==================== pipe_stage_reg_flat
Figure 1. Placed cells, one color a class (pipe_stage_reg_flat).
The bar under the picture is 50 microns long. Fill, decap, tap and diode cells in gray.
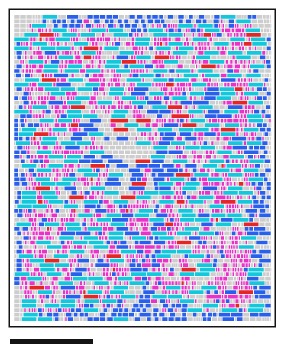

[config.mk]
export PLATFORM = sky130hd
export DESIGN_NAME = pipe_stage_reg_flat
export DESIGN_NICKNAME = d
export VERILOG_FILES = /design/src/rtl/pipe_stage_reg_pkg.sv /design/src/rtl/pipe_stage_reg_if.sv /design/src/rtl/pipe_stage_reg_sat_counter.sv /design/src/rtl/pipe_stage_reg.sv /design/src/flat_wrapper.sv
export SDC_FILE = /design/constraint.sdc
export NUM_CORES = 1
export LEC_CHECK = 0
export ABC_AREA = 1
export CORE_ASPECT_RATIO = 1.2
export CORE_MARGIN = 2
export CORE_UTILIZATION = 46
export DETAILED_ROUTE_END_ITERATION = 7
export PLACE_DENSITY_LB_ADDON = 0.05
export SYNTH_ARGS = -nofsm -noshare
export SYNTH_HDL_FRONTEND = slang
export SYNTH_SLANG_ARGS = --single-unit
[constraint.sdc]
create_clock -name clk -period 1.7 [get_ports clk]
set_clock_uncertainty 0.1 [all_clocks]
set_input_delay 0.34 -clock clk [delete_from_list [all_inputs] [get_ports clk]]
set_output_delay 0.34 -clock clk [all_outputs]
set_load 0.05 [all_outputs]
[src/rtl/pipe_stage_reg_pkg.sv]
// pipe_stage_reg_pkg: state encoding shared by the pipeline stage register and its users
package pipe_stage_reg_pkg;
  typedef enum logic [1:0] {
    ST_EMPTY = 2'd0,
    ST_ONE   = 2'd1,
    ST_TWO   = 2'd2
  } state_t;
endpackage

[src/rtl/pipe_stage_reg_if.sv]
// pipe_stage_reg_if: valid/ready stage handshake carrying split control and payload fields
interface pipe_stage_reg_if #(
  parameter int CTRL_W = 8,
  parameter int DATA_W = 128
);
  logic              valid;
  logic              ready;
  logic [CTRL_W-1:0] ctrl;
  logic [DATA_W-1:0] data;
  modport master (output valid, ctrl, data, input ready);
  modport slave  (input valid, ctrl, data, output ready);
endinterface

[src/rtl/pipe_stage_reg_sat_counter.sv]
// sat_counter: saturating up-counter with synchronous clear that wins over increment
module sat_counter #(
  parameter int W = 16
) (
  input  logic         clk,
  input  logic         reset,
  input  logic         en,
  input  logic         clr,
  output logic [W-1:0] q
);
  always_ff @(posedge clk or negedge reset)
    if (!reset) q <= '0;
    else q <= clr ? '0 : (en && !(&q)) ? q + 1'b1 : q;
endmodule

[src/rtl/pipe_stage_reg.sv]
// pipe_stage_reg: valid/ready pipeline stage register with optional skid entry, flush and bubble counter
module pipe_stage_reg
  import pipe_stage_reg_pkg::*;
#(
  parameter int CTRL_W     = 8,
  parameter int DATA_W     = 128,
  parameter int SKID_EN    = 1,
  parameter int CLEAR_DATA = 1,
  parameter int CNT_W      = 16
) (
  input  logic              clk,
  input  logic              reset,
  input  logic              flush,
  pipe_stage_reg_if.slave   up,
  pipe_stage_reg_if.master  dn,
  output logic [1:0]        occupancy,
  input  logic              bubble_clr,
  output logic [CNT_W-1:0]  bubble_cnt
);
  localparam bit WIPE = CLEAR_DATA != 0;
  state_t            st, st_nx;
  logic [CTRL_W-1:0] head_ctrl, skid_ctrl;
  logic [DATA_W-1:0] head_data, skid_data;
  logic              acc, rel, load_in, load_skid, kill_head;
  assign dn.valid  = st != ST_EMPTY;
  assign dn.ctrl   = head_ctrl;
  assign dn.data   = head_data;
  assign occupancy = st;
  assign acc       = up.valid && up.ready;
  assign rel       = dn.valid && dn.ready;
  always_comb begin
    st_nx = flush ? ST_EMPTY
          : st == ST_EMPTY ? (acc ? ST_ONE : ST_EMPTY)
          : st == ST_TWO ? (rel ? ST_ONE : ST_TWO)
          : (SKID_EN != 0 && acc && !rel) ? ST_TWO
          : (rel && !acc) ? ST_EMPTY : ST_ONE;
    load_in   = !flush && acc && (st == ST_EMPTY || rel);
    load_skid = !flush && st == ST_TWO && rel;
    kill_head = flush || (st == ST_ONE && rel && !acc);
  end
  // head ctrl is zeroed whenever the stage empties, so bubbles never carry live control
  always_ff @(posedge clk or negedge reset)
    if (!reset) begin
      st        <= ST_EMPTY;
      head_ctrl <= '0;
      head_data <= '0;
    end else begin
      st        <= st_nx;
      head_ctrl <= kill_head ? '0 : load_in ? up.ctrl : load_skid ? skid_ctrl : head_ctrl;
      head_data <= (kill_head && WIPE) ? '0 : load_in ? up.data : load_skid ? skid_data : head_data;
    end
  if (SKID_EN != 0) begin : g_skid
    logic rdy;
    always_ff @(posedge clk or negedge reset)
      if (!reset) begin
        rdy       <= 1'b1;
        skid_ctrl <= '0;
        skid_data <= '0;
      end else begin
        rdy       <= st_nx != ST_TWO;
        skid_ctrl <= flush ? '0 : (st == ST_ONE && acc && !rel) ? up.ctrl : skid_ctrl;
        skid_data <= (flush && WIPE) ? '0 : (!flush && st == ST_ONE && acc && !rel) ? up.data : skid_data;
      end
    assign up.ready = rdy;
  end else begin : g_noskid
    assign skid_ctrl = '0;
    assign skid_data = '0;
    assign up.ready  = !dn.valid || dn.ready;
  end
  sat_counter #(.W(CNT_W)) u_bubble (
    .clk   (clk),
    .reset (reset),
    .en    (dn.ready && !dn.valid),
    .clr   (bubble_clr),
    .q     (bubble_cnt)
  );
endmodule
[src/flat_wrapper.sv]
// flat-port wrapper written by rule: the top's interface ports become plain ports
module pipe_stage_reg_flat import pipe_stage_reg_pkg::*;
#(
  parameter int CTRL_W     = 8,
  parameter int DATA_W     = 128,
  parameter int SKID_EN    = 1,
  parameter int CLEAR_DATA = 1,
  parameter int CNT_W      = 16
)
  (clk, reset, flush, occupancy, bubble_clr, bubble_cnt, up_valid, up_ctrl, up_data, up_ready, dn_valid, dn_ctrl, dn_data, dn_ready);
  pipe_stage_reg_if #(.CTRL_W(CTRL_W), .DATA_W(DATA_W)) up_i ();
  pipe_stage_reg_if #(.CTRL_W(CTRL_W), .DATA_W(DATA_W)) dn_i ();
  input  logic clk;
  input  logic reset;
  input  logic flush;
  output logic [1:0] occupancy;
  input  logic bubble_clr;
  output logic [CNT_W-1:0] bubble_cnt;
  input wire logic [$bits(up_i.valid)-1:0] up_valid;
  input wire logic [$bits(up_i.ctrl)-1:0] up_ctrl;
  input wire logic [$bits(up_i.data)-1:0] up_data;
  output wire logic [$bits(up_i.ready)-1:0] up_ready;
  output wire logic [$bits(dn_i.valid)-1:0] dn_valid;
  output wire logic [$bits(dn_i.ctrl)-1:0] dn_ctrl;
  output wire logic [$bits(dn_i.data)-1:0] dn_data;
  input wire logic [$bits(dn_i.ready)-1:0] dn_ready;
  assign up_i.valid = up_valid;
  assign up_i.ctrl = up_ctrl;
  assign up_i.data = up_data;
  assign up_ready = up_i.ready;
  assign dn_valid = dn_i.valid;
  assign dn_ctrl = dn_i.ctrl;
  assign dn_data = dn_i.data;
  assign dn_i.ready = dn_ready;
  pipe_stage_reg #(.CTRL_W(CTRL_W), .DATA_W(DATA_W), .SKID_EN(SKID_EN), .CLEAR_DATA(CLEAR_DATA), .CNT_W(CNT_W)) u_core (.clk(clk), .reset(reset), .flush(flush), .up(up_i), .dn(dn_i), .occupancy(occupancy), .bubble_clr(bubble_clr), .bubble_cnt(bubble_cnt));
endmodule
==================== moore_step_driver
===== config.mk =====
export PLATFORM = sky130hd
export DESIGN_NAME = moore_step_driver
export DESIGN_NICKNAME = d
export VERILOG_FILES = /design/src/rtl/moore_step_driver.sv
export SDC_FILE = /design/constraint.sdc
export NUM_CORES = 1
export LEC_CHECK = 0
export CORE_ASPECT_RATIO = 1.4
export CORE_MARGIN = 2
export CORE_UTILIZATION = 39
export CTS_BUF_LIST = sky130_fd_sc_hd__clkbuf_8
export CTS_CLUSTER_SIZE = 20
export DETAILED_ROUTE_END_ITERATION = 7
export GPL_ROUTABILITY_DRIVEN = 0
export PLACE_DENSITY = 0.61
export SYNTH_ARGS = -nofsm -noshare
export SYNTH_HDL_FRONTEND = slang
export SYNTH_SLANG_ARGS = --single-unit

===== constraint.sdc =====
create_clock -name clk -period 8.5 [get_ports clk]
set_clock_uncertainty 0.2 [all_clocks]
set_input_delay 1.7 -clock clk [delete_from_list [all_inputs] [get_ports clk]]
set_output_delay 1.7 -clock clk [all_outputs]
set_load 0.05 [all_outputs]

===== src/rtl/moore_step_driver.sv =====
// Stimulus/observe driver for a stepped Moore FSM: replays a host-loaded queue of
// switch values one step at a time and returns the captured {state,out} per step.
module moore_step_driver #(
  parameter int SW_W  = 2,
  parameter int ST_W  = 3,
  parameter int DEPTH = 16
) (
  input  logic            clk,
  input  logic            reset,
  input  logic            ld_valid,
  output logic            ld_ready,
  input  logic [SW_W-1:0] ld_sw,
  input  logic            start,
  input  logic [ST_W-1:0] init_state,
  output logic            dut_reset,
  output logic [ST_W-1:0] dut_state_in,
  output logic [SW_W-1:0] dut_sw,
  output logic            dut_ctrl,
  input  logic [ST_W-1:0] dut_state,
  input  logic            dut_out,
  output logic            rsp_valid,
  input  logic            rsp_ready,
  output logic [ST_W-1:0] rsp_state,
  output logic            rsp_out,
  output logic [7:0]      rsp_idx,
  output logic            busy,
  output logic            done,
  output logic [2:0]      dbg_state
);

  localparam int AW = $clog2(DEPTH);
  localparam logic [AW:0] Q_FULL = (AW+1)'(DEPTH);

  localparam logic [2:0] IDLE    = 3'd0;
  localparam logic [2:0] INIT    = 3'd1;
  localparam logic [2:0] APPLY   = 3'd2;
  localparam logic [2:0] STEP    = 3'd3;
  localparam logic [2:0] CAPTURE = 3'd4;
  localparam logic [2:0] WAIT    = 3'd5;
  localparam logic [2:0] DONE    = 3'd6;

  logic [2:0]      state;
  logic [SW_W-1:0] mem [DEPTH];
  logic [AW-1:0]   wr_ptr;
  logic [AW-1:0]   rd_ptr;
  logic [AW:0]     count;
  logic            push;
  logic            pop;
  logic            q_empty;

  // Both ports use valid/ready: a transfer happens on a rising edge where valid and
  // ready are both high; the producer holds its payload stable until that edge.
  assign q_empty  = (count == '0);
  assign ld_ready = (count != Q_FULL);
  assign push     = ld_valid & ld_ready;
  assign pop      = (state == STEP) & !q_empty;

  always_ff @(posedge clk) begin
    if (push) mem[wr_ptr] <= ld_sw;
  end

  always_ff @(posedge clk) begin
    if (reset) begin
      wr_ptr <= '0;
      rd_ptr <= '0;
      count  <= '0;
    end else begin
      if (push) wr_ptr <= wr_ptr + 1'b1;
      if (pop)  rd_ptr <= rd_ptr + 1'b1;
      case ({push, pop})
        2'b10:   count <= count + 1'b1;
        2'b01:   count <= count - 1'b1;
        default: count <= count;
      endcase
    end
  end

  always_ff @(posedge clk) begin
    if (reset) begin
      state        <= IDLE;
      dut_state_in <= '0;
      dut_sw       <= '0;
      rsp_valid    <= 1'b0;
      rsp_state    <= '0;
      rsp_out      <= 1'b0;
      rsp_idx      <= 8'd0;
    end else begin
      case (state)
        IDLE: begin
          if (start) begin
            dut_state_in <= init_state;
            rsp_idx      <= 8'd0;
            state        <= INIT;
          end
        end
        INIT:  state <= q_empty ? DONE : APPLY;
        APPLY: begin
          // Loaded here so the FSM's next-state logic sees it a full cycle before the step.
          dut_sw <= mem[rd_ptr];
          state  <= STEP;
        end
        STEP:  state <= CAPTURE;
        CAPTURE: begin
          rsp_state <= dut_state;
          rsp_out   <= dut_out;
          rsp_valid <= 1'b1;
          state     <= WAIT;
        end
        WAIT: begin
          if (rsp_ready) begin
            rsp_valid <= 1'b0;
            rsp_idx   <= rsp_idx + 8'd1;
            state     <= q_empty ? DONE : APPLY;
          end
        end
        DONE:    state <= IDLE;
        default: state <= IDLE;
      endcase
    end
  end

  // Strobes are masked by reset so an abort never steps the FSM or signals completion.
  assign dut_reset = reset | (state == INIT);
  assign dut_ctrl  = (state == STEP) & !reset;
  assign done      = (state == DONE) & !reset;
  assign busy      = (state != IDLE);
  assign dbg_state = state;

endmodule


==================== pwm_voice_bank_flat
===== src/rtl/pwm_pkg.sv =====
// Shared field layout and widths for the PWM voice bank.
// Control word: [15] enable, [14:12] volume, [11:0] half-period.
package pwm_pkg;

  localparam int NUM_VOICES = 8;
  localparam int CTRL_W     = 16;

  localparam int EN_BIT  = 15;
  localparam int VOL_MSB = 14;
  localparam int VOL_LSB = 12;
  localparam int PER_MSB = 11;

  localparam int VOL_W = 3;
  localparam int PER_W = 12;
  localparam int MIX_W = 6;

endpackage


===== src/rtl/pwm_voice_bank_if.sv =====
// Register-file side and audio side of the voice bank.
// The core (master) drives the control words; the bank (slave) drives audio.
interface pwm_voice_bank_if;

  logic [15:0] pwm_reg0;
  logic [15:0] pwm_reg1;
  logic [15:0] pwm_reg2;
  logic [15:0] pwm_reg3;
  logic [15:0] pwm_reg4;
  logic [15:0] pwm_reg5;
  logic [15:0] pwm_reg6;
  logic [15:0] pwm_reg7;

  logic        audio_out;
  logic [5:0]  sample;
  logic        sample_valid;
  logic [7:0]  voice_phase;

  modport master (
    output pwm_reg0, pwm_reg1,
    output pwm_reg2, pwm_reg3,
    output pwm_reg4, pwm_reg5,
    output pwm_reg6, pwm_reg7,
    input  audio_out, sample,
    input  sample_valid, voice_phase
  );

  modport slave (
    input  pwm_reg0, pwm_reg1,
    input  pwm_reg2, pwm_reg3,
    input  pwm_reg4, pwm_reg5,
    input  pwm_reg6, pwm_reg7,
    output audio_out, sample,
    output sample_valid, voice_phase
  );

endinterface


===== src/rtl/pwm_voice.sv =====
// One square-wave voice: shadowed control word, tick counter, phase bit.
// Shadow reloads only at half-period boundaries so retunes are glitch-free.
module pwm_voice
  import pwm_pkg::*;
(
  input  logic              clk,
  input  logic              rst,
  input  logic              tick,
  input  logic [CTRL_W-1:0] ctrl,
  output logic              phase,
  output logic [VOL_W-1:0]  vol
);

  logic             live_en;
  logic [VOL_W-1:0] live_vol;
  logic [PER_W-1:0] live_per;

  logic [VOL_W-1:0] shadow_vol;
  logic [PER_W-1:0] shadow_per;
  logic [PER_W-1:0] cnt;
  logic             boundary;

  assign live_en  = ctrl[EN_BIT];
  assign live_vol = ctrl[VOL_MSB:VOL_LSB];
  assign live_per = ctrl[PER_MSB:0];

  assign boundary = (cnt == shadow_per - PER_W'(1));

  always_ff @(posedge clk) begin
    if (!rst) begin
      shadow_vol <= '0;
      shadow_per <= '0;
      cnt        <= '0;
      phase      <= 1'b0;
    end else if (!live_en || shadow_per == '0) begin
      shadow_vol <= live_vol;
      shadow_per <= live_per;
      cnt        <= '0;
      phase      <= 1'b0;
    end else if (tick) begin
      if (boundary) begin
        cnt        <= '0;
        phase      <= ~phase;
        shadow_vol <= live_vol;
        shadow_per <= live_per;
      end else begin
        cnt <= cnt + PER_W'(1);
      end
    end
  end

  assign vol = shadow_vol;

endmodule


===== src/rtl/pwm_voice_bank.sv =====
// Eight tone voices mixed to a 6-bit amplitude and sent out as 1-bit PWM.
// Sample is latched only at carrier wrap, so each carrier period is whole.
module pwm_voice_bank
  import pwm_pkg::*;
#(
  parameter int CLK_DIV     = 50,
  parameter int CARRIER_MAX = 62
) (
  input  logic clk,
  input  logic rst,
  pwm_voice_bank_if.slave bus
);

  logic [15:0]       div_cnt;
  logic              tick;

  logic [CTRL_W-1:0] ctrl [NUM_VOICES];
  logic [VOL_W-1:0]  vol  [NUM_VOICES];
  logic [NUM_VOICES-1:0] phase;

  logic [MIX_W-1:0]  mix;
  logic [MIX_W-1:0]  carrier;
  logic              wrap;
  logic [MIX_W-1:0]  sample_r;
  logic              valid_r;
  logic              audio_r;

  assign tick = (div_cnt == 16'(CLK_DIV - 1));

  always_ff @(posedge clk) begin
    if (!rst) begin
      div_cnt <= '0;
    end else if (tick) begin
      div_cnt <= '0;
    end else begin
      div_cnt <= div_cnt + 16'd1;
    end
  end

  assign ctrl[0] = bus.pwm_reg0;
  assign ctrl[1] = bus.pwm_reg1;
  assign ctrl[2] = bus.pwm_reg2;
  assign ctrl[3] = bus.pwm_reg3;
  assign ctrl[4] = bus.pwm_reg4;
  assign ctrl[5] = bus.pwm_reg5;
  assign ctrl[6] = bus.pwm_reg6;
  assign ctrl[7] = bus.pwm_reg7;

  for (genvar g = 0; g < NUM_VOICES; g++) begin : g_voice
    pwm_voice u_voice (
      .clk   (clk),
      .rst   (rst),
      .tick  (tick),
      .ctrl  (ctrl[g]),
      .phase (phase[g]),
      .vol   (vol[g])
    );
  end

  // 8 x 7 = 56 fits in 6 bits, no saturation needed
  always_comb begin
    mix = '0;
    for (int i = 0; i < NUM_VOICES; i++) begin
      if (phase[i]) mix = mix + MIX_W'(vol[i]);
    end
  end

  assign wrap = (carrier == MIX_W'(CARRIER_MAX));

  always_ff @(posedge clk) begin
    if (!rst) begin
      carrier  <= '0;
      sample_r <= '0;
      valid_r  <= 1'b0;
      audio_r  <= 1'b0;
    end else begin
      carrier  <= wrap ? '0 : carrier + MIX_W'(1);
      valid_r  <= wrap;
      audio_r  <= (carrier < sample_r);
      if (wrap) sample_r <= mix;
    end
  end

  assign bus.sample       = sample_r;
  assign bus.sample_valid = valid_r;
  assign bus.audio_out    = audio_r;
  assign bus.voice_phase  = phase;

endmodule


===== src/flat_wrapper.sv =====
// flat-port wrapper written by rule: the top's interface ports become plain ports
module pwm_voice_bank_flat import pwm_pkg::*;
#(
  parameter int CLK_DIV     = 50,
  parameter int CARRIER_MAX = 62
)
  (clk, rst, bus_pwm_reg0, bus_pwm_reg1, bus_pwm_reg2, bus_pwm_reg3, bus_pwm_reg4, bus_pwm_reg5, bus_pwm_reg6, bus_pwm_reg7, bus_audio_out, bus_sample, bus_sample_valid, bus_voice_phase);
  pwm_voice_bank_if bus_i ();
  input  logic clk;
  input  logic rst;
  input wire logic [$bits(bus_i.pwm_reg0)-1:0] bus_pwm_reg0;
  input wire logic [$bits(bus_i.pwm_reg1)-1:0] bus_pwm_reg1;
  input wire logic [$bits(bus_i.pwm_reg2)-1:0] bus_pwm_reg2;
  input wire logic [$bits(bus_i.pwm_reg3)-1:0] bus_pwm_reg3;
  input wire logic [$bits(bus_i.pwm_reg4)-1:0] bus_pwm_reg4;
  input wire logic [$bits(bus_i.pwm_reg5)-1:0] bus_pwm_reg5;
  input wire logic [$bits(bus_i.pwm_reg6)-1:0] bus_pwm_reg6;
  input wire logic [$bits(bus_i.pwm_reg7)-1:0] bus_pwm_reg7;
  output wire logic [$bits(bus_i.audio_out)-1:0] bus_audio_out;
  output wire logic [$bits(bus_i.sample)-1:0] bus_sample;
  output wire logic [$bits(bus_i.sample_valid)-1:0] bus_sample_valid;
  output wire logic [$bits(bus_i.voice_phase)-1:0] bus_voice_phase;
  assign bus_i.pwm_reg0 = bus_pwm_reg0;
  assign bus_i.pwm_reg1 = bus_pwm_reg1;
  assign bus_i.pwm_reg2 = bus_pwm_reg2;
  assign bus_i.pwm_reg3 = bus_pwm_reg3;
  assign bus_i.pwm_reg4 = bus_pwm_reg4;
  assign bus_i.pwm_reg5 = bus_pwm_reg5;
  assign bus_i.pwm_reg6 = bus_pwm_reg6;
  assign bus_i.pwm_reg7 = bus_pwm_reg7;
  assign bus_audio_out = bus_i.audio_out;
  assign bus_sample = bus_i.sample;
  assign bus_sample_valid = bus_i.sample_valid;
  assign bus_voice_phase = bus_i.voice_phase;
  pwm_voice_bank #(.CLK_DIV(CLK_DIV), .CARRIER_MAX(CARRIER_MAX)) u_core (.clk(clk), .rst(rst), .bus(bus_i));
endmodule

===== config.mk =====
export PLATFORM = sky130hd
export DESIGN_NAME = pwm_voice_bank_flat
export DESIGN_NICKNAME = d
export VERILOG_FILES = /design/src/rtl/pwm_pkg.sv /design/src/rtl/pwm_voice_bank_if.sv /design/src/rtl/pwm_voice.sv /design/src/rtl/pwm_voice_bank.sv /design/src/flat_wrapper.sv
export SDC_FILE = /design/constraint.sdc
export NUM_CORES = 1
export LEC_CHECK = 0
export CORE_ASPECT_RATIO = 0.5
export CORE_MARGIN = 5
export CORE_UTILIZATION = 59
export CTS_CLUSTER_SIZE = 10
export DETAILED_ROUTE_END_ITERATION = 12
export PLACE_DENSITY_LB_ADDON = 0.2
export RECOVER_POWER = 100
export SYNTH_ARGS = -nofsm -noshare
export SYNTH_HDL_FRONTEND = slang
export SYNTH_HIERARCHICAL = 1
export SYNTH_SLANG_ARGS = --single-unit

===== constraint.sdc =====
create_clock -name clk -period 7.45 [get_ports clk]
set_clock_uncertainty 0.1 [all_clocks]
set_input_delay 1.49 -clock clk [delete_from_list [all_inputs] [get_ports clk]]
set_output_delay 1.49 -clock clk [all_outputs]
set_load 0.01 [all_outputs]

==================== add_operand_feeder
--- config.mk ---
export PLATFORM = sky130hd
export DESIGN_NAME = add_operand_feeder
export DESIGN_NICKNAME = d
export VERILOG_FILES = /design/src/rtl/add_operand_feeder.sv
export SDC_FILE = /design/constraint.sdc
export NUM_CORES = 1
export LEC_CHECK = 0
export ABC_AREA = 1
export CORE_MARGIN = 1.5
export CORE_UTILIZATION = 27
export CTS_BUF_LIST = sky130_fd_sc_hd__clkbuf_8
export DETAILED_ROUTE_END_ITERATION = 6
export HOLD_SLACK_MARGIN = 0.1
export PLACE_DENSITY = 0.6
export SLEW_MARGIN = 0
export SYNTH_ARGS = -nofsm -noshare
export SYNTH_HDL_FRONTEND = slang
export SYNTH_SLANG_ARGS = --single-unit
--- constraint.sdc ---
create_clock -name clk -period 3.05 [get_ports clk]
set_input_delay 0.61 -clock clk [delete_from_list [all_inputs] [get_ports clk]]
set_output_delay 0.61 -clock clk [all_outputs]
set_load 0.01 [all_outputs]
--- src/rtl/add_operand_feeder.sv ---
// Operand FIFO feeding an external combinational adder; the adder's sum is
// captured together with its operands into a single result register.
module add_operand_feeder #(
    parameter int W     = 4,
    parameter int DEPTH = 2
) (
    input  logic         clk,
    input  logic         rst_n,
    input  logic         in_valid,
    output logic         in_ready,
    input  logic [W-1:0] in_a,
    input  logic [W-1:0] in_b,
    input  logic         sync_clr,
    output logic [W-1:0] add_a,
    output logic [W-1:0] add_b,
    input  logic [W-1:0] add_sum,
    output logic         res_valid,
    input  logic         res_ready,
    output logic [W-1:0] res_a,
    output logic [W-1:0] res_b,
    output logic [W-1:0] res_sum,
    output logic         res_wrap,
    output logic         busy,
    output logic [7:0]   res_count
);

    localparam int PW = (DEPTH > 1) ? $clog2(DEPTH) : 1;
    localparam int CW = $clog2(DEPTH + 1);

    logic [W-1:0]  mem_a_q [DEPTH];
    logic [W-1:0]  mem_a_d [DEPTH];
    logic [W-1:0]  mem_b_q [DEPTH];
    logic [W-1:0]  mem_b_d [DEPTH];
    logic [PW-1:0] head_q, head_d, tail_q, tail_d;
    logic [CW-1:0] count_q, count_d;
    logic          res_valid_q, res_valid_d;
    logic [W-1:0]  res_a_q, res_a_d, res_b_q, res_b_d, res_sum_q, res_sum_d;
    logic          res_wrap_q, res_wrap_d;
    logic [7:0]    res_count_q, res_count_d;

    logic          nempty, push, pop;
    logic [W-1:0]  head_a, head_b;

    function automatic logic [PW-1:0] ptr_inc(input logic [PW-1:0] p);
        return (p == PW'(DEPTH - 1)) ? '0 : p + 1'b1;
    endfunction

    // in_ready depends on registered occupancy only, so a full FIFO stays
    // closed even in a cycle where the head is being popped.
    assign in_ready = (count_q < CW'(DEPTH));
    assign nempty   = (count_q != '0);
    assign push     = in_valid && in_ready;
    assign pop      = nempty && (!res_valid_q || res_ready);
    assign head_a   = mem_a_q[head_q];
    assign head_b   = mem_b_q[head_q];
    assign add_a    = nempty ? head_a : '0;
    assign add_b    = nempty ? head_b : '0;

    always_comb begin
        mem_a_d     = mem_a_q;
        mem_b_d     = mem_b_q;
        head_d      = head_q;
        tail_d      = tail_q;
        count_d     = count_q;
        res_valid_d = res_valid_q;
        res_a_d     = res_a_q;
        res_b_d     = res_b_q;
        res_sum_d   = res_sum_q;
        res_wrap_d  = res_wrap_q;
        res_count_d = res_count_q;
        if (sync_clr) begin
            head_d      = '0;
            tail_d      = '0;
            count_d     = '0;
            res_valid_d = 1'b0;
        end else begin
            if (push) begin
                mem_a_d[tail_q] = in_a;
                mem_b_d[tail_q] = in_b;
                tail_d          = ptr_inc(tail_q);
            end
            if (pop) begin
                head_d      = ptr_inc(head_q);
                res_valid_d = 1'b1;
                res_a_d     = head_a;
                res_b_d     = head_b;
                res_sum_d   = add_sum;
                res_wrap_d  = (add_sum < head_a);
            end else if (res_valid_q && res_ready) begin
                res_valid_d = 1'b0;
            end
            if (push && !pop)
                count_d = count_q + 1'b1;
            else if (pop && !push)
                count_d = count_q - 1'b1;
            if (res_valid_q && res_ready)
                res_count_d = res_count_q + 8'd1;
        end
    end

    always_ff @(posedge clk or negedge rst_n) begin
        if (!rst_n) begin
            for (int i = 0; i < DEPTH; i++) begin
                mem_a_q[i] <= '0;
                mem_b_q[i] <= '0;
            end
            head_q      <= '0;
            tail_q      <= '0;
            count_q     <= '0;
            res_valid_q <= 1'b0;
            res_a_q     <= '0;
            res_b_q     <= '0;
            res_sum_q   <= '0;
            res_wrap_q  <= 1'b0;
            res_count_q <= '0;
        end else begin
            mem_a_q     <= mem_a_d;
            mem_b_q     <= mem_b_d;
            head_q      <= head_d;
            tail_q      <= tail_d;
            count_q     <= count_d;
            res_valid_q <= res_valid_d;
            res_a_q     <= res_a_d;
            res_b_q     <= res_b_d;
            res_sum_q   <= res_sum_d;
            res_wrap_q  <= res_wrap_d;
            res_count_q <= res_count_d;
        end
    end

    assign res_valid = res_valid_q;
    assign res_a     = res_a_q;
    assign res_b     = res_b_q;
    assign res_sum   = res_sum_q;
    assign res_wrap  = res_wrap_q;
    assign res_count = res_count_q;
    assign busy      = nempty || res_valid_q;

endmodule

==================== alu
[config.mk]
export PLATFORM = sky130hd
export DESIGN_NAME = alu
export DESIGN_NICKNAME = d
export VERILOG_FILES = /design/src/rtl/alu.sv
export SDC_FILE = /design/constraint.sdc
export NUM_CORES = 1
export LEC_CHECK = 0
export CORE_UTILIZATION = 29
export CTS_CLUSTER_SIZE = 14
export DETAILED_ROUTE_END_ITERATION = 7
export PLACE_DENSITY = 0.6
export SKIP_CTS_REPAIR_TIMING = 1
export SYNTH_ARGS = -nofsm -noshare
export SYNTH_HDL_FRONTEND = slang
export SYNTH_SLANG_ARGS = --single-unit
[constraint.sdc]
create_clock -name clk -period 1.4 [get_ports clk]
set_input_delay 0.21 -clock clk [delete_from_list [all_inputs] [get_ports clk]]
set_output_delay 0.21 -clock clk [all_outputs]
set_load 0.1 [all_outputs]
[src/rtl/alu.sv]
// alu: two-operand signed ALU (add/sub/and/or) with one registered output stage
// and registered zero/negative/carry/overflow flags.
module alu #(
    parameter int WIDTH = 8
) (
    input  logic             clk,
    input  logic             reset,
    input  logic             in_valid,
    input  logic [WIDTH-1:0] a,
    input  logic [WIDTH-1:0] b,
    input  logic [1:0]       opcode,
    output logic [WIDTH-1:0] result,
    output logic             out_valid,
    output logic             zero,
    output logic             negative,
    output logic             carry,
    output logic             overflow
);
    localparam int M = WIDTH - 1;
    logic [WIDTH:0]   sum, diff;
    logic [WIDTH-1:0] result_d, result_q;
    logic             carry_d, carry_q, overflow_d, overflow_q;
    logic             valid_q, zero_q, negative_q;
    always_comb begin
        sum        = {1'b0, a} + {1'b0, b};
        diff       = {1'b0, a} - {1'b0, b};
        result_d   = opcode == 2'b00 ? sum[M:0] :
                     opcode == 2'b01 ? diff[M:0] :
                     opcode == 2'b10 ? (a & b) : (a | b);
        // the extra MSB of the widened difference is the unsigned borrow
        carry_d    = opcode == 2'b00 ? sum[WIDTH] :
                     opcode == 2'b01 ? diff[WIDTH] : 1'b0;
        overflow_d = opcode == 2'b00 ? (a[M] == b[M]) && (result_d[M] != a[M]) :
                     opcode == 2'b01 ? (a[M] != b[M]) && (result_d[M] != a[M]) : 1'b0;
    end
    always_ff @(posedge clk or posedge reset) begin
        if (reset) begin
            result_q   <= '0;
            valid_q    <= 1'b0;
            zero_q     <= 1'b1;
            negative_q <= 1'b0;
            carry_q    <= 1'b0;
            overflow_q <= 1'b0;
        end else begin
            valid_q <= in_valid;
            if (in_valid) begin
                result_q   <= result_d;
                zero_q     <= result_d == '0;
                negative_q <= result_d[M];
                carry_q    <= carry_d;
                overflow_q <= overflow_d;
            end
        end
    end
    assign result    = result_q;
    assign out_valid = valid_q;
    assign zero      = zero_q;
    assign negative  = negative_q;
    assign carry     = carry_q;
    assign overflow  = overflow_q;
endmodule

Figure 2. Drive-strength map (alu).
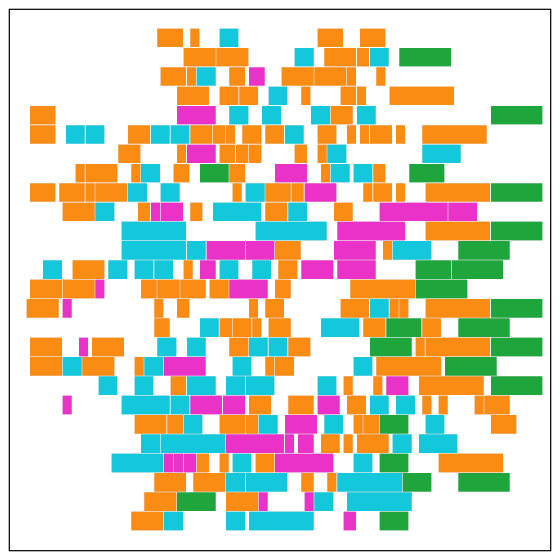
Cyan marks _3 and _4 cells, cells 76, share 27%, most used buf_4. Green marks _6 and larger, cells 23, share 8.3%, most used buf_12. Magenta marks _2 cells, cells 37, share 13%, most used inv_2. Orange marks _0 and _1 cells, cells 141, share 51%, most used ha_1.

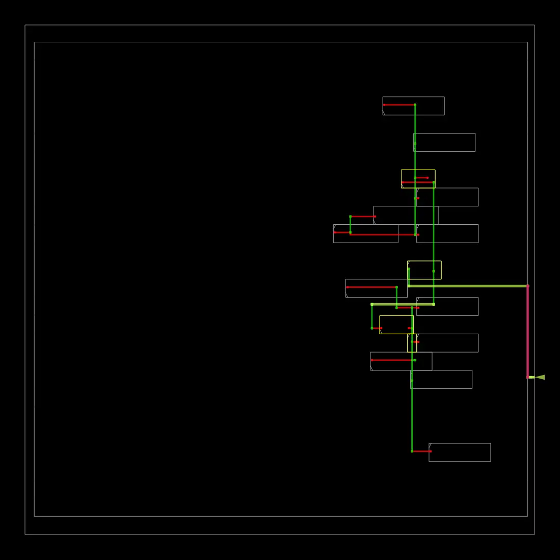
Figure 3: alu, clock nets.
total clock buffers created by CTS: 3
clock insertion delay at the later pin of the skew report: 230 ps
Sink Count: 12
Flops: 12
Post-Route Skew: 0 ps

==> CHANGELOG.md, alu <==
### Changed

* Fmax at 431 MHz
* Post-Synthesis Net Count at 234
* CTS tree: built
* Post-Syn Area at 1590 sq um
* Synth flops at 12
* Worst Setup Start Kind: primary input
* Top cells by count: ha_1 (24), inv_1 (24), nor2_1 (15)
* FP Core Util at 30.5%
* Total gr overflow at 0
* Failing checks: negative setup slack
* Avg WL per Cell at 12.3 microns
* Synth Seq Share at 19.0%
* CTS root buf: clkbuf_8
* XORs/XNORs by Area at 2.21%
* Initial antenna violation count at 0
* Cell Count, Final, Fillers Out at 347
* RSZ-0062 raised after global routing: true
* Total GRT Usage at 14.1%
* Switch Pwr at 0.00102 W
* Placer Congestion at 0.873
* First-pass GRT wire length at 6820 microns
* Fill count at 482
* DR DRC count at 0
* Worst setup margin at -921 ps
* H-tree levels at 1
* Dpl cells at 337
* Core Region at 5200 sq um
* Sequential power share at 20.2%
* CP max FO at 3
* Finish-stage setup viols at 10
* Flop2flop setup slack at 550 ps
* Design area at 2860 sq um
* Status: finished with violations
* Leak at 1.36 nW
* Slew Limit Fails at 0
* Clock buffer depth at 2
* Yosys Chip Area at 1590 sq um
* Cell area leaders: ha_1 (19%), dfrtp_1 (17%), inv_1 (5.7%), mux2_2 (3.5%), nor2_1 (3.5%)
* Dpl cell area at 2580 sq um
* Leading area contributor after synthesis: ha_1
==> alu: layer usage <==
layer / track usage, % / vias to the layer above / wire (microns)
li1: - / 841 / -
met1: 18.9 / 742 / 1940
met2: 23.7 / 41 / 2100
met3: 2.16 / 8 / 167
met4: 3.65 / 0 / 59
met5: 0 / - / 0
==> alu: through the flow <==
step	setup TNS [ps]	util (%)	power (W)
floorplan	-4280	-	0.00128
global placement	-12380	49.7	0.00186
detailed placement	-12620	49.7	0.00187
CTS	-9980	50.5	0.00220
global route	-6800	54.9	0.00242
finish	-5980	54.9	0.00230
==> alu: power by group through the flow <==
stage / clock network (W) / logic [W] / registers, W
after floorplan: 0 / 0.000462 / 0.000816
after global placement: 0 / 0.00139 / 0.000469
after detailed placement: 0 / 0.00140 / 0.000470
after CTS: 0.000325 / 0.00141 / 0.000465
after global routing: 0.000337 / 0.00161 / 0.000472
final: 0.000315 / 0.00152 / 0.000465
==> alu: critical path: stages <==
cell and delay (ps):
buf_8 80, clkinvlp_4 110, ha_4 260, o21ba_4 190, or4_4 570, a2111oi_4 410, nor2_1 110, o21a_1 240
mux2_4 260
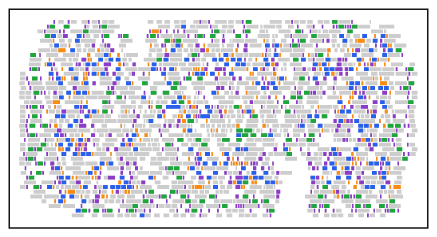
Figure 4: pwm_voice_bank_flat, selected gate families.
Blue marks XOR/XNOR gates, cells 215, most used xor2_1. Purple marks NAND gates, cells 476, most used nand2_1, where all over the die. Orange marks NOR gates, cells 247, most used nor2_1. Green marks multiplexers, cells 129, most used mux2i_1, where all over the die.

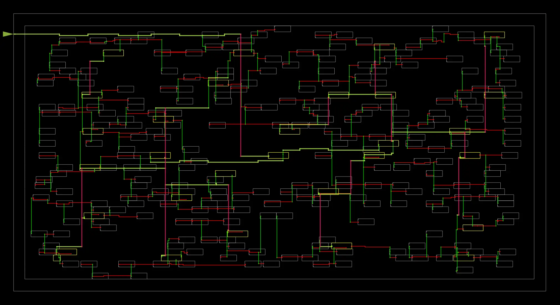
Figure 5: pwm_voice_bank_flat, clock nets.
Clock group: 0.00120 W
clock insertion delay at the later pin of the skew report: 540 ps

==> CHANGELOG.md, pwm_voice_bank_flat <==
### Changed

* Multiplexer share of the synthesized area at 8.33%
* Reg2reg start: u_core/g_voice[0].u_voice/phase$_SDFFE_PP0P_
* CP max FO at 8
* Cells in synth_stat.txt at 1835
* GRT Max-Usage Layer: met2
* PD cells at 182 nW/um^2
* Worst-margin pin slew at 4130 ps
* Top cells by count: nand2_1 (303), dfxtp_1 (254), nor2_1 (184)
* XORs/XNORs by Area at 12.2%
* M1 WL at 16900 microns
* Data arrival, critical path at 7350 ps
* Yosys Chip Area at 15700 sq um
* Failing checks: max-capacitance violations, max-slew violations
* Worst setup EP type: flop
* Crit path required time at 7810 ps
* Adder-cell share of the synthesized area at 4.52%
* Avg WL per Cell at 14.9 microns
* Share of layout cells above drive strength 1 at 5.22%
* Sw frac at 27.0%
* P_int at 0.00238 W
* Top cell by count, worst path: fa_1
* Total gr overflow at 0
* Slew Limit Fails at 103
* Leak at 6.78 nW
* Max Cap Violations at 1
* Sequential power share at 46.0%
* Final WL at 34200 microns
* Top pwr grp: sequential cells
* HPWL after DPL at 25000 microns
* Post-Syn Area at 15700 sq um
* Status: finished with violations
* Most used flip-flop cell: dfxtp_1
* Crit share post-route at 93.9%
* Vias post-DR at 12900
* Setup TNS at 0 ps
* Ys async rst share at 0%
* Routed Antenna Nets at 0
* DIE HEIGHT at 125 microns
* Cells on worst reg2reg path at 26
* Design area at 17800 sq um
* Hold Path Class: flop to flop
[pwm_voice_bank_flat: state kept, by name, summed over array words and instances (netlist names)]
signal / flops
u_core/g_voice.u_voice/cnt: 96
u_core/g_voice.u_voice/shadow_per: 96
u_core/g_voice.u_voice/vol: 24
u_core/div_cnt: 16
u_core/g_voice.u_voice/phase: 8
u_core/bus.sample: 6
u_core/carrier: 6
u_core/bus.audio_out: 1
u_core/bus.sample_valid: 1
[pwm_voice_bank_flat: worst max-delay path: cells and delay by family (launching register included)]
family / cells / cell delay (ps)
AND-OR/OR-AND: 5 / 510
adder cells (fa/ha/maj): 8 / 3080
buffers and inverters: 2 / 180
flip-flops: 1 / 450
AND/OR/NAND/NOR: 6 / 1180
multiplexers: 5 / 1430
[pwm_voice_bank_flat: cell type report]
class	instances	area share (%)
inverters	50	1.05
well taps	352	2.47
clock buffers	29	4.07
clock inverters	1	0.0491
multi-input cells	1453	55.6
repair buffers	148	8.29
flip-flops and latches	254	28.5
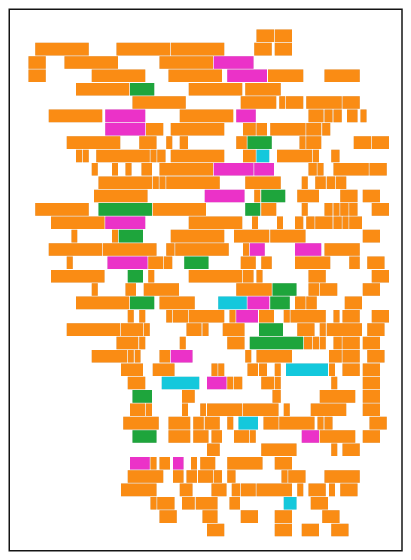
Figure 6: moore_step_driver, drive-strength map.
Green marks _6 and larger, cells 15, share 4.8%, most used clkbuf_8. Magenta marks _2 cells, cells 19, share 6.1%, most used mux4_2. Orange marks _0 and _1 cells, cells 270, share 87%, most used nor2_1. Cyan marks _3 and _4 cells, cells 6, share 1.9%.

==> CHANGELOG.md, moore_step_driver <==
### Changed

* Synth warnings at 0
* Crit path required time at 6600 ps
* P_seq at 0.000387 W
* Flops at 66
* Ant diodes at 0
* Max reg flops at 32
* Worst hold stages at 2
* Clock buffers at 9
* Flop2flop setup slack at 5310 ps
* Status: complete, no violations
* Cell Count, Final, Fillers Out at 410
* Final WL at 6130 microns
* Inverters at 10
* Share of layout cells above drive strength 1 at 12.9%
* # Taps at 100
* CP Capture Point: dut_reset
* Top pwr grp: sequential cells
* Die Area at 8760 sq um
* Fill count at 690
* Post-Syn Area at 3130 sq um
* Clock group at 0.000308 W
* Power, Total at 0.000903 W
* Storage element area at 1640 sq um
* Area growth syn-to-layout at 21.1%
* Drt via density at 5.15
* Clock-pin slew on the worst setup and hold paths at 70 ps
* First DRT Iteration DRCs at 69
* Hold Violations, Final at 0
* Main logic family: simple AND/OR/NAND/NOR gates
* Pre-antenna DRT Iters at 4
* ClkCell Share at 6.11%
* FP Core Util at 40.4%
* CTS resizes at 0
* Finish-stage setup viols at 0
* Vias in the first global route at 2117
* Row cnt at 38
* Synth flops at 66
* Top Registers: mem: 32 flops, rsp_idx: 8 flops, count: 5 flops
* Worst setup EP type: output pin
* Multi-In Gates at 178
* P_comb at 0.000208 W
* XORs/XNORs by Area at 3.64%
* Syn Area/Cell at 11.5 sq um
* Rel. slew slack at 54.1%
* First-pass GRT wire length at 10200 microns
-- moore_step_driver: worst reg2reg max path: cells and delay by family (launching register included) --
kind                       cells  cell delay (ps)
and+or+nand+nor                1              640
AOI/OAI and AO/OA              4              750
buffers and inverters          1              100
muxes                          1              350
adders and majority gates      2              480
DFF                            1              380
xor gates and xnor gates       1              180
-- moore_step_driver: layout by cell type (no fill, tap or decap), types with 4 or more instances in the layout --
cell	n
nor3_1	9
xnor2_1	4
mux2_2	4
dfxtp_1	34
ha_1	9
nand2_1	12
or3_1	4
clkdlybuf4s50_1	39
xor2_1	9
mux4_2	8
clkbuf_8	9
inv_1	10
o21ai_0	5
nor2_1	43
edfxtp_1	32
mux2i_1	13
a21oi_1	9
-- moore_step_driver: cell families (layout without fill, tap and decap cells) --
family | after synthesis | count (layout)
buffers and inverters | 29 | 66
AND/OR/NAND/NOR | 93 | 93
multiplexers | 25 | 25
adder cells (fa/ha/maj) | 9 | 9
AND-OR/OR-AND | 38 | 38
flip-flops | 66 | 66
XOR/XNOR | 13 | 13
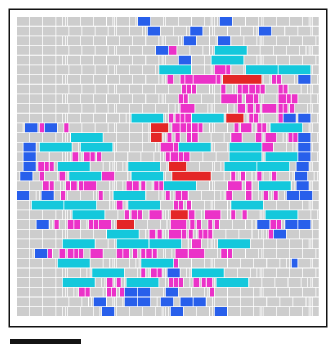
Figure 7: add_operand_feeder, placed cells, one color a class.
The bar under the picture is 20 microns long. Fill, decap, tap and diode cells in gray.
Magenta marks combinational and other logic, cells 177, share of their area 35%. Blue marks other buffers and delay cells, cells 48, share of their area 19%. Red marks clock drivers and dummy loads, cells 8, share of their area 5.4%. Cyan marks flops, cells 42, share of their area 41%.

==> CHANGELOG.md, add_operand_feeder <==
### Changed

* Largest net degree at the start of global routing at 43
* PortBufs at 48
* FP Core Util at 27.8%
* CTS Hold Bufs at 0
* # IOs at 49
* CP max FO at 9
* Status: complete, no violations
* Flop2flop setup slack at 1300 ps
* Sink Count at 42
* Finish-stage setup viols at 0
* Ant diodes at 0
* Drt via density at 4.21
* Setup TNS at 0 ps
* Synth warnings at 0
* Vias post-DR at 1573
* Cells on worst reg2reg path at 6
* Clock-pin slew on the worst setup and hold paths at 90 ps
* Hold Path Class: primary input to asynchronous set/reset pin
* Total GRT Usage at 12.1%
* Tool warnings at 26
* CTS root buf: clkbuf_8
* Max-area cell share at 52.8%
* Cell area leaders: dfrtp_1 (53%), nand2_1 (12%), inv_1 (5.1%), o21ai_1 (3.8%), mux2i_1 (3.5%)
* Placer Congestion at 0.724
* Crit share post-route at 81.3%
* Avg WL per Cell at 11.5 microns
* Logic area at 772 sq um
* PD cells at 963 nW/um^2
* Worst-margin pin slew at 948 ps
* Post-Syn Area at 1990 sq um
* Reg2reg start: head_q$_DFFE_PN0P_
* Final WL at 4310 microns
* Dpl cells at 366
* Most used flip-flop cell: dfrtp_1
* Total clock buffers created by CTS at 5
* HPWL after DPL at 3110 microns
* Final Net Count at 295
* Data arrival, critical path at 1870 ps
* Pre-antenna DRT Iters at 4
[add_operand_feeder: area by class of cell]
type                    instances  share of cell area (%)
repair buffers                 48                    17.8
flip-flops and latches         42                    39.3
clock buffers                   5                    2.57
inverters                      30                    4.21
well taps                      99                    4.63
clock inverters                 3                    2.57
multi-input cells             147                    28.9
[add_operand_feeder: where the power goes]
group | internal [W] | total, W | switching (W)
logic | 0.000532 | 0.00108 | 0.000552
clock network | 0.000328 | 0.000540 | 0.000211
registers | 0.000782 | 0.000951 | 0.000169
[add_operand_feeder: kinds of logic after synthesis]
group | count (synthesis) | share of synthesized area [%]
AND/OR/NAND/NOR | 98 | 22.1
flip-flops | 42 | 52.8
buffers and inverters | 37 | 8.48
AND-OR/OR-AND | 33 | 8.42
multiplexers | 7 | 3.52
XOR/XNOR | 5 | 2.20
adder cells (fa/ha/maj) | 4 | 2.51
[add_operand_feeder: critical path, cell delays in order (launching register included)]
cell and delay [ps]:
dfrtp_1 620, mux2i_1 380, nor2_1 80, clkdlybuf4s50_1 500
[add_operand_feeder: metal layers]
layer	global-route usage [%]	vias up	wire length [microns]
met3	3.42	5	220
met5	0	-	0
met1	16.4	726	2180
li1	-	803	-
met2	18.9	39	1860
met4	3.41	0	51
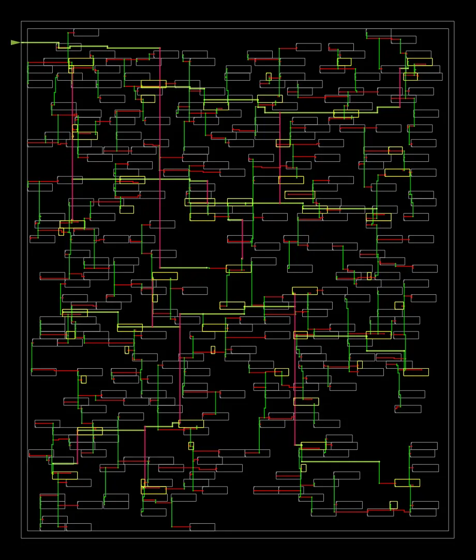
Figure 8: pipe_stage_reg_flat, clock nets.
total clock buffers created by CTS: 31
clock buffers: 43
clock insertion delay at the later pin of the skew report: 550 ps

## Picture notes: Figure 1
Magenta marks combinational and other logic, cells 1246, share of their area 32%. Blue marks other buffers and delay cells, cells 453, share of their area 27%. Red marks clock drivers and dummy loads, cells 57, share of their area 5.1%. Cyan marks flops, cells 291, share of their area 36%.

==> CHANGELOG.md, pipe_stage_reg_flat <==
### Changed

* Finish-stage setup viols at 271
* Dpl cells at 2329
* Status: finished with violations
* Failing checks: negative setup slack
* CTS resizes at 15
* CTS Hold Bufs at 1
* Tool warnings at 29
* P_int at 0.0122 W
* DIE HEIGHT at 190 microns
* Cells in synth_stat.txt at 1658
* # IOs at 298
* NonClk Buf Share at 26.1%
* # Taps at 385
* Largest cell class: registers
* Worst setup margin at -145 ps
* Storage element area at 7300 sq um
[pipe_stage_reg_flat: Yosys cell counts, drive strengths merged]
cell	n	area, sq um
nand2	472	1770
dfrtp	290	7260
nand3	283	1420
o21ai	275	1380
inv	156	586
clkbuf	62	233
buf	60	319
nor2	33	151
nand4	15	93.8
or2	3	18.8
xor2	3	26.3
o21bai	2	15.0
a31oi	1	6.26
dfstp	1	26.3
ha	1	12.5
nand3b	1	7.51
[pipe_stage_reg_flat: routing by layer]
metal	global-route usage, %	vias to the layer above
li1	-	6112
met1	31.3	6236
met2	42.4	448
met3	4.11	92
met4	9.16	2
met5	0	-
[pipe_stage_reg_flat: sequential cells by signal, summed over array words and instances (netlist names)]
signal             count
u_core.dn.data       128
u_core.up.ready        1
u_core.skid_data     128
u_core.u_bubble.q     16
u_core.dn.ctrl         8
u_core.occupancy       2
u_core.skid_ctrl       8
[pipe_stage_reg_flat: kinds of logic (layout without fill, tap and decap cells)]
kind of cell	Yosys count	after routing	share of synthesized area (%)
AOI/OAI and AO/OA	278	278	10.5
xor gates and xnor gates	3	3	0.197
adders and majority gates	1	1	0.0939
buffers and inverters	278	666	8.54
DFF	291	291	54.7
and+or+nand+nor	807	808	26.0

==================== serial_word_comparator
$ cat config.mk
export PLATFORM = sky130hd
export DESIGN_NAME = serial_word_comparator
export DESIGN_NICKNAME = d
export VERILOG_FILES = /design/src/rtl/serial_word_comparator.sv
export SDC_FILE = /design/constraint.sdc
export NUM_CORES = 1
export LEC_CHECK = 0
export CAP_MARGIN = 20
export CORE_UTILIZATION = 45
export CTS_CLUSTER_DIAMETER = 80
export DETAILED_ROUTE_END_ITERATION = 12
export PLACE_DENSITY = 0.75
export REMOVE_ABC_BUFFERS = 1
export SLEW_MARGIN = 20
export SYNTH_ARGS = -nofsm -noshare
export SYNTH_HDL_FRONTEND = slang
export SYNTH_SLANG_ARGS = --single-unit
$ cat constraint.sdc
create_clock -name clk -period 2.31 [get_ports clk]
set_input_delay 0.693 -clock clk [delete_from_list [all_inputs] [get_ports clk]]
set_output_delay 0.693 -clock clk [all_outputs]
set_load 0.05 [all_outputs]
$ cat src/rtl/serial_word_comparator.sv
// serial_word_comparator
//   Unsigned WIDTH-bit magnitude comparator that scans one bit per clock,
//   MSB first, using a single 1-bit compare cell. Operands arrive on a
//   valid/ready request port. The lt/gt/eq verdict leaves on a valid/ready
//   result port.
//
//   Build option: define SERIAL_CMP_EARLY_EXIT_EN to finish the scan on the
//   first differing bit. Without it, every compare takes WIDTH cycles.
//
// Ports
//   clk        rising-edge clock
//   rst_n      asynchronous active-low reset
//   req_valid  a_in/b_in valid
//   req_ready  block can accept operands (IDLE only)
//   a_in,b_in  unsigned operands
//   res_valid  verdict valid (DONE)
//   res_ready  consumer accepts verdict
//   lt,gt,eq   registered verdict, exactly one set while res_valid
//   busy       operation in flight (SCAN or DONE)
//
// state | meaning
// IDLE  | waiting for operands, req_ready=1
// SCAN  | comparing bit idx each cycle, MSB first
// DONE  | verdict held on lt/gt/eq until result handshake
module serial_word_comparator #(
    parameter  int WIDTH = 8,
    localparam int CNT_W = $clog2(WIDTH)
) (
    input  logic             clk,
    input  logic             rst_n,
    input  logic             req_valid,
    output logic             req_ready,
    input  logic [WIDTH-1:0] a_in,
    input  logic [WIDTH-1:0] b_in,
    output logic             res_valid,
    input  logic             res_ready,
    output logic             lt,
    output logic             gt,
    output logic             eq,
    output logic             busy
);

    typedef enum logic [1:0] {
        IDLE = 2'd0,
        SCAN = 2'd1,
        DONE = 2'd2
    } state_t;

    state_t           state_q, state_nxt;
    logic [CNT_W-1:0] idx_q;
    logic [WIDTH-1:0] a_q, b_q;
    logic             diff_q;
    logic             lt_q, gt_q, eq_q;

    logic             cell_lt, cell_gt, cell_diff;

    // Single 1-bit compare cell on the current bit.
    assign cell_lt   = ~a_q[idx_q] &  b_q[idx_q];
    assign cell_gt   =  a_q[idx_q] & ~b_q[idx_q];
    assign cell_diff = cell_lt | cell_gt;

    always_comb begin
        state_nxt = state_q;
        case (state_q)
            IDLE: begin
                if (req_valid) state_nxt = SCAN;
            end
            SCAN: begin
                if (idx_q == '0) state_nxt = DONE;
`ifdef SERIAL_CMP_EARLY_EXIT_EN
                // diff_q can never be set here: the first difference exits.
                if (cell_diff) state_nxt = DONE;
`endif
            end
            DONE: begin
                if (res_ready) state_nxt = IDLE;
            end
            default: state_nxt = IDLE;
        endcase
    end

    always_ff @(posedge clk or negedge rst_n) begin
        if (!rst_n) begin
            state_q <= IDLE;
        end else begin
            state_q <= state_nxt;
        end
    end

    always_ff @(posedge clk or negedge rst_n) begin
        if (!rst_n) begin
            idx_q  <= '0;
            a_q    <= '0;
            b_q    <= '0;
            diff_q <= 1'b0;
            lt_q   <= 1'b0;
            gt_q   <= 1'b0;
            eq_q   <= 1'b0;
        end else begin
            case (state_q)
                IDLE: begin
                    if (req_valid) begin
                        a_q    <= a_in;
                        b_q    <= b_in;
                        idx_q  <= CNT_W'(WIDTH - 1);
                        diff_q <= 1'b0;
                        lt_q   <= 1'b0;
                        gt_q   <= 1'b0;
                        eq_q   <= 1'b0;
                    end
                end
                SCAN: begin
                    // Only the first differing bit decides the verdict.
                    if (!diff_q && cell_diff) begin
                        diff_q <= 1'b1;
                        lt_q   <= cell_lt;
                        gt_q   <= cell_gt;
                    end
                    if (idx_q != '0) idx_q <= idx_q - 1'b1;
                    if (state_nxt == DONE) eq_q <= ~(diff_q | cell_diff);
                end
                DONE: begin
                    if (res_ready) begin
                        lt_q <= 1'b0;
                        gt_q <= 1'b0;
                        eq_q <= 1'b0;
                    end
                end
                default: ;
            endcase
        end
    end

    assign req_ready = (state_q == IDLE);
    assign res_valid = (state_q == DONE);
    assign busy      = (state_q != IDLE);
    assign lt        = lt_q;
    assign gt        = gt_q;
    assign eq        = eq_q;

endmodule

==================== ch_start_sequencer
[src/rtl/ch_start_sequencer_pkg.sv]
// Shared definitions for ch_start_sequencer: FSM states, register map and reset values.
// The burst register at ADDR_BURST exists only when SEQ_BURST_EN is defined.
package ch_start_sequencer_pkg;

  typedef enum logic [1:0] {
    ST_IDLE    = 2'd0,
    ST_CHARGE  = 2'd1,
    ST_RUN     = 2'd2,
    ST_HOLDOFF = 2'd3
  } seq_state_t;

  localparam logic [1:0] ADDR_DELAY   = 2'd0;
  localparam logic [1:0] ADDR_WIDTH   = 2'd1;
  localparam logic [1:0] ADDR_HOLDOFF = 2'd2;
  localparam logic [1:0] ADDR_BURST   = 2'd3;

  localparam int RST_DELAY   = 0;
  localparam int RST_WIDTH   = 0;
  localparam int RST_HOLDOFF = 0;
  localparam int RST_BURST   = 1;

endpackage

[src/rtl/ch_start_sequencer_edge_det.sv]
// Registered edge detector; the first clock after reset only captures history,
// so a level already high at reset release never reports an edge.
module seq_edge_det #(
  parameter bit FALL = 1'b0
) (
  input  logic i_clk,
  input  logic i_rst_n,
  input  logic i_sig,
  output logic o_edge
);

  logic r_prev;
  logic r_armed;

  always_ff @(posedge i_clk or negedge i_rst_n) begin
    if (!i_rst_n) begin
      r_prev  <= 1'b0;
      r_armed <= 1'b0;
    end else begin
      r_prev  <= i_sig;
      r_armed <= 1'b1;
    end
  end

  assign o_edge = r_armed & (FALL ? (~i_sig & r_prev) : (i_sig & ~r_prev));

endmodule

[src/rtl/ch_start_sequencer.sv]
// Channel start sequencer: on a trigger edge runs CHARGE -> RUN -> HOLDOFF against a counter stage.
// Define SEQ_BURST_EN to add the burst-count register (addr 3) and the repeat loop.
//
// state      | meaning
// ST_IDLE    | waiting for trigger edge; rejects it when disabled or delay is 0
// ST_CHARGE  | first-charge strobe high for max(width,1) cycles
// ST_RUN     | counter started, waiting for i_ch_out or timeout
// ST_HOLDOFF | counter stopped for max(holdoff,1) cycles, then repeat or finish
module ch_start_sequencer #(
  parameter int DATA_W    = 16,
  parameter int CW_W      = 8,
  parameter int TO_MARGIN = 4
) (
  input  logic              i_clk,
  input  logic              i_rst_n,
  input  logic              i_trig,
  input  logic              i_ch_enable,
  input  logic              i_wr,
  input  logic [1:0]        i_wr_addr,
  input  logic [DATA_W-1:0] i_wr_data,
  input  logic              i_ch_out,
  output logic              o_first_charge,
  output logic              o_start,
  output logic [DATA_W-1:0] o_data,
  output logic              o_high_del,
  output logic              o_busy,
  output logic              o_done,
  output logic              o_err
);
  import ch_start_sequencer_pkg::*;

  localparam logic [DATA_W-1:0] ONE_D = DATA_W'(1);
  localparam logic [DATA_W:0]   ONE_T = (DATA_W+1)'(1);

  seq_state_t        r_state;
  logic [DATA_W-1:0] r_sh_delay;
  logic [CW_W-1:0]   r_sh_width;
  logic [DATA_W-1:0] r_sh_holdoff;
  logic [DATA_W-1:0] r_act_delay;
  logic [CW_W-1:0]   r_act_width;
  logic [DATA_W-1:0] r_act_holdoff;
  logic [DATA_W-1:0] r_cnt;
  logic [DATA_W:0]   r_tmo;
  logic              r_first_charge;
  logic              r_start;
  logic              r_busy;
  logic              r_high_del;
  logic              r_done;
  logic              r_err;

  logic              w_trig_rise;
  logic              w_en_fall;
  logic              w_accept;
  logic              w_abort;
  logic              w_more_burst;
  logic [DATA_W-1:0] w_sh_charge_len;
  logic [DATA_W-1:0] w_act_charge_len;
  logic [DATA_W-1:0] w_hold_len;
  logic [DATA_W:0]   w_tmo_load;

  seq_edge_det #(.FALL(1'b0)) u_trig_det (
    .i_clk   (i_clk),
    .i_rst_n (i_rst_n),
    .i_sig   (i_trig),
    .o_edge  (w_trig_rise)
  );

  seq_edge_det #(.FALL(1'b1)) u_en_det (
    .i_clk   (i_clk),
    .i_rst_n (i_rst_n),
    .i_sig   (i_ch_enable),
    .o_edge  (w_en_fall)
  );

  assign w_accept = (r_state == ST_IDLE) && w_trig_rise && i_ch_enable && (r_sh_delay != '0);
  assign w_abort  = (r_state != ST_IDLE) && w_en_fall;

  assign w_sh_charge_len  = (r_sh_width == '0)    ? ONE_D : DATA_W'(r_sh_width);
  assign w_act_charge_len = (r_act_width == '0)   ? ONE_D : DATA_W'(r_act_width);
  assign w_hold_len       = (r_act_holdoff == '0) ? ONE_D : r_act_holdoff;
  // One bit wider than the delay so a full-scale delay plus margin cannot wrap.
  assign w_tmo_load       = {1'b0, r_act_delay} + (DATA_W+1)'(TO_MARGIN);

  always_ff @(posedge i_clk or negedge i_rst_n) begin
    if (!i_rst_n) begin
      r_sh_delay   <= DATA_W'(RST_DELAY);
      r_sh_width   <= CW_W'(RST_WIDTH);
      r_sh_holdoff <= DATA_W'(RST_HOLDOFF);
    end else if (i_wr) begin
      case (i_wr_addr)
        ADDR_DELAY:   r_sh_delay   <= i_wr_data;
        ADDR_WIDTH:   r_sh_width   <= i_wr_data[CW_W-1:0];
        ADDR_HOLDOFF: r_sh_holdoff <= i_wr_data;
        default:      ;
      endcase
    end
  end

`ifdef SEQ_BURST_EN
  logic [DATA_W-1:0] r_sh_burst;
  logic [DATA_W-1:0] r_burst_rem;
  logic              w_loop;

  assign w_loop = (r_state == ST_HOLDOFF) && !w_abort && (r_cnt == ONE_D) && w_more_burst;

  always_ff @(posedge i_clk or negedge i_rst_n) begin
    if (!i_rst_n) begin
      r_sh_burst  <= DATA_W'(RST_BURST);
      r_burst_rem <= DATA_W'(RST_BURST);
    end else begin
      if (i_wr && (i_wr_addr == ADDR_BURST)) r_sh_burst <= i_wr_data;
      if (w_accept)    r_burst_rem <= (r_sh_burst == '0) ? ONE_D : r_sh_burst;
      else if (w_loop) r_burst_rem <= r_burst_rem - ONE_D;
    end
  end

  assign w_more_burst = (r_burst_rem > ONE_D);
`else
  assign w_more_burst = 1'b0;
`endif

  always_ff @(posedge i_clk or negedge i_rst_n) begin
    if (!i_rst_n) begin
      r_state        <= ST_IDLE;
      r_cnt          <= '0;
      r_tmo          <= '0;
      r_act_delay    <= '0;
      r_act_width    <= '0;
      r_act_holdoff  <= '0;
      r_first_charge <= 1'b0;
      r_start        <= 1'b0;
      r_busy         <= 1'b0;
      r_high_del     <= 1'b0;
      r_done         <= 1'b0;
      r_err          <= 1'b0;
    end else begin
      r_done     <= 1'b0;
      r_err      <= 1'b0;
      r_high_del <= 1'b0;
      if (w_abort) begin
        r_state        <= ST_IDLE;
        r_first_charge <= 1'b0;
        r_start        <= 1'b0;
        r_busy         <= 1'b0;
        r_high_del     <= 1'b1;
      end else begin
        if ((r_state != ST_IDLE) && w_trig_rise) r_err <= 1'b1;
        case (r_state)
          ST_IDLE: begin
            if (w_accept) begin
              r_act_delay    <= r_sh_delay;
              r_act_width    <= r_sh_width;
              r_act_holdoff  <= r_sh_holdoff;
              r_cnt          <= w_sh_charge_len;
              r_first_charge <= 1'b1;
              r_busy         <= 1'b1;
              r_state        <= ST_CHARGE;
            end else if (w_trig_rise) begin
              r_err <= 1'b1;
            end
          end
          ST_CHARGE: begin
            if (r_cnt == ONE_D) begin
              r_first_charge <= 1'b0;
              r_start        <= 1'b1;
              r_tmo          <= w_tmo_load;
              r_state        <= ST_RUN;
            end else begin
              r_cnt <= r_cnt - ONE_D;
            end
          end
          ST_RUN: begin
            if (i_ch_out) begin
              r_start <= 1'b0;
              r_cnt   <= w_hold_len;
              r_state <= ST_HOLDOFF;
            end else if (r_tmo == ONE_T) begin
              r_start    <= 1'b0;
              r_high_del <= 1'b1;
              r_err      <= 1'b1;
              r_cnt      <= w_hold_len;
              r_state    <= ST_HOLDOFF;
            end else begin
              r_tmo <= r_tmo - ONE_T;
            end
          end
          ST_HOLDOFF: begin
            if (r_cnt == ONE_D) begin
              if (w_more_burst) begin
                r_cnt          <= w_act_charge_len;
                r_first_charge <= 1'b1;
                r_state        <= ST_CHARGE;
              end else begin
                r_busy  <= 1'b0;
                r_done  <= 1'b1;
                r_state <= ST_IDLE;
              end
            end else begin
              r_cnt <= r_cnt - ONE_D;
            end
          end
          default: r_state <= ST_IDLE;
        endcase
      end
    end
  end

  assign o_first_charge = r_first_charge;
  assign o_start        = r_start;
  assign o_data         = r_act_delay;
  assign o_high_del     = r_high_del;
  assign o_busy         = r_busy;
  assign o_done         = r_done;
  assign o_err          = r_err;

endmodule

[config.mk]
export PLATFORM = sky130hd
export DESIGN_NAME = ch_start_sequencer
export DESIGN_NICKNAME = d
export VERILOG_FILES = /design/src/rtl/ch_start_sequencer_pkg.sv /design/src/rtl/ch_start_sequencer_edge_det.sv /design/src/rtl/ch_start_sequencer.sv
export SDC_FILE = /design/constraint.sdc
export NUM_CORES = 1
export LEC_CHECK = 0
export CAP_MARGIN = 20
export CORE_MARGIN = 3
export CORE_UTILIZATION = 60
export CTS_BUF_LIST = sky130_fd_sc_hd__clkbuf_4
export DETAILED_ROUTE_END_ITERATION = 6
export GPL_TIMING_DRIVEN = 1
export PLACE_DENSITY_LB_ADDON = 0.08
export REMOVE_ABC_BUFFERS = 1
export SLEW_MARGIN = 20
export SYNTH_ARGS = -nofsm -noshare
export SYNTH_HDL_FRONTEND = slang
export SYNTH_HIERARCHICAL = 1
export SYNTH_SLANG_ARGS = --single-unit
[constraint.sdc]
create_clock -name i_clk -period 3.06 [get_ports i_clk]
set_input_delay 0.306 -clock i_clk [delete_from_list [all_inputs] [get_ports i_clk]]
set_output_delay 0.306 -clock i_clk [all_outputs]
set_load 0.005 [all_outputs]
==================== dds_freq_meter
`src/rtl/dds_pkg.sv`:
```
// Shared definitions for the DDS generator and its frequency meter:
// accumulator width, meter FSM states and the count-to-K scaling.
package dds_pkg;

  localparam int ACC_W = 32;

  typedef enum logic [1:0] {
    IDLE = 2'd0,
    GATE = 2'd1,
    DONE = 2'd2
  } meter_state_e;

  // An edge count over 2^gate_log2 clocks equals K / 2^(ACC_W-gate_log2),
  // so scaling back up is a plain left shift.
  function automatic logic [ACC_W-1:0] k_from_count(input logic [ACC_W-1:0] count,
                                                    input int unsigned       gate_log2);
    return count << (ACC_W - gate_log2);
  endfunction

endpackage

```
`src/rtl/dds_edge_sync.sv`:
```
// Two-flop synchronizer plus rising-edge detector for an asynchronous
// input. rise_o is high for one cycle per synchronized 0->1 transition.
module dds_edge_sync (
  input  logic clk,
  input  logic rst_n,
  input  logic sig_i,
  output logic rise_o
);

  logic s1_q;
  logic s2_q;
  logic s3_q;

  // Synchronizer chain (s1, s2) and edge history (s3), updated every cycle.
  always_ff @(posedge clk or negedge rst_n) begin
    if (!rst_n) begin
      s1_q <= 1'b0;
      s2_q <= 1'b0;
      s3_q <= 1'b0;
    end else begin
      s1_q <= sig_i;
      s2_q <= s1_q;
      s3_q <= s2_q;
    end
  end

  assign rise_o = s2_q & ~s3_q;

endmodule

```
`src/rtl/dds_freq_meter.sv`:
```
// Frequency meter: counts synchronized rising edges of sig_in over a gate
// of 2^GATE_LOG2 clocks and reports the count and the implied tuning word.
module dds_freq_meter
  import dds_pkg::*;
#(
  parameter int GATE_LOG2  = 16,
  parameter bit CONTINUOUS = 1'b0
) (
  input  logic                 clk,
  input  logic                 rst_n,
  input  logic                 start,
  input  logic                 sig_in,
  output logic                 busy,
  output logic                 valid,
  output logic [GATE_LOG2-1:0] edge_cnt,
  output logic [ACC_W-1:0]     k_est
);

  localparam logic [GATE_LOG2-1:0] GATE_LAST = '1;

  meter_state_e         state_q, state_d;
  logic [GATE_LOG2-1:0] gate_cnt_q, gate_cnt_d;
  logic [GATE_LOG2-1:0] acc_cnt_q, acc_cnt_d;
  logic [GATE_LOG2-1:0] edge_cnt_q, edge_cnt_d;
  logic [ACC_W-1:0]     k_est_q, k_est_d;
  logic                 valid_q, valid_d;
  logic [GATE_LOG2-1:0] acc_final;
  logic                 rise;

  // Edge accumulator increment; edges are at least two cycles apart so the
  // ceiling is never reached in practice, but the counter must not wrap.
  function automatic logic [GATE_LOG2-1:0] sat_inc(input logic [GATE_LOG2-1:0] v,
                                                   input logic                 inc);
    if (inc && (v != GATE_LAST)) begin
      return v + 1'b1;
    end
    return v;
  endfunction

  dds_edge_sync u_edge_sync (
    .clk    (clk),
    .rst_n  (rst_n),
    .sig_i  (sig_in),
    .rise_o (rise)
  );

  // Next-state logic: gate sequencing, edge accumulation and result capture.
  // Results are captured on the last GATE cycle so they are visible together
  // with valid during the DONE cycle.
  always_comb begin
    state_d    = state_q;
    gate_cnt_d = gate_cnt_q;
    acc_cnt_d  = acc_cnt_q;
    edge_cnt_d = edge_cnt_q;
    k_est_d    = k_est_q;
    valid_d    = 1'b0;
    acc_final  = sat_inc(acc_cnt_q, rise);

    unique case (state_q)
      IDLE: begin
        if (start) begin
          gate_cnt_d = '0;
          acc_cnt_d  = '0;
          state_d    = GATE;
        end
      end
      GATE: begin
        gate_cnt_d = gate_cnt_q + 1'b1;
        acc_cnt_d  = acc_final;
        if (gate_cnt_q == GATE_LAST) begin
          edge_cnt_d = acc_final;
          k_est_d    = k_from_count(ACC_W'(acc_final), GATE_LOG2);
          valid_d    = 1'b1;
          state_d    = DONE;
        end
      end
      DONE: begin
        // A rise seen here is dropped: it belongs to neither gate.
        gate_cnt_d = '0;
        acc_cnt_d  = '0;
        if (CONTINUOUS) begin
          state_d = GATE;
        end else begin
          state_d = IDLE;
        end
      end
      default: begin
        state_d = IDLE;
      end
    endcase
  end

  // State, counters and result registers.
  always_ff @(posedge clk or negedge rst_n) begin
    if (!rst_n) begin
      state_q    <= IDLE;
      gate_cnt_q <= '0;
      acc_cnt_q  <= '0;
      edge_cnt_q <= '0;
      k_est_q    <= '0;
      valid_q    <= 1'b0;
    end else begin
      state_q    <= state_d;
      gate_cnt_q <= gate_cnt_d;
      acc_cnt_q  <= acc_cnt_d;
      edge_cnt_q <= edge_cnt_d;
      k_est_q    <= k_est_d;
      valid_q    <= valid_d;
    end
  end

  assign busy     = (state_q != IDLE);
  assign valid    = valid_q;
  assign edge_cnt = edge_cnt_q;
  assign k_est    = k_est_q;

endmodule

```
`config.mk`:
```
export PLATFORM = sky130hd
export DESIGN_NAME = dds_freq_meter
export DESIGN_NICKNAME = d
export VERILOG_FILES = /design/src/rtl/dds_pkg.sv /design/src/rtl/dds_edge_sync.sv /design/src/rtl/dds_freq_meter.sv
export SDC_FILE = /design/constraint.sdc
export NUM_CORES = 1
export LEC_CHECK = 0
export ABC_AREA = 0
export CORE_ASPECT_RATIO = 0.75
export CORE_MARGIN = 2
export CORE_UTILIZATION = 57
export CTS_CLUSTER_DIAMETER = 100
export DETAILED_ROUTE_END_ITERATION = 7
export DONT_BUFFER_PORTS = 1
export PLACE_DENSITY = 0.75
export REMOVE_ABC_BUFFERS = 1
export SYNTH_ARGS = -nofsm -noshare
export SYNTH_HDL_FRONTEND = slang
export SYNTH_SLANG_ARGS = --single-unit
```
`constraint.sdc`:
```
create_clock -name clk -period 2.4 [get_ports clk]
set_clock_uncertainty 0.15 [all_clocks]
set_input_delay 0.48 -clock clk [delete_from_list [all_inputs] [get_ports clk]]
set_output_delay 0.48 -clock clk [all_outputs]
set_load 0.05 [all_outputs]
```
Figure 9. Placed cells, one color a class (ch_start_sequencer).
The bar under the picture is 20 microns long. Fill, decap, tap and diode cells in gray.
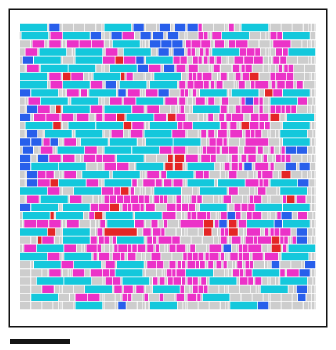
Magenta marks combinational and other logic, cells 400, share of their area 43%. Blue marks other buffers and delay cells, cells 57, share of their area 8.2%. Red marks clock drivers and dummy loads, cells 32, share of their area 3.9%. Cyan marks flops, cells 117, share of their area 44%.

==> CHANGELOG.md, ch_start_sequencer <==
### Changed

* Logic area at 2830 sq um
* Clock insertion delay at the later pin of the skew report at 530 ps
* Status: complete, no violations
* Vias post-DR at 4573
* First-pass GRT wire length at 23000 microns
* Max-area cell share at 49.7%
* Switch Pwr at 0.00247 W
* Total gr overflow at 0
* Top cells by count: dfrtp_1 (117), mux2_2 (73), nand2_1 (42)
* Core Region at 9370 sq um
* Clock buffers at 17
* Clock buffer depth at 2
* Slew Limit Fails at 0
* Inverters at 9
* Fin crit period at 2610 ps
* Row cnt at 35
* Clock-pin slew on the worst setup and hold paths at 120 ps
* Total clock buffers created by CTS at 17
* Worst hold stages at 1
* Plain + repair buffers at 57
* H-tree levels at 4
* Pre-CTS setup slack at 484 ps
* CTS Hold Bufs at 1
* Initial antenna violation count at 0
* Max IR drop VDD at 465 uV
* NonClk Buf Share at 8.01%
* Synth Seq Share at 49.7%
* Power, Total at 0.00605 W
* Comb area share at 41.9%
* Leak at 2.77 nW
* PortBufs at 45
* Sequential share of cell area at 43.4%
* Final Net Count at 626
* Ant diodes at 0
* Data arrival, critical path at 3020 ps
* Share of layout cells above drive strength 1 at 21.8%
* CP Launch Point: r_tmo[10]$_DFFE_PN0P_
==> ch_start_sequencer: power by group through the flow <==
stage / logic, W / clock network [W] / registers, W
2_1_floorplan: 0.00159 / 0 / 0.00248
3_3_place_gp: 0.00229 / 0 / 0.00265
3_5_place_dp: 0.00233 / 0 / 0.00267
4_1_cts: 0.00235 / 0.00105 / 0.00264
5_1_grt: 0.00261 / 0.00112 / 0.00273
6_report: 0.00236 / 0.00103 / 0.00266
==> ch_start_sequencer: per-layer routing <==
layer,track usage (%),up-vias
met2,42.7,152
met1,35.1,2272
met3,6.36,25
met5,0,-
met4,9.84,0
li1,-,2124
==> ch_start_sequencer: state kept, by name (all words and copies together), names as in the netlist, 2 cells and up <==
signal and count:
r_tmo 17, o_data 16, r_act_holdoff 16, r_cnt 16, r_sh_delay 16, r_sh_holdoff 16
r_sh_width 8, r_state 2
==> ch_start_sequencer: cells by family after synthesis <==
kind of cell / count (synthesis) / synth area share [%]
other: 2 / 0.127
buffers and inverters: 33 / 2.40
multiplexers: 74 / 14.1
adder cells (fa/ha/maj): 9 / 1.91
AND-OR/OR-AND: 115 / 12.9
XOR/XNOR: 18 / 2.68
AND/OR/NAND/NOR: 173 / 16.2
flip-flops: 117 / 49.7
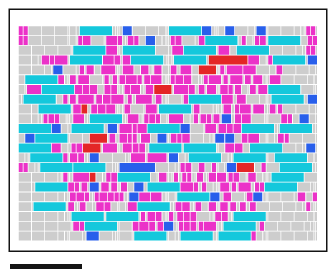
Figure 10: dds_freq_meter, placed cells, one color a class.
The bar under the picture is 20 microns long. Fill, decap, tap and diode cells in gray.
Red marks clock drivers and dummy loads, cells 8, share of their area 3.5%. Cyan marks flops, cells 54, share of their area 43%. Blue marks other buffers and delay cells, cells 29, share of their area 7.7%. Magenta marks combinational and other logic, cells 243, share of their area 45%.

==> CHANGELOG.md, dds_freq_meter <==
### Changed

* Top pwr grp: sequential cells
* Worst hold stages at 0
* And+or+nand+nor area frac at 20.7%
* FP Core Util at 60.5%
* Slew Limit Fails at 0
* Crit path required time at 2480 ps
* Reg-to-reg critical path endpoint: k_est[21]$_DFFE_PN0P_
* Max IR drop VDD at 361 uV
* # IOs at 54
* Cell Count, Final, Fillers Out at 406
* Sink Count at 54
* Max-area cell share at 44.8%
* Post-Syn Area at 3020 sq um
* Tool warnings at 25
* Row cnt at 22
* Sw frac at 34.0%
* M1 WL at 3020 microns
* Critical path's slowest cell: or4_1
* Setup TNS at 0 ps
* Met3 Wirelength at 565 microns
* Hold Path End: u_edge_sync.s1_q$_DFF_PN0_
* Count leader, synth: dfrtp_1
* Cells along the critical path: nand4_1 -> or4_1 -> and4_4 -> xnor2_1 -> a21oi_1
* Number of synthesized flops with an enable pin at 0
* Rel. slew slack at 38.4%
* Worst Setup Start Kind: flop
* Cells in synth_stat.txt at 329
* Clock power share at 25.7%
* DIE HEIGHT at 67.0 microns
* Hold Path Class: primary input to flop
* Status: complete, no violations
* CTS tree: built
* Finish-stage setup viols at 0
* Clock group at 0.000601 W
dds_freq_meter: through the flow:
step / setup slack (ps) / area (sq um) / hold slack (ps)
5_1_grt: 83.2 / 3200 / 23.4
3_5_place_dp: 222 / 3050 / 35.7
4_1_cts: 199 / 3200 / 35.1
2_1_floorplan: 90.7 / 2760 / 34.4
6_report: 203 / 3200 / 41.9
3_3_place_gp: 339 / 3050 / 35.8
dds_freq_meter: area by class of cell:
class	count	area, sq um	share of cell area, %
clock buffers	5	68.8	2.15
clock inverters	3	40.0	1.25
inverters	2	7.51	0.235
multi-input cells	241	1400	43.8
flip-flops and latches	54	1350	42.2
well taps	72	90.1	2.81
repair buffers	29	240	7.51
dds_freq_meter: state kept, by name (all words and copies together) (netlist names):
signal,flops
state_q,2
u_edge_sync.s2_q,1
valid,1
u_edge_sync.s1_q,1
u_edge_sync.s3_q,1
gate_cnt_q,16
acc_cnt_q,16
k_est,16
dds_freq_meter: worst reg2reg max path, delay by kind of cell, from the launching register on:
kind / cells / cell delay, ps
AND-OR/OR-AND: 1 / 160
flip-flops: 1 / 460
AND/OR/NAND/NOR: 3 / 1240
XOR/XNOR: 1 / 120
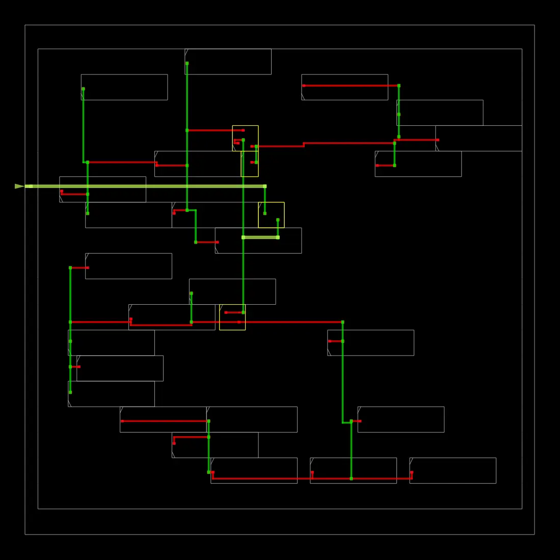
Figure 11: serial_word_comparator, clock nets.
Flops: 25
Clock group: 0.000194 W
Post-Route Skew: 5.21 ps

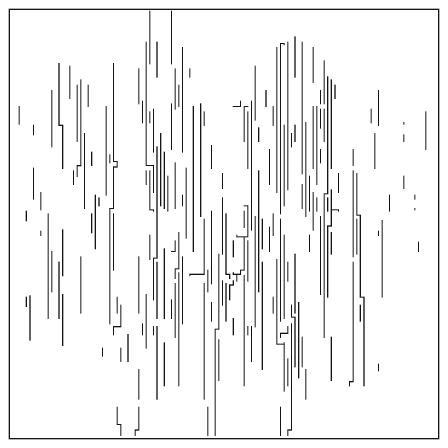
Figure 12: serial_word_comparator, met2 routing.
129 nets have wire on it. The wires run mostly vertical. The longest straight run is 21.6 microns. The layer holds 52% of the routed length.

==> CHANGELOG.md, serial_word_comparator <==
### Changed

* Status: complete, no violations
* Worst setup EP type: flop
* RSZ-0062 raised after global routing: true
* Worst Setup Start Kind: flop
* GRT Max-Usage Layer: met2
* Top cells by count: dfrtp_1 (25), mux2_2 (16), inv_1 (7)
* Slowest stage delay, CP at 530 ps
* Critical path's slowest cell: mux4_2
* Cells on worst reg2reg path at 7
* Synth Seq Share at 51.0%
* Row cnt at 18
* CP Launch Point: idx_q[0]$_DFFE_PN0P_
* Syn Area/Cell at 13.6 sq um
* Met3 Wirelength at 86 microns
* Largest cell class: registers
* Cell area leaders: dfrtp_1 (51%), mux2_2 (15%), mux4_1 (8.6%), ha_1 (4.1%), mux2i_1 (2.4%)
* Post-Syn Area at 1230 sq um
* Hold_sp: a_q[2]$_DFFE_PN0P_
* Share of layout cells above drive strength 1 at 31.4%
* Clock insertion delay at the later pin of the skew report at 310 ps
* Top Metal Used: met3
* Slew Limit Fails at 0
* Ant diodes at 0
* CTS tree: built
* Initial antenna violation count at 0
* Placer Congestion at 0.802
* Pre-antenna DRT Iters at 3
* Die x size at 54.2 microns
* CP delay by family, top: multiplexers
* First DRT Iteration DRCs at 10
-- serial_word_comparator: worst max-delay path by stage --
stage / endpoint / slack, ps
2_1_floorplan: busy / -30
3_3_place_gp: lt$_DFFE_PN0P_ / -30
3_5_place_dp: gt$_DFFE_PN0P_ / -140
4_1_cts: gt$_DFFE_PN0P_ / 30
5_1_grt: gt$_DFFE_PN0P_ / -50
6_report: lt$_DFFE_PN0P_ / 60
-- serial_word_comparator: cells by family after synthesis --
kind of cell               count (synthesis)  synth area share, %
DFF                                       25                 51.0
muxes                                     23                 25.7
and+or+nand+nor                           17                 8.87
AOI/OAI and AO/OA                         11                 5.81
buffers and inverters                     10                 4.59
adders and majority gates                  4                 4.08
-- serial_word_comparator: placed cells by master (no fill, tap or decap), types with 2 or more instances in the layout --
| cell | count |
|---|---|
| a21o_1 | 2 |
| buf_4 | 7 |
| clkbuf_4 | 3 |
| clkdlybuf4s50_1 | 22 |
| dfrtp_1 | 24 |
| ha_1 | 3 |
| inv_1 | 7 |
| mux2_2 | 16 |
| mux4_2 | 4 |
| nand2_1 | 6 |
| nand2b_1 | 2 |
| nor2_1 | 2 |
| o21ai_0 | 3 |

==================== alu_regfile
## config.mk

```make
export PLATFORM = sky130hd
export DESIGN_NAME = alu_regfile
export DESIGN_NICKNAME = d
export VERILOG_FILES = /design/src/rtl/alu_regfile_pkg.sv /design/src/rtl/alu_regfile_regfile.sv /design/src/rtl/alu_regfile.sv
export SDC_FILE = /design/constraint.sdc
export NUM_CORES = 2
export LEC_CHECK = 0
export ABC_CLOCK_PERIOD_IN_PS = 7100
export CAP_MARGIN = 10
export CORE_ASPECT_RATIO = 1.25
export CORE_MARGIN = 8
export CORE_UTILIZATION = 30
export DETAILED_ROUTE_END_ITERATION = 6
export GPL_ROUTABILITY_DRIVEN = 0
export PLACE_DENSITY = 0.52
export SYNTH_ARGS = -nofsm -noshare
export SYNTH_HDL_FRONTEND = slang
export SYNTH_HIERARCHICAL = 1
export SYNTH_SLANG_ARGS = --single-unit
```

## constraint.sdc

```tcl
create_clock -name clk -period 7.1 [get_ports clk]
set_clock_uncertainty 0.2 [all_clocks]
set_input_delay 0.71 -clock clk [delete_from_list [all_inputs] [get_ports clk]]
set_output_delay 0.71 -clock clk [all_outputs]
set_load 0.05 [all_outputs]
```

## src/rtl/alu_regfile_pkg.sv

```systemverilog
// Shared constants and ALU operation encoding for the alu_regfile execute core.
package alu_regfile_pkg;

  localparam int unsigned XLEN      = 64;
  localparam int unsigned NREG_LOG2 = 5;

  typedef enum logic [1:0] {
    ALU_PASS = 2'b00,
    ALU_ADD  = 2'b01,
    ALU_SLTU = 2'b10,
    ALU_RSV  = 2'b11
  } aluop_e;

endpackage

```

## src/rtl/alu_regfile_regfile.sv

```systemverilog
// Architectural register file: two combinational read ports, one synchronous write port,
// x0 hardwired to zero. Build with REGFILE_BYPASS_EN defined to forward the in-flight
// write data to a matching read port in the same cycle.
module alu_regfile_regfile #(
  parameter int unsigned XLEN = 64,
  parameter int unsigned NREG = 32,
  parameter int unsigned AW   = $clog2(NREG)
) (
  input  logic            clk,
  input  logic            rst_n,
  input  logic [AW-1:0]   raddr1,
  output logic [XLEN-1:0] rdata1,
  input  logic [AW-1:0]   raddr2,
  output logic [XLEN-1:0] rdata2,
  input  logic            we,
  input  logic [AW-1:0]   waddr,
  input  logic [XLEN-1:0] wdata
);

  logic [XLEN-1:0] r_mem [NREG];
  logic            w_wr_en;

  assign w_wr_en = we && (waddr != '0);

  // Storage update: synchronous reset clears every entry and takes priority over a write.
  always_ff @(posedge clk) begin
    if (!rst_n) begin
      for (int i = 0; i < int'(NREG); i++) begin
        r_mem[i] <= '0;
      end
    end else if (w_wr_en) begin
      r_mem[waddr] <= wdata;
    end
  end

  // Read ports: x0 forced to zero, optional same-cycle forwarding of the write.
  always_comb begin
    rdata1 = r_mem[raddr1];
    rdata2 = r_mem[raddr2];
`ifdef REGFILE_BYPASS_EN
    if (w_wr_en && (raddr1 == waddr)) rdata1 = wdata;
    if (w_wr_en && (raddr2 == waddr)) rdata2 = wdata;
`endif
    if (raddr1 == '0) rdata1 = '0;
    if (raddr2 == '0) rdata2 = '0;
  end

endmodule

```

## src/rtl/alu_regfile.sv

```systemverilog
// Integer execute core: register file plus combinational ALU (pass, add, unsigned compare).
// Optional feature macro REGFILE_BYPASS_EN is handled inside the register file.
module alu_regfile
  import alu_regfile_pkg::*;
#(
  parameter int unsigned XLEN = 64,
  parameter int unsigned NREG = 32
) (
  input  logic                    clk,
  input  logic                    rst_n,
  input  logic [$clog2(NREG)-1:0] raddr1,
  output logic [XLEN-1:0]         rdata1,
  input  logic [$clog2(NREG)-1:0] raddr2,
  output logic [XLEN-1:0]         rdata2,
  input  logic                    we,
  input  logic [$clog2(NREG)-1:0] waddr,
  input  logic [XLEN-1:0]         wdata,
  input  logic [XLEN-1:0]         src1,
  input  logic [XLEN-1:0]         src2,
  input  logic [1:0]              aluop,
  output logic [XLEN-1:0]         result
);

  aluop_e w_op;

  assign w_op = aluop_e'(aluop);

  alu_regfile_regfile #(
    .XLEN (XLEN),
    .NREG (NREG)
  ) u_regfile (
    .clk    (clk),
    .rst_n  (rst_n),
    .raddr1 (raddr1),
    .rdata1 (rdata1),
    .raddr2 (raddr2),
    .rdata2 (rdata2),
    .we     (we),
    .waddr  (waddr),
    .wdata  (wdata)
  );

  // ALU decode; the reserved encoding behaves as add.
  always_comb begin
    result = src2;
    unique case (w_op)
      ALU_PASS: result = src2;
      ALU_ADD:  result = src1 + src2;
      ALU_SLTU: result = {{(XLEN-1){1'b0}}, (src1 < src2)};
      ALU_RSV:  result = src1 + src2;
      default:  result = src2;
    endcase
  end

endmodule

```

==================== mem_port_arbiter_flat
File: config.mk
export PLATFORM = sky130hd
export DESIGN_NAME = mem_port_arbiter_flat
export DESIGN_NICKNAME = d
export VERILOG_FILES = /design/src/rtl/mem_arb_pkg.sv /design/src/rtl/mem_port_arbiter_if.sv /design/src/rtl/mem_arb_select.sv /design/src/rtl/mem_port_arbiter.sv /design/src/flat_wrapper.sv
export SDC_FILE = /design/constraint.sdc
export NUM_CORES = 1
export LEC_CHECK = 0
export CORE_MARGIN = 10
export CORE_UTILIZATION = 39
export DETAILED_ROUTE_END_ITERATION = 16
export PLACE_DENSITY = 0.87
export SLEW_MARGIN = 20
export SYNTH_ARGS = -nofsm -noshare
export SYNTH_HDL_FRONTEND = slang
export SYNTH_SLANG_ARGS = --single-unit
File: constraint.sdc
create_clock -name clk -period 4.9 [get_ports clk]
set_input_delay 0.735 -clock clk [delete_from_list [all_inputs] [get_ports clk]]
set_output_delay 0.735 -clock clk [all_outputs]
set_load 0.02 [all_outputs]
File: src/rtl/mem_arb_pkg.sv
// Shared types and constants for the two-port unified-memory arbiter.
// Holds the FSM encoding, port indices, RV32 load/store funct3 codes and the default fairness bound.
package mem_arb_pkg;

  typedef enum logic [1:0] {
    IDLE    = 2'd0,
    ISSUE   = 2'd1,
    WAIT_RD = 2'd2
  } state_t;

  typedef enum logic {
    PORT0 = 1'b0,
    PORT1 = 1'b1
  } port_t;

  localparam logic [2:0] F3_LB  = 3'b000;
  localparam logic [2:0] F3_LH  = 3'b001;
  localparam logic [2:0] F3_LW  = 3'b010;
  localparam logic [2:0] F3_LBU = 3'b100;
  localparam logic [2:0] F3_LHU = 3'b101;
  localparam logic [2:0] F3_SB  = 3'b000;
  localparam logic [2:0] F3_SH  = 3'b001;
  localparam logic [2:0] F3_SW  = 3'b010;

  localparam int unsigned STARVE_MAX_DEF = 4;

  // Counter width able to hold the value max itself.
  function automatic int unsigned cnt_w(input int unsigned max);
    return (max < 1) ? 1 : $clog2(max + 1);
  endfunction

endpackage

File: src/rtl/mem_port_arbiter_if.sv
// Requester-side handshakes plus memory-side pins of the arbiter, bundled as one interface.
// slave = arbiter view, master = requesters and memory (testbench) view.
interface mem_port_arbiter_if #(
  parameter int unsigned ADDR_W = 32,
  parameter int unsigned DATA_W = 32
);
  logic              req0;
  logic              req1;
  logic              we0;
  logic              we1;
  logic [2:0]        funct3_0;
  logic [2:0]        funct3_1;
  logic [ADDR_W-1:0] addr0;
  logic [ADDR_W-1:0] addr1;
  logic [DATA_W-1:0] wdata0;
  logic [DATA_W-1:0] wdata1;
  logic              ack0;
  logic              ack1;
  logic [DATA_W-1:0] rdata0;
  logic [DATA_W-1:0] rdata1;
  logic              mem_wen;
  logic [2:0]        mem_func3;
  logic [ADDR_W-1:0] mem_ra;
  logic [ADDR_W-1:0] mem_wa;
  logic [DATA_W-1:0] mem_wd;
  logic [DATA_W-1:0] mem_rd;

  modport slave (
    input  req0, req1, we0, we1, funct3_0, funct3_1, addr0, addr1, wdata0, wdata1,
    output ack0, ack1, rdata0, rdata1,
    output mem_wen, mem_func3, mem_ra, mem_wa, mem_wd,
    input  mem_rd
  );

  modport master (
    output req0, req1, we0, we1, funct3_0, funct3_1, addr0, addr1, wdata0, wdata1,
    input  ack0, ack1, rdata0, rdata1,
    input  mem_wen, mem_func3, mem_ra, mem_wa, mem_wd,
    output mem_rd
  );
endinterface

File: src/rtl/mem_arb_select.sv
// Combinational winner pick; MEM_ARB_ROUND_ROBIN_EN chooses round-robin, else port 0 priority with starvation escape.
// Zero latency; the FSM only consults it in IDLE, so a losing requester simply keeps waiting.
module mem_arb_select
  import mem_arb_pkg::*;
#(
  parameter int unsigned STARVE_MAX = STARVE_MAX_DEF,
  parameter int unsigned CNT_W      = cnt_w(STARVE_MAX)
) (
  input  logic             req0,
  input  logic             req1,
  input  port_t            last_grant,
  input  logic [CNT_W-1:0] starve_cnt,
  output logic             gnt_vld,
  output port_t            gnt_port
);

  assign gnt_vld = req0 | req1;

`ifdef MEM_ARB_ROUND_ROBIN_EN
  logic unused_cnt;
  assign unused_cnt = (^starve_cnt) ^ (STARVE_MAX == 0);

  always_comb begin
    gnt_port = PORT0;
    if (req0 && req1) begin
      gnt_port = (last_grant == PORT0) ? PORT1 : PORT0;
    end else if (req1) begin
      gnt_port = PORT1;
    end
  end
`else
  logic unused_last;
  assign unused_last = (last_grant == PORT1);

  // Port 1 wins when alone, or once port 0 has been served STARVE_MAX times in a row over it.
  always_comb begin
    gnt_port = PORT0;
    if (req1 && (!req0 || (starve_cnt >= CNT_W'(STARVE_MAX)))) begin
      gnt_port = PORT1;
    end
  end
`endif

endmodule

File: src/rtl/mem_port_arbiter.sv
// Serialises single reads/writes from two requesters onto one memory; MEM_ARB_ROUND_ROBIN_EN picks round-robin arbitration.
// Write ack 2 cycles, read ack 3 cycles after req is seen in IDLE; requesters hold req and fields until their ack.
module mem_port_arbiter
  import mem_arb_pkg::*;
#(
  parameter int unsigned ADDR_W     = 32,
  parameter int unsigned DATA_W     = 32,
  parameter int unsigned STARVE_MAX = STARVE_MAX_DEF
) (
  input  logic              clk,
  input  logic              reset,
  mem_port_arbiter_if.slave bus
);

  localparam int unsigned      CNT_W   = cnt_w(STARVE_MAX);
  localparam logic [CNT_W-1:0] CNT_MAX = CNT_W'(STARVE_MAX);

  state_t            state_q,      state_d;
  port_t             port_q,       port_d;
  port_t             last_grant_q, last_grant_d;
  logic [CNT_W-1:0]  starve_cnt_q, starve_cnt_d;
  logic              ack0_q,       ack0_d;
  logic              ack1_q,       ack1_d;
  logic              mem_wen_q,    mem_wen_d;
  logic              is_wr_q,      is_wr_d;
  logic [2:0]        mem_func3_q,  mem_func3_d;
  logic [ADDR_W-1:0] mem_addr_q,   mem_addr_d;
  logic [DATA_W-1:0] mem_wd_q,     mem_wd_d;
  logic [DATA_W-1:0] rdata0_q,     rdata0_d;
  logic [DATA_W-1:0] rdata1_q,     rdata1_d;

  logic  gnt_vld;
  port_t gnt_port;

  mem_arb_select #(
    .STARVE_MAX (STARVE_MAX),
    .CNT_W      (CNT_W)
  ) u_select (
    .req0       (bus.req0),
    .req1       (bus.req1),
    .last_grant (last_grant_q),
    .starve_cnt (starve_cnt_q),
    .gnt_vld    (gnt_vld),
    .gnt_port   (gnt_port)
  );

  always_comb begin
    state_d      = state_q;
    port_d       = port_q;
    last_grant_d = last_grant_q;
    starve_cnt_d = starve_cnt_q;
    ack0_d       = 1'b0;
    ack1_d       = 1'b0;
    mem_wen_d    = 1'b0;
    is_wr_d      = is_wr_q;
    mem_func3_d  = mem_func3_q;
    mem_addr_d   = mem_addr_q;
    mem_wd_d     = mem_wd_q;
    rdata0_d     = rdata0_q;
    rdata1_d     = rdata1_q;

    case (state_q)
      IDLE: begin
        if (!bus.req1) begin
          starve_cnt_d = '0;
        end
        if (gnt_vld) begin
          state_d      = ISSUE;
          port_d       = gnt_port;
          last_grant_d = gnt_port;
          // The memory pins double as the transaction latch; the write ack is
          // registered here so it lands in the ISSUE cycle.
          if (gnt_port == PORT1) begin
            is_wr_d      = bus.we1;
            mem_wen_d    = bus.we1;
            mem_func3_d  = bus.funct3_1;
            mem_addr_d   = bus.addr1;
            mem_wd_d     = bus.wdata1;
            ack1_d       = bus.we1;
            starve_cnt_d = '0;
          end else begin
            is_wr_d     = bus.we0;
            mem_wen_d   = bus.we0;
            mem_func3_d = bus.funct3_0;
            mem_addr_d  = bus.addr0;
            mem_wd_d    = bus.wdata0;
            ack0_d      = bus.we0;
            if (bus.req1 && (starve_cnt_q != CNT_MAX)) begin
              starve_cnt_d = starve_cnt_q + CNT_W'(1);
            end
          end
        end
      end

      ISSUE: begin
        if (is_wr_q) begin
          state_d = IDLE;
        end else begin
          state_d = WAIT_RD;
          ack0_d  = (port_q == PORT0);
          ack1_d  = (port_q == PORT1);
        end
      end

      WAIT_RD: begin
        state_d = IDLE;
        if (port_q == PORT0) begin
          rdata0_d = bus.mem_rd;
        end else begin
          rdata1_d = bus.mem_rd;
        end
      end

      default: state_d = IDLE;
    endcase
  end

  always_ff @(posedge clk or posedge reset) begin
    if (reset) begin
      state_q      <= IDLE;
      port_q       <= PORT0;
      last_grant_q <= PORT1;
      starve_cnt_q <= '0;
      ack0_q       <= 1'b0;
      ack1_q       <= 1'b0;
      mem_wen_q    <= 1'b0;
      is_wr_q      <= 1'b0;
      mem_func3_q  <= '0;
      mem_addr_q   <= '0;
      mem_wd_q     <= '0;
      rdata0_q     <= '0;
      rdata1_q     <= '0;
    end else begin
      state_q      <= state_d;
      port_q       <= port_d;
      last_grant_q <= last_grant_d;
      starve_cnt_q <= starve_cnt_d;
      ack0_q       <= ack0_d;
      ack1_q       <= ack1_d;
      mem_wen_q    <= mem_wen_d;
      is_wr_q      <= is_wr_d;
      mem_func3_q  <= mem_func3_d;
      mem_addr_q   <= mem_addr_d;
      mem_wd_q     <= mem_wd_d;
      rdata0_q     <= rdata0_d;
      rdata1_q     <= rdata1_d;
    end
  end

  // Memory read data only arrives in the ack cycle, so forward it until it is captured.
  assign bus.rdata0 = (state_q == WAIT_RD && port_q == PORT0) ? bus.mem_rd : rdata0_q;
  assign bus.rdata1 = (state_q == WAIT_RD && port_q == PORT1) ? bus.mem_rd : rdata1_q;

  assign bus.ack0      = ack0_q;
  assign bus.ack1      = ack1_q;
  assign bus.mem_wen   = mem_wen_q;
  assign bus.mem_func3 = mem_func3_q;
  assign bus.mem_ra    = mem_addr_q;
  assign bus.mem_wa    = mem_addr_q;
  assign bus.mem_wd    = mem_wd_q;

endmodule

File: src/flat_wrapper.sv
// flat-port wrapper written by rule: the top's interface ports become plain ports
module mem_port_arbiter_flat import mem_arb_pkg::*;
#(
  parameter int unsigned ADDR_W     = 32,
  parameter int unsigned DATA_W     = 32,
  parameter int unsigned STARVE_MAX = STARVE_MAX_DEF
)
  (clk, reset, bus_req0, bus_req1, bus_we0, bus_we1, bus_funct3_0, bus_funct3_1, bus_addr0, bus_addr1, bus_wdata0, bus_wdata1, bus_ack0, bus_ack1, bus_rdata0, bus_rdata1, bus_mem_wen, bus_mem_func3, bus_mem_ra, bus_mem_wa, bus_mem_wd, bus_mem_rd);
  mem_port_arbiter_if #(.ADDR_W(ADDR_W), .DATA_W(DATA_W)) bus_i ();
  input  logic clk;
  input  logic reset;
  input wire logic [$bits(bus_i.req0)-1:0] bus_req0;
  input wire logic [$bits(bus_i.req1)-1:0] bus_req1;
  input wire logic [$bits(bus_i.we0)-1:0] bus_we0;
  input wire logic [$bits(bus_i.we1)-1:0] bus_we1;
  input wire logic [$bits(bus_i.funct3_0)-1:0] bus_funct3_0;
  input wire logic [$bits(bus_i.funct3_1)-1:0] bus_funct3_1;
  input wire logic [$bits(bus_i.addr0)-1:0] bus_addr0;
  input wire logic [$bits(bus_i.addr1)-1:0] bus_addr1;
  input wire logic [$bits(bus_i.wdata0)-1:0] bus_wdata0;
  input wire logic [$bits(bus_i.wdata1)-1:0] bus_wdata1;
  output wire logic [$bits(bus_i.ack0)-1:0] bus_ack0;
  output wire logic [$bits(bus_i.ack1)-1:0] bus_ack1;
  output wire logic [$bits(bus_i.rdata0)-1:0] bus_rdata0;
  output wire logic [$bits(bus_i.rdata1)-1:0] bus_rdata1;
  output wire logic [$bits(bus_i.mem_wen)-1:0] bus_mem_wen;
  output wire logic [$bits(bus_i.mem_func3)-1:0] bus_mem_func3;
  output wire logic [$bits(bus_i.mem_ra)-1:0] bus_mem_ra;
  output wire logic [$bits(bus_i.mem_wa)-1:0] bus_mem_wa;
  output wire logic [$bits(bus_i.mem_wd)-1:0] bus_mem_wd;
  input wire logic [$bits(bus_i.mem_rd)-1:0] bus_mem_rd;
  assign bus_i.req0 = bus_req0;
  assign bus_i.req1 = bus_req1;
  assign bus_i.we0 = bus_we0;
  assign bus_i.we1 = bus_we1;
  assign bus_i.funct3_0 = bus_funct3_0;
  assign bus_i.funct3_1 = bus_funct3_1;
  assign bus_i.addr0 = bus_addr0;
  assign bus_i.addr1 = bus_addr1;
  assign bus_i.wdata0 = bus_wdata0;
  assign bus_i.wdata1 = bus_wdata1;
  assign bus_ack0 = bus_i.ack0;
  assign bus_ack1 = bus_i.ack1;
  assign bus_rdata0 = bus_i.rdata0;
  assign bus_rdata1 = bus_i.rdata1;
  assign bus_mem_wen = bus_i.mem_wen;
  assign bus_mem_func3 = bus_i.mem_func3;
  assign bus_mem_ra = bus_i.mem_ra;
  assign bus_mem_wa = bus_i.mem_wa;
  assign bus_mem_wd = bus_i.mem_wd;
  assign bus_i.mem_rd = bus_mem_rd;
  mem_port_arbiter #(.ADDR_W(ADDR_W), .DATA_W(DATA_W), .STARVE_MAX(STARVE_MAX)) u_core (.clk(clk), .reset(reset), .bus(bus_i));
endmodule
==================== uart_rx_os
--- config.mk ---
export PLATFORM = sky130hd
export DESIGN_NAME = uart_rx_os
export DESIGN_NICKNAME = d
export VERILOG_FILES = /design/src/rtl/uart_pkg.sv /design/src/rtl/uart_rx_sync.sv /design/src/rtl/uart_rx_os.sv
export SDC_FILE = /design/constraint.sdc
export NUM_CORES = 1
export LEC_CHECK = 0
export CAP_MARGIN = 25
export CORE_UTILIZATION = 40
export DETAILED_ROUTE_END_ITERATION = 6
export GPL_ROUTABILITY_DRIVEN = 1
export GPL_TIMING_DRIVEN = 0
export PLACE_DENSITY = 0.67
export SYNTH_ARGS = -nofsm -noshare
export SYNTH_HDL_FRONTEND = slang
export SYNTH_SLANG_ARGS = --single-unit
--- constraint.sdc ---
create_clock -name clk -period 3.8 [get_ports clk]
set_input_delay 0.38 -clock clk [delete_from_list [all_inputs] [get_ports clk]]
set_output_delay 0.38 -clock clk [all_outputs]
set_load 0.02 [all_outputs]
--- src/rtl/uart_pkg.sv ---
// Shared constants for the UART receive path: parity modes, RX FSM encoding and a
// width helper that never returns zero.
package uart_pkg;

  localparam int unsigned PAR_NONE = 0;
  localparam int unsigned PAR_EVEN = 1;
  localparam int unsigned PAR_ODD  = 2;

  localparam logic [2:0] S_IDLE       = 3'd0;
  localparam logic [2:0] S_START      = 3'd1;
  localparam logic [2:0] S_DATA       = 3'd2;
  localparam logic [2:0] S_PARITY     = 3'd3;
  localparam logic [2:0] S_STOP       = 3'd4;
  localparam logic [2:0] S_BREAK_WAIT = 3'd5;

  // Counter width for n states; at least one bit so degenerate sizes still elaborate.
  function automatic int unsigned clog2_safe(input int unsigned n);
    return (n < 2) ? 1 : unsigned'($clog2(n));
  endfunction

endpackage

--- src/rtl/uart_rx_sync.sv ---
// N-flop synchroniser for an asynchronous, idle-high input; every stage resets to 1.
module uart_rx_sync #(
  parameter int unsigned STAGES = 2
) (
  input  logic clk,
  input  logic reset,
  input  logic d,
  output logic q
);

  logic [STAGES-1:0] sync_q;

  always_ff @(posedge clk) begin
    if (reset) begin
      sync_q <= '1;
    end else begin
      sync_q <= {sync_q[STAGES-2:0], d};
    end
  end

  assign q = sync_q[STAGES-1];

endmodule

--- src/rtl/uart_rx_os.sv ---
// Oversampled UART receiver: mid-bit sampling, optional parity, 1-2 stop bits and a
// valid/ready output stage that drops (and flags) frames arriving while one is unread.
module uart_rx_os
  import uart_pkg::*;
#(
  parameter int unsigned DATA_BITS    = 8,
  parameter int unsigned CLKS_PER_BIT = 16,
  parameter int unsigned PARITY       = 0,
  parameter int unsigned STOP_BITS    = 1
) (
  input  logic                 clk,
  input  logic                 reset,
  input  logic                 rx,
  output logic [DATA_BITS-1:0] data_out,
  output logic                 valid,
  input  logic                 ready,
  output logic                 parity_err,
  output logic                 frame_err,
  output logic                 overrun,
  output logic                 busy
);

  localparam int unsigned TICK_W = clog2_safe(CLKS_PER_BIT);
  localparam int unsigned BIT_W  = clog2_safe(DATA_BITS + 1);

  localparam logic [TICK_W-1:0] TICK_HALF     = TICK_W'(CLKS_PER_BIT / 2 - 1);
  localparam logic [TICK_W-1:0] TICK_LAST     = TICK_W'(CLKS_PER_BIT - 1);
  localparam logic [BIT_W-1:0]  BIT_DATA_LAST = BIT_W'(DATA_BITS - 1);
  localparam logic [BIT_W-1:0]  BIT_STOP_LAST = BIT_W'(STOP_BITS - 1);
  localparam logic              PAR_ODD_MODE  = (PARITY == PAR_ODD);

  logic rx_s;

  logic [2:0]           state_q, state_d;
  logic [TICK_W-1:0]    tick_q, tick_d;
  logic [BIT_W-1:0]     bit_q, bit_d;
  logic [DATA_BITS-1:0] shift_q, shift_d;
  logic                 par_err_q, par_err_d;
  logic                 stop_err_q, stop_err_d;
  logic                 commit_q, commit_d;

  logic [DATA_BITS-1:0] data_q, data_d;
  logic                 valid_q, valid_d;
  logic                 perr_q, perr_d;
  logic                 ferr_q, ferr_d;
  logic                 overrun_q, overrun_d;

  uart_rx_sync #(
    .STAGES(2)
  ) u_sync (
    .clk  (clk),
    .reset(reset),
    .d    (rx),
    .q    (rx_s)
  );

  always_comb begin
    state_d    = state_q;
    tick_d     = tick_q;
    bit_d      = bit_q;
    shift_d    = shift_q;
    par_err_d  = par_err_q;
    stop_err_d = stop_err_q;
    commit_d   = 1'b0;

    case (state_q)
      S_IDLE: begin
        if (!rx_s) begin
          state_d = S_START;
          tick_d  = '0;
        end
      end
      S_START: begin
        if (tick_q == TICK_HALF) begin
          tick_d  = '0;
          bit_d   = '0;
          state_d = rx_s ? S_IDLE : S_DATA;
        end else begin
          tick_d = tick_q + 1'b1;
        end
      end
      S_DATA: begin
        if (tick_q == TICK_LAST) begin
          tick_d  = '0;
          // LSB arrives first, so after DATA_BITS right-shifts it sits at bit 0.
          shift_d = {rx_s, shift_q[DATA_BITS-1:1]};
          bit_d   = bit_q + 1'b1;
          if (bit_q == BIT_DATA_LAST) begin
            bit_d      = '0;
            par_err_d  = 1'b0;
            stop_err_d = 1'b0;
            state_d    = (PARITY != PAR_NONE) ? S_PARITY : S_STOP;
          end
        end else begin
          tick_d = tick_q + 1'b1;
        end
      end
      S_PARITY: begin
        if (tick_q == TICK_LAST) begin
          tick_d    = '0;
          bit_d     = '0;
          par_err_d = (^shift_q) ^ rx_s ^ PAR_ODD_MODE;
          state_d   = S_STOP;
        end else begin
          tick_d = tick_q + 1'b1;
        end
      end
      S_STOP: begin
        if (tick_q == TICK_LAST) begin
          tick_d     = '0;
          bit_d      = bit_q + 1'b1;
          stop_err_d = stop_err_q | ~rx_s;
          if (bit_q == BIT_STOP_LAST) begin
            commit_d = 1'b1;
            // A low final stop bit means a break; wait for the line to rise first.
            state_d  = rx_s ? S_IDLE : S_BREAK_WAIT;
          end
        end else begin
          tick_d = tick_q + 1'b1;
        end
      end
      S_BREAK_WAIT: begin
        if (rx_s) begin
          state_d = S_IDLE;
        end
      end
      default: state_d = S_IDLE;
    endcase
  end

  always_comb begin
    data_d    = data_q;
    valid_d   = valid_q;
    perr_d    = perr_q;
    ferr_d    = ferr_q;
    overrun_d = 1'b0;

    if (valid_q && ready) begin
      valid_d = 1'b0;
    end
    if (commit_q) begin
      if (valid_q && !ready) begin
        overrun_d = 1'b1;
      end else begin
        data_d  = shift_q;
        perr_d  = par_err_q;
        ferr_d  = stop_err_q;
        valid_d = 1'b1;
      end
    end
  end

  always_ff @(posedge clk) begin
    if (reset) begin
      state_q    <= S_IDLE;
      tick_q     <= '0;
      bit_q      <= '0;
      shift_q    <= '0;
      par_err_q  <= 1'b0;
      stop_err_q <= 1'b0;
      commit_q   <= 1'b0;
      data_q     <= '0;
      valid_q    <= 1'b0;
      perr_q     <= 1'b0;
      ferr_q     <= 1'b0;
      overrun_q  <= 1'b0;
    end else begin
      state_q    <= state_d;
      tick_q     <= tick_d;
      bit_q      <= bit_d;
      shift_q    <= shift_d;
      par_err_q  <= par_err_d;
      stop_err_q <= stop_err_d;
      commit_q   <= commit_d;
      data_q     <= data_d;
      valid_q    <= valid_d;
      perr_q     <= perr_d;
      ferr_q     <= ferr_d;
      overrun_q  <= overrun_d;
    end
  end

  assign data_out   = data_q;
  assign valid      = valid_q;
  assign parity_err = perr_q;
  assign frame_err  = ferr_q;
  assign overrun    = overrun_q;
  assign busy       = (state_q != S_IDLE);

endmodule


==> notes/layouts.md <==
Pictures saved along the way, in no particular order.

Met2 routing.
panel A
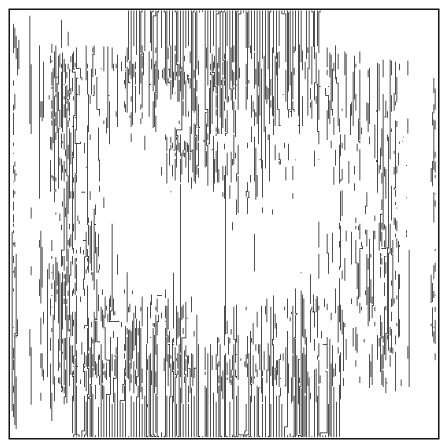
panel B
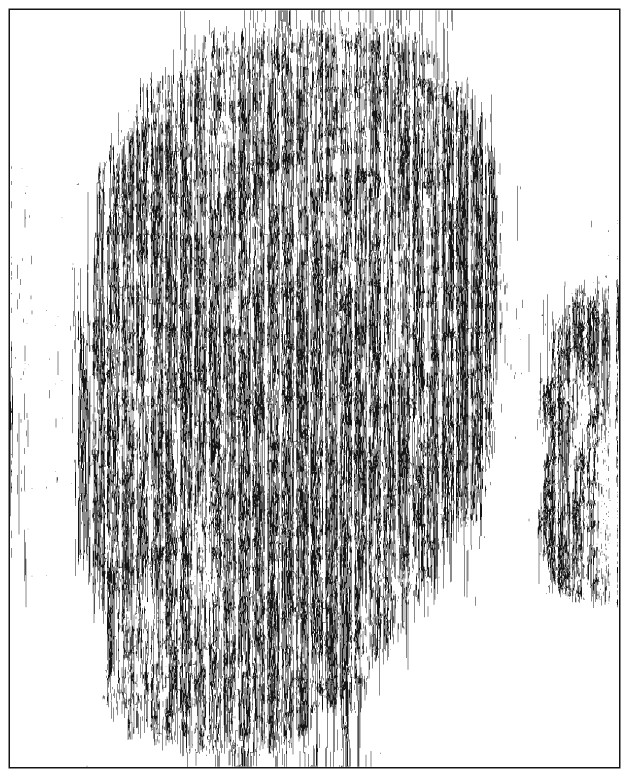
panel C
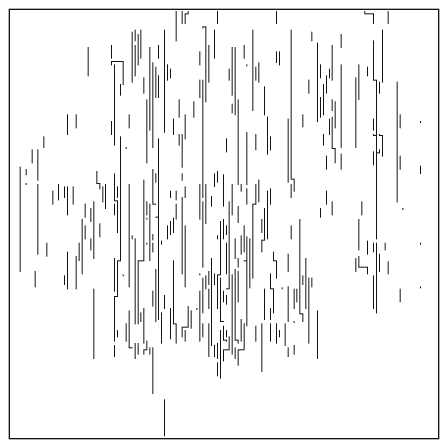
uart_rx_os -> panel C
mem_port_arbiter_flat -> panel A
alu_regfile -> panel B

Figure 13. Drive-strength map (uart_rx_os).
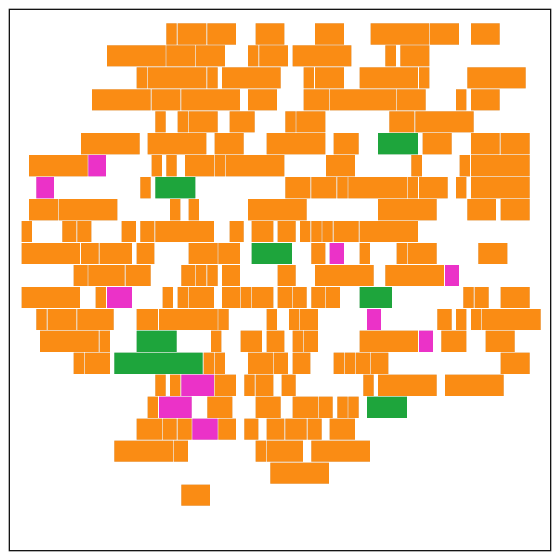
Magenta marks _2 cells, cells 10, share 4.7%, most used buf_2. Orange marks _0 and _1 cells, cells 194, share 92%, most used dfxtp_1. Green marks _6 and larger, cells 7, share 3.3%, most used clkbuf_8.

==> CHANGELOG.md, uart_rx_os <==
### Changed

* Switch Pwr at 0.000159 W
* Met3 Wirelength at 170 microns
* Post-Synthesis Cells at 188
* Clock buffer depth at 2
* Worst setup EP type: output pin
* Status: complete, no violations
* P_comb at 0.0000364 W
* Max-area cell share at 42.8%
* Clock power share at 44.0%
* Cell Count, Final, Fillers Out at 261
* Core Region at 4030 sq um
* GRT met1 Usage at 22.8%
* Initial antenna violation count at 0
* Logic pwr share at 4.9%
* Area growth syn-to-layout at 19.0%
* Fmax at 457 MHz
* P_int at 0.000589 W
* Aoi share at 12.0%
* DR WL met2 at 1300 microns
* Stages on worst setup path at 3
* Slowest stage delay, CP at 550 ps
* Main logic family: simple AND/OR/NAND/NOR gates
* M1 WL at 1600 microns
-- uart_rx_os: worst min-delay path by stage --
stage                                startpoint                     endpoint  slack, ps  cells after the start
CTS                 u_sync.sync_q[0]$_SDFF_PP1_  u_sync.sync_q[1]$_SDFF_PP1_        410                      1
floorplan           u_sync.sync_q[0]$_SDFF_PP1_  u_sync.sync_q[1]$_SDFF_PP1_        390                      1
finish              u_sync.sync_q[0]$_SDFF_PP1_  u_sync.sync_q[1]$_SDFF_PP1_        410                      1
global placement    u_sync.sync_q[0]$_SDFF_PP1_  u_sync.sync_q[1]$_SDFF_PP1_        390                      1
global route        u_sync.sync_q[0]$_SDFF_PP1_  u_sync.sync_q[1]$_SDFF_PP1_        430                      1
detailed placement  u_sync.sync_q[0]$_SDFF_PP1_  u_sync.sync_q[1]$_SDFF_PP1_        390                      1
-- uart_rx_os: layout make-up --
cell class / count / area [sq um]
timing repair buffer: 15 / 150
tap: 50 / 62.6
sequential: 36 / 721
buffer: 12 / 56.3
multi-input combinational: 134 / 885
fill: 387 / 2020
clock buffer: 6 / 72.6
inverter: 6 / 22.5
clock inverter: 2 / 35.0
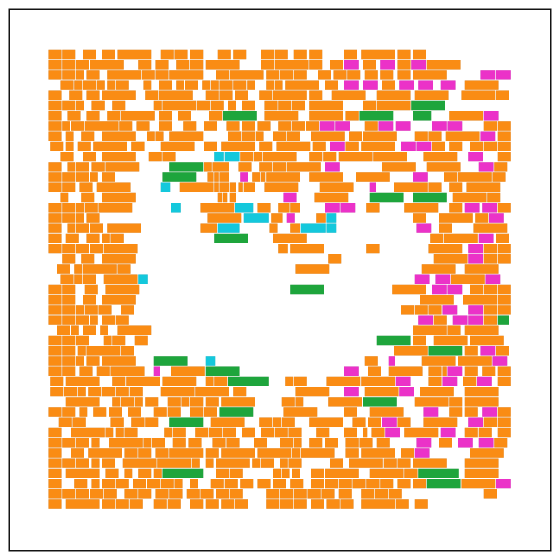
Figure 14: mem_port_arbiter_flat, drive-strength map.
Magenta marks _2 cells, cells 70, share 9.5%, most used mux2_2. Cyan marks _3 and _4 cells, cells 12, share 1.6%, most used buf_4. Green marks _6 and larger, cells 22, share 3.0%, most used clkbuf_16. Orange marks _0 and _1 cells, cells 636, share 86%, most used clkdlybuf4s50_1.

==> CHANGELOG.md, mem_port_arbiter_flat <==
### Changed

* M3 GR Usage at 9.87%
* Total GRT Usage at 19.7%
* Pre-antenna DRT Iters at 4
* Reg-to-reg critical path endpoint: u_core.bus.mem_wen$_DFF_PP0_
* Rel. slew slack at 33.5%
* P_comb at 0.00390 W
* Logic pwr share at 54.1%
* Core Region at 15100 sq um
* Top Metal Used: met5
* Clock group at 0.00125 W
* H-tree levels at 4
* # IOs at 338
* GRT Max-Usage Layer: met2
* Leading area contributor after synthesis: dfrtp_1
* Power, Total at 0.00720 W
* Status: complete, no violations
* PD cells at 735 nW/um^2
* DR WL met2 at 10700 microns
* Tool warnings at 30
* PortBufs at 337
* XORs/XNORs by Area at 0%
[mem_port_arbiter_flat: area by class of cell]
cell class / instances / share of cell area, %
clock buffer: 20 / 4.55
clock inverter: 8 / 1.22
inverter: 5 / 0.242
multi-input combinational: 224 / 20.8
sequential: 141 / 36.0
tap: 188 / 2.40
timing repair buffer: 342 / 34.8
[mem_port_arbiter_flat: registers in the layout, indices dropped and copies added, names as in the netlist]
name and count:
u_core.bus.ack0 1, u_core.is_wr_q 1, u_core.bus.mem_func3 3, u_core.bus.ack1 1, u_core.state_q 2, u_core.rdata0_q 32, u_core.bus.mem_wd 32, u_core.port_q 1
u_core.bus.mem_ra 32, u_core.starve_cnt_q 3, u_core.rdata1_q 32, u_core.bus.mem_wen 1
[mem_port_arbiter_flat: worst reg2reg max path, cell delays in order, from the launching register on]
cell and delay (ps):
dfrtp_1 480, nor3b_4 870, buf_4 440, and3_1 250
or2_2 120
[mem_port_arbiter_flat: through the flow]
stage	instance area (sq um)	util [%]
after floorplan	5970	-
after global placement	9230	61.2
after detailed placement	9240	61.2
after CTS	9800	65.0
after global routing	9810	65.0
final	9810	65.0
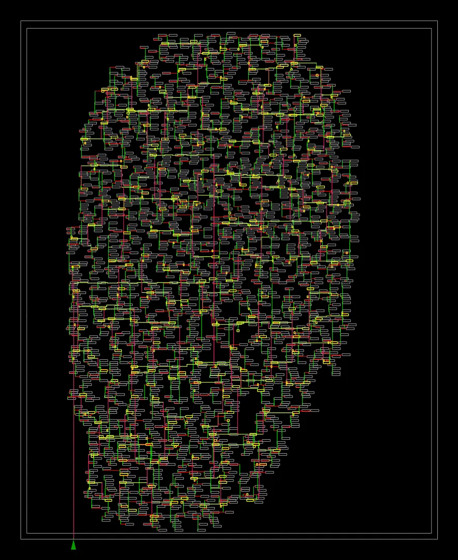
Figure 15: alu_regfile, clock nets.
Flops: 2048
Sink Count: 2048
clock buffers: 256
Clock group: 0.0109 W

==> CHANGELOG.md, alu_regfile <==
### Changed

* HPWL after DPL at 288000 microns
* Ys async rst share at 0%
* PD cells at 232 nW/um^2
* Syn Area/Cell at 14.3 sq um
* Avg WL per Cell at 36.6 microns
* Worst-margin pin slew at 1300 ps
* CTS Hold Bufs at 0
* Yosys cell types at 86
* Largest Register: u_regfile/r_mem
* Status: complete, no violations
* DIE HEIGHT at 707 microns
* Final WL at 485000 microns
* P_int at 0.0219 W
* Total clock buffers created by CTS at 211
* Switch Pwr at 0.00863 W
* Max IR drop VDD at 210 uV
* Cells along the critical path: clkdlybuf4s50_1 -> inv_1 -> ha_1 -> a21o_1 -> a21oi_1 -> nor2_1 -> o211ai_1 -> a21oi_1 -> o21ai_0 -> nand2_1 -> a2111oi_0 -> buf_4 -> o2111ai_1 -> nand2_1 -> clkdlybuf4s50_1
* Finish-stage setup viols at 0
* Post-Synthesis Cells at 7993
* Yosys Chip Area at 114000 sq um
* Hold_sp: rst_n
* PortBufs at 403
* Drt via density at 5.88
* P_comb at 0.00538 W
* Most used flip-flop cell: edfxtp_1
* CTS resizes at 0
* Power, Total at 0.0305 W
* Top pwr grp: sequential cells
* Die x size at 569 microns
* CTS tree: built
* Leak at 45.2 nW
* Count leader, synth: edfxtp_1
* Slowest stage delay, CP at 1110 ps
* # IOs at 404
* H-tree levels at 4
* Crit path required time at 6190 ps
* Vias in the first global route at 78800
* Logic pwr share at 17.6%
* Hold Path End: u_regfile/r_mem[18][61]$_SDFFCE_PN0P_
* Worst setup EP type: output pin
* Area growth syn-to-layout at 15.0%
* Max-area cell share at 53.7%
==> alu_regfile: final cells by class <==
class,instances,area (sq um),area share [%]
Multi-Input combinational cell,5063,49900,37.9
Antenna cell,22,55.1,0.0418
Clock buffer,256,5510,4.19
Timing Repair Buffer,653,7100,5.39
Inverter,131,499,0.379
Sequential cell,2048,61500,46.7
Clock inverter,111,853,0.648
Tap cell,4972,6220,4.73
==> alu_regfile: layer usage <==
layer  track usage (%)  wire, microns  vias up
met5                 0            243        -
li1                  -              -    30900
met3              3.94          41500     1354
met4              11.9          30200       36
met2              40.2         238000     4726
met1              27.6         175000    41000
==> alu_regfile: metrics by stage <==
stage               std cells  setup WS [ps]  util (%)  hold slack, ps  area [sq um]
global placement        12900            867      33.0            1490        125000
CTS                     13200            883      34.6             547        132000
detailed placement      12900            898      33.0            1500        125000
floorplan                8056            465         -             708        115000
global route            13200            661      34.6             609        132000
finish                  13300            879      34.7             634        132000


==> layout pictures side by side <==
Met2 routing.
(a)
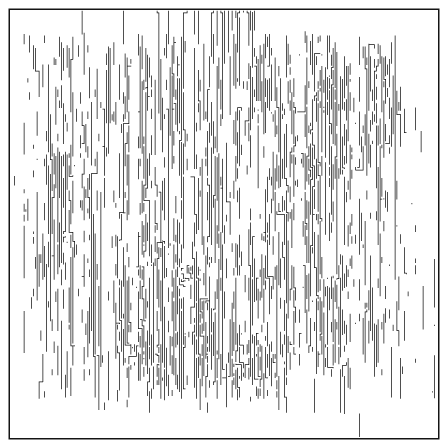
(b)
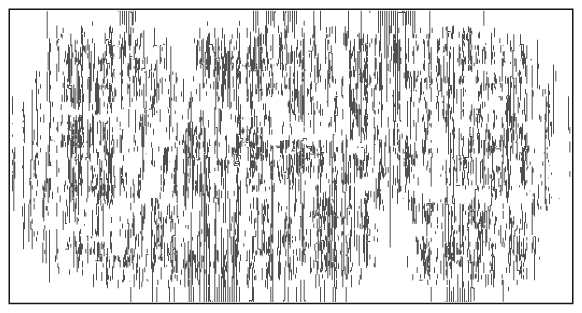
(c)
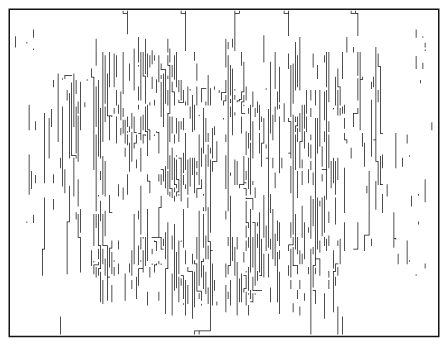
(d)
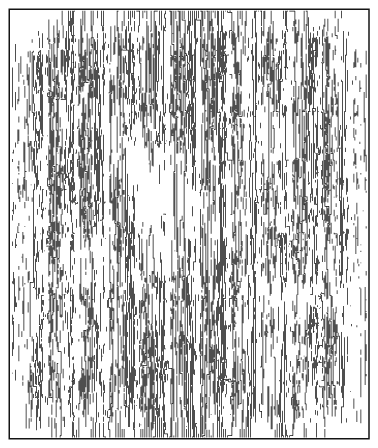
(e)
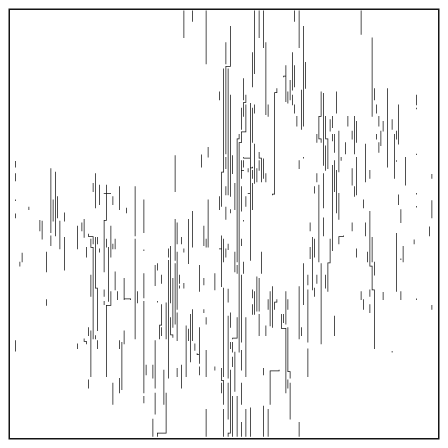
(f)
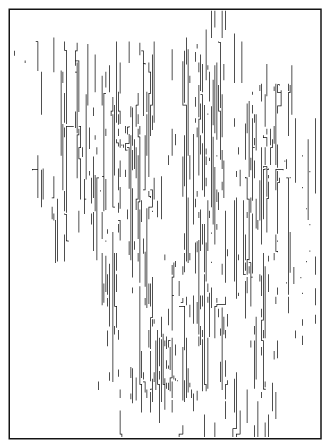
pipe_stage_reg_flat is (d).
dds_freq_meter is (c).
pwm_voice_bank_flat is (b).
ch_start_sequencer is (a).
moore_step_driver is (f).
add_operand_feeder is (e).

Key to (a):
The wires run mostly vertical. The layer carries 6830 microns of wire. The longest straight run is 59.8 microns. 547 nets have wire on it.


==> layout pictures side by side <==
Placed cells, one color a class.
picture 1
The bar under the picture is 20 microns long. Fill, decap, tap and diode cells in gray.
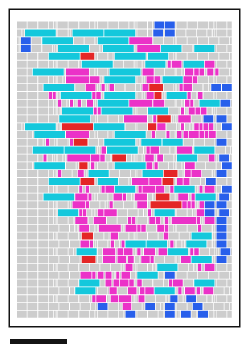
picture 2
The bar under the picture is 50 microns long. Fill, decap, tap and diode cells in gray.
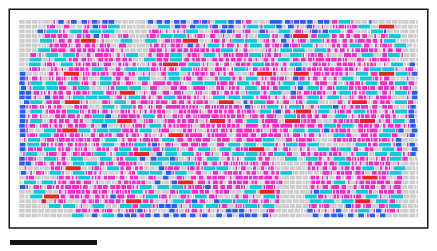
picture 3
The bar under the picture is 20 microns long. Fill, decap, tap and diode cells in gray.
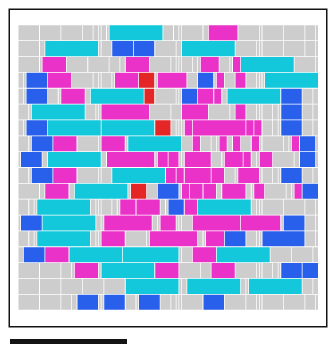
picture 4
The bar under the picture is 20 microns long. Fill, decap, tap and diode cells in gray.
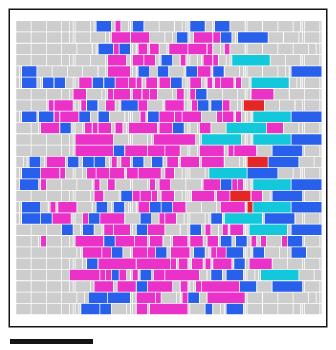
picture 5
The bar under the picture is 20 microns long. Fill, decap, tap and diode cells in gray.
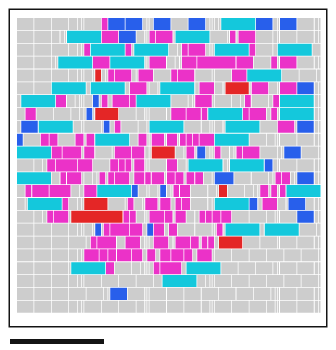
picture 6
The bar under the picture is 50 microns long. Fill, decap, tap and diode cells in gray.
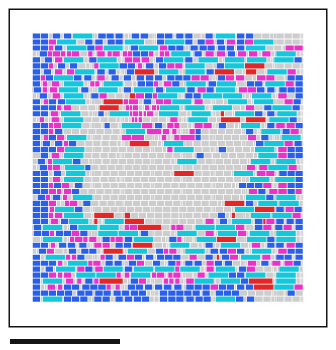
- picture 1 = moore_step_driver
- picture 3 = serial_word_comparator
- picture 4 = alu
- picture 2 = pwm_voice_bank_flat
- picture 5 = uart_rx_os
- picture 6 = mem_port_arbiter_flat
The one with the most cells is picture 2.

Key to picture 2:
Magenta marks combinational and other logic, cells 1503, share of their area 58%. Cyan marks flops, cells 254, share of their area 29%. Blue marks other buffers and delay cells, cells 148, share of their area 8.5%. Red marks clock drivers and dummy loads, cells 30, share of their area 4.2%.

Power figures rest on the tool's default switching activity, not on a simulated workload.
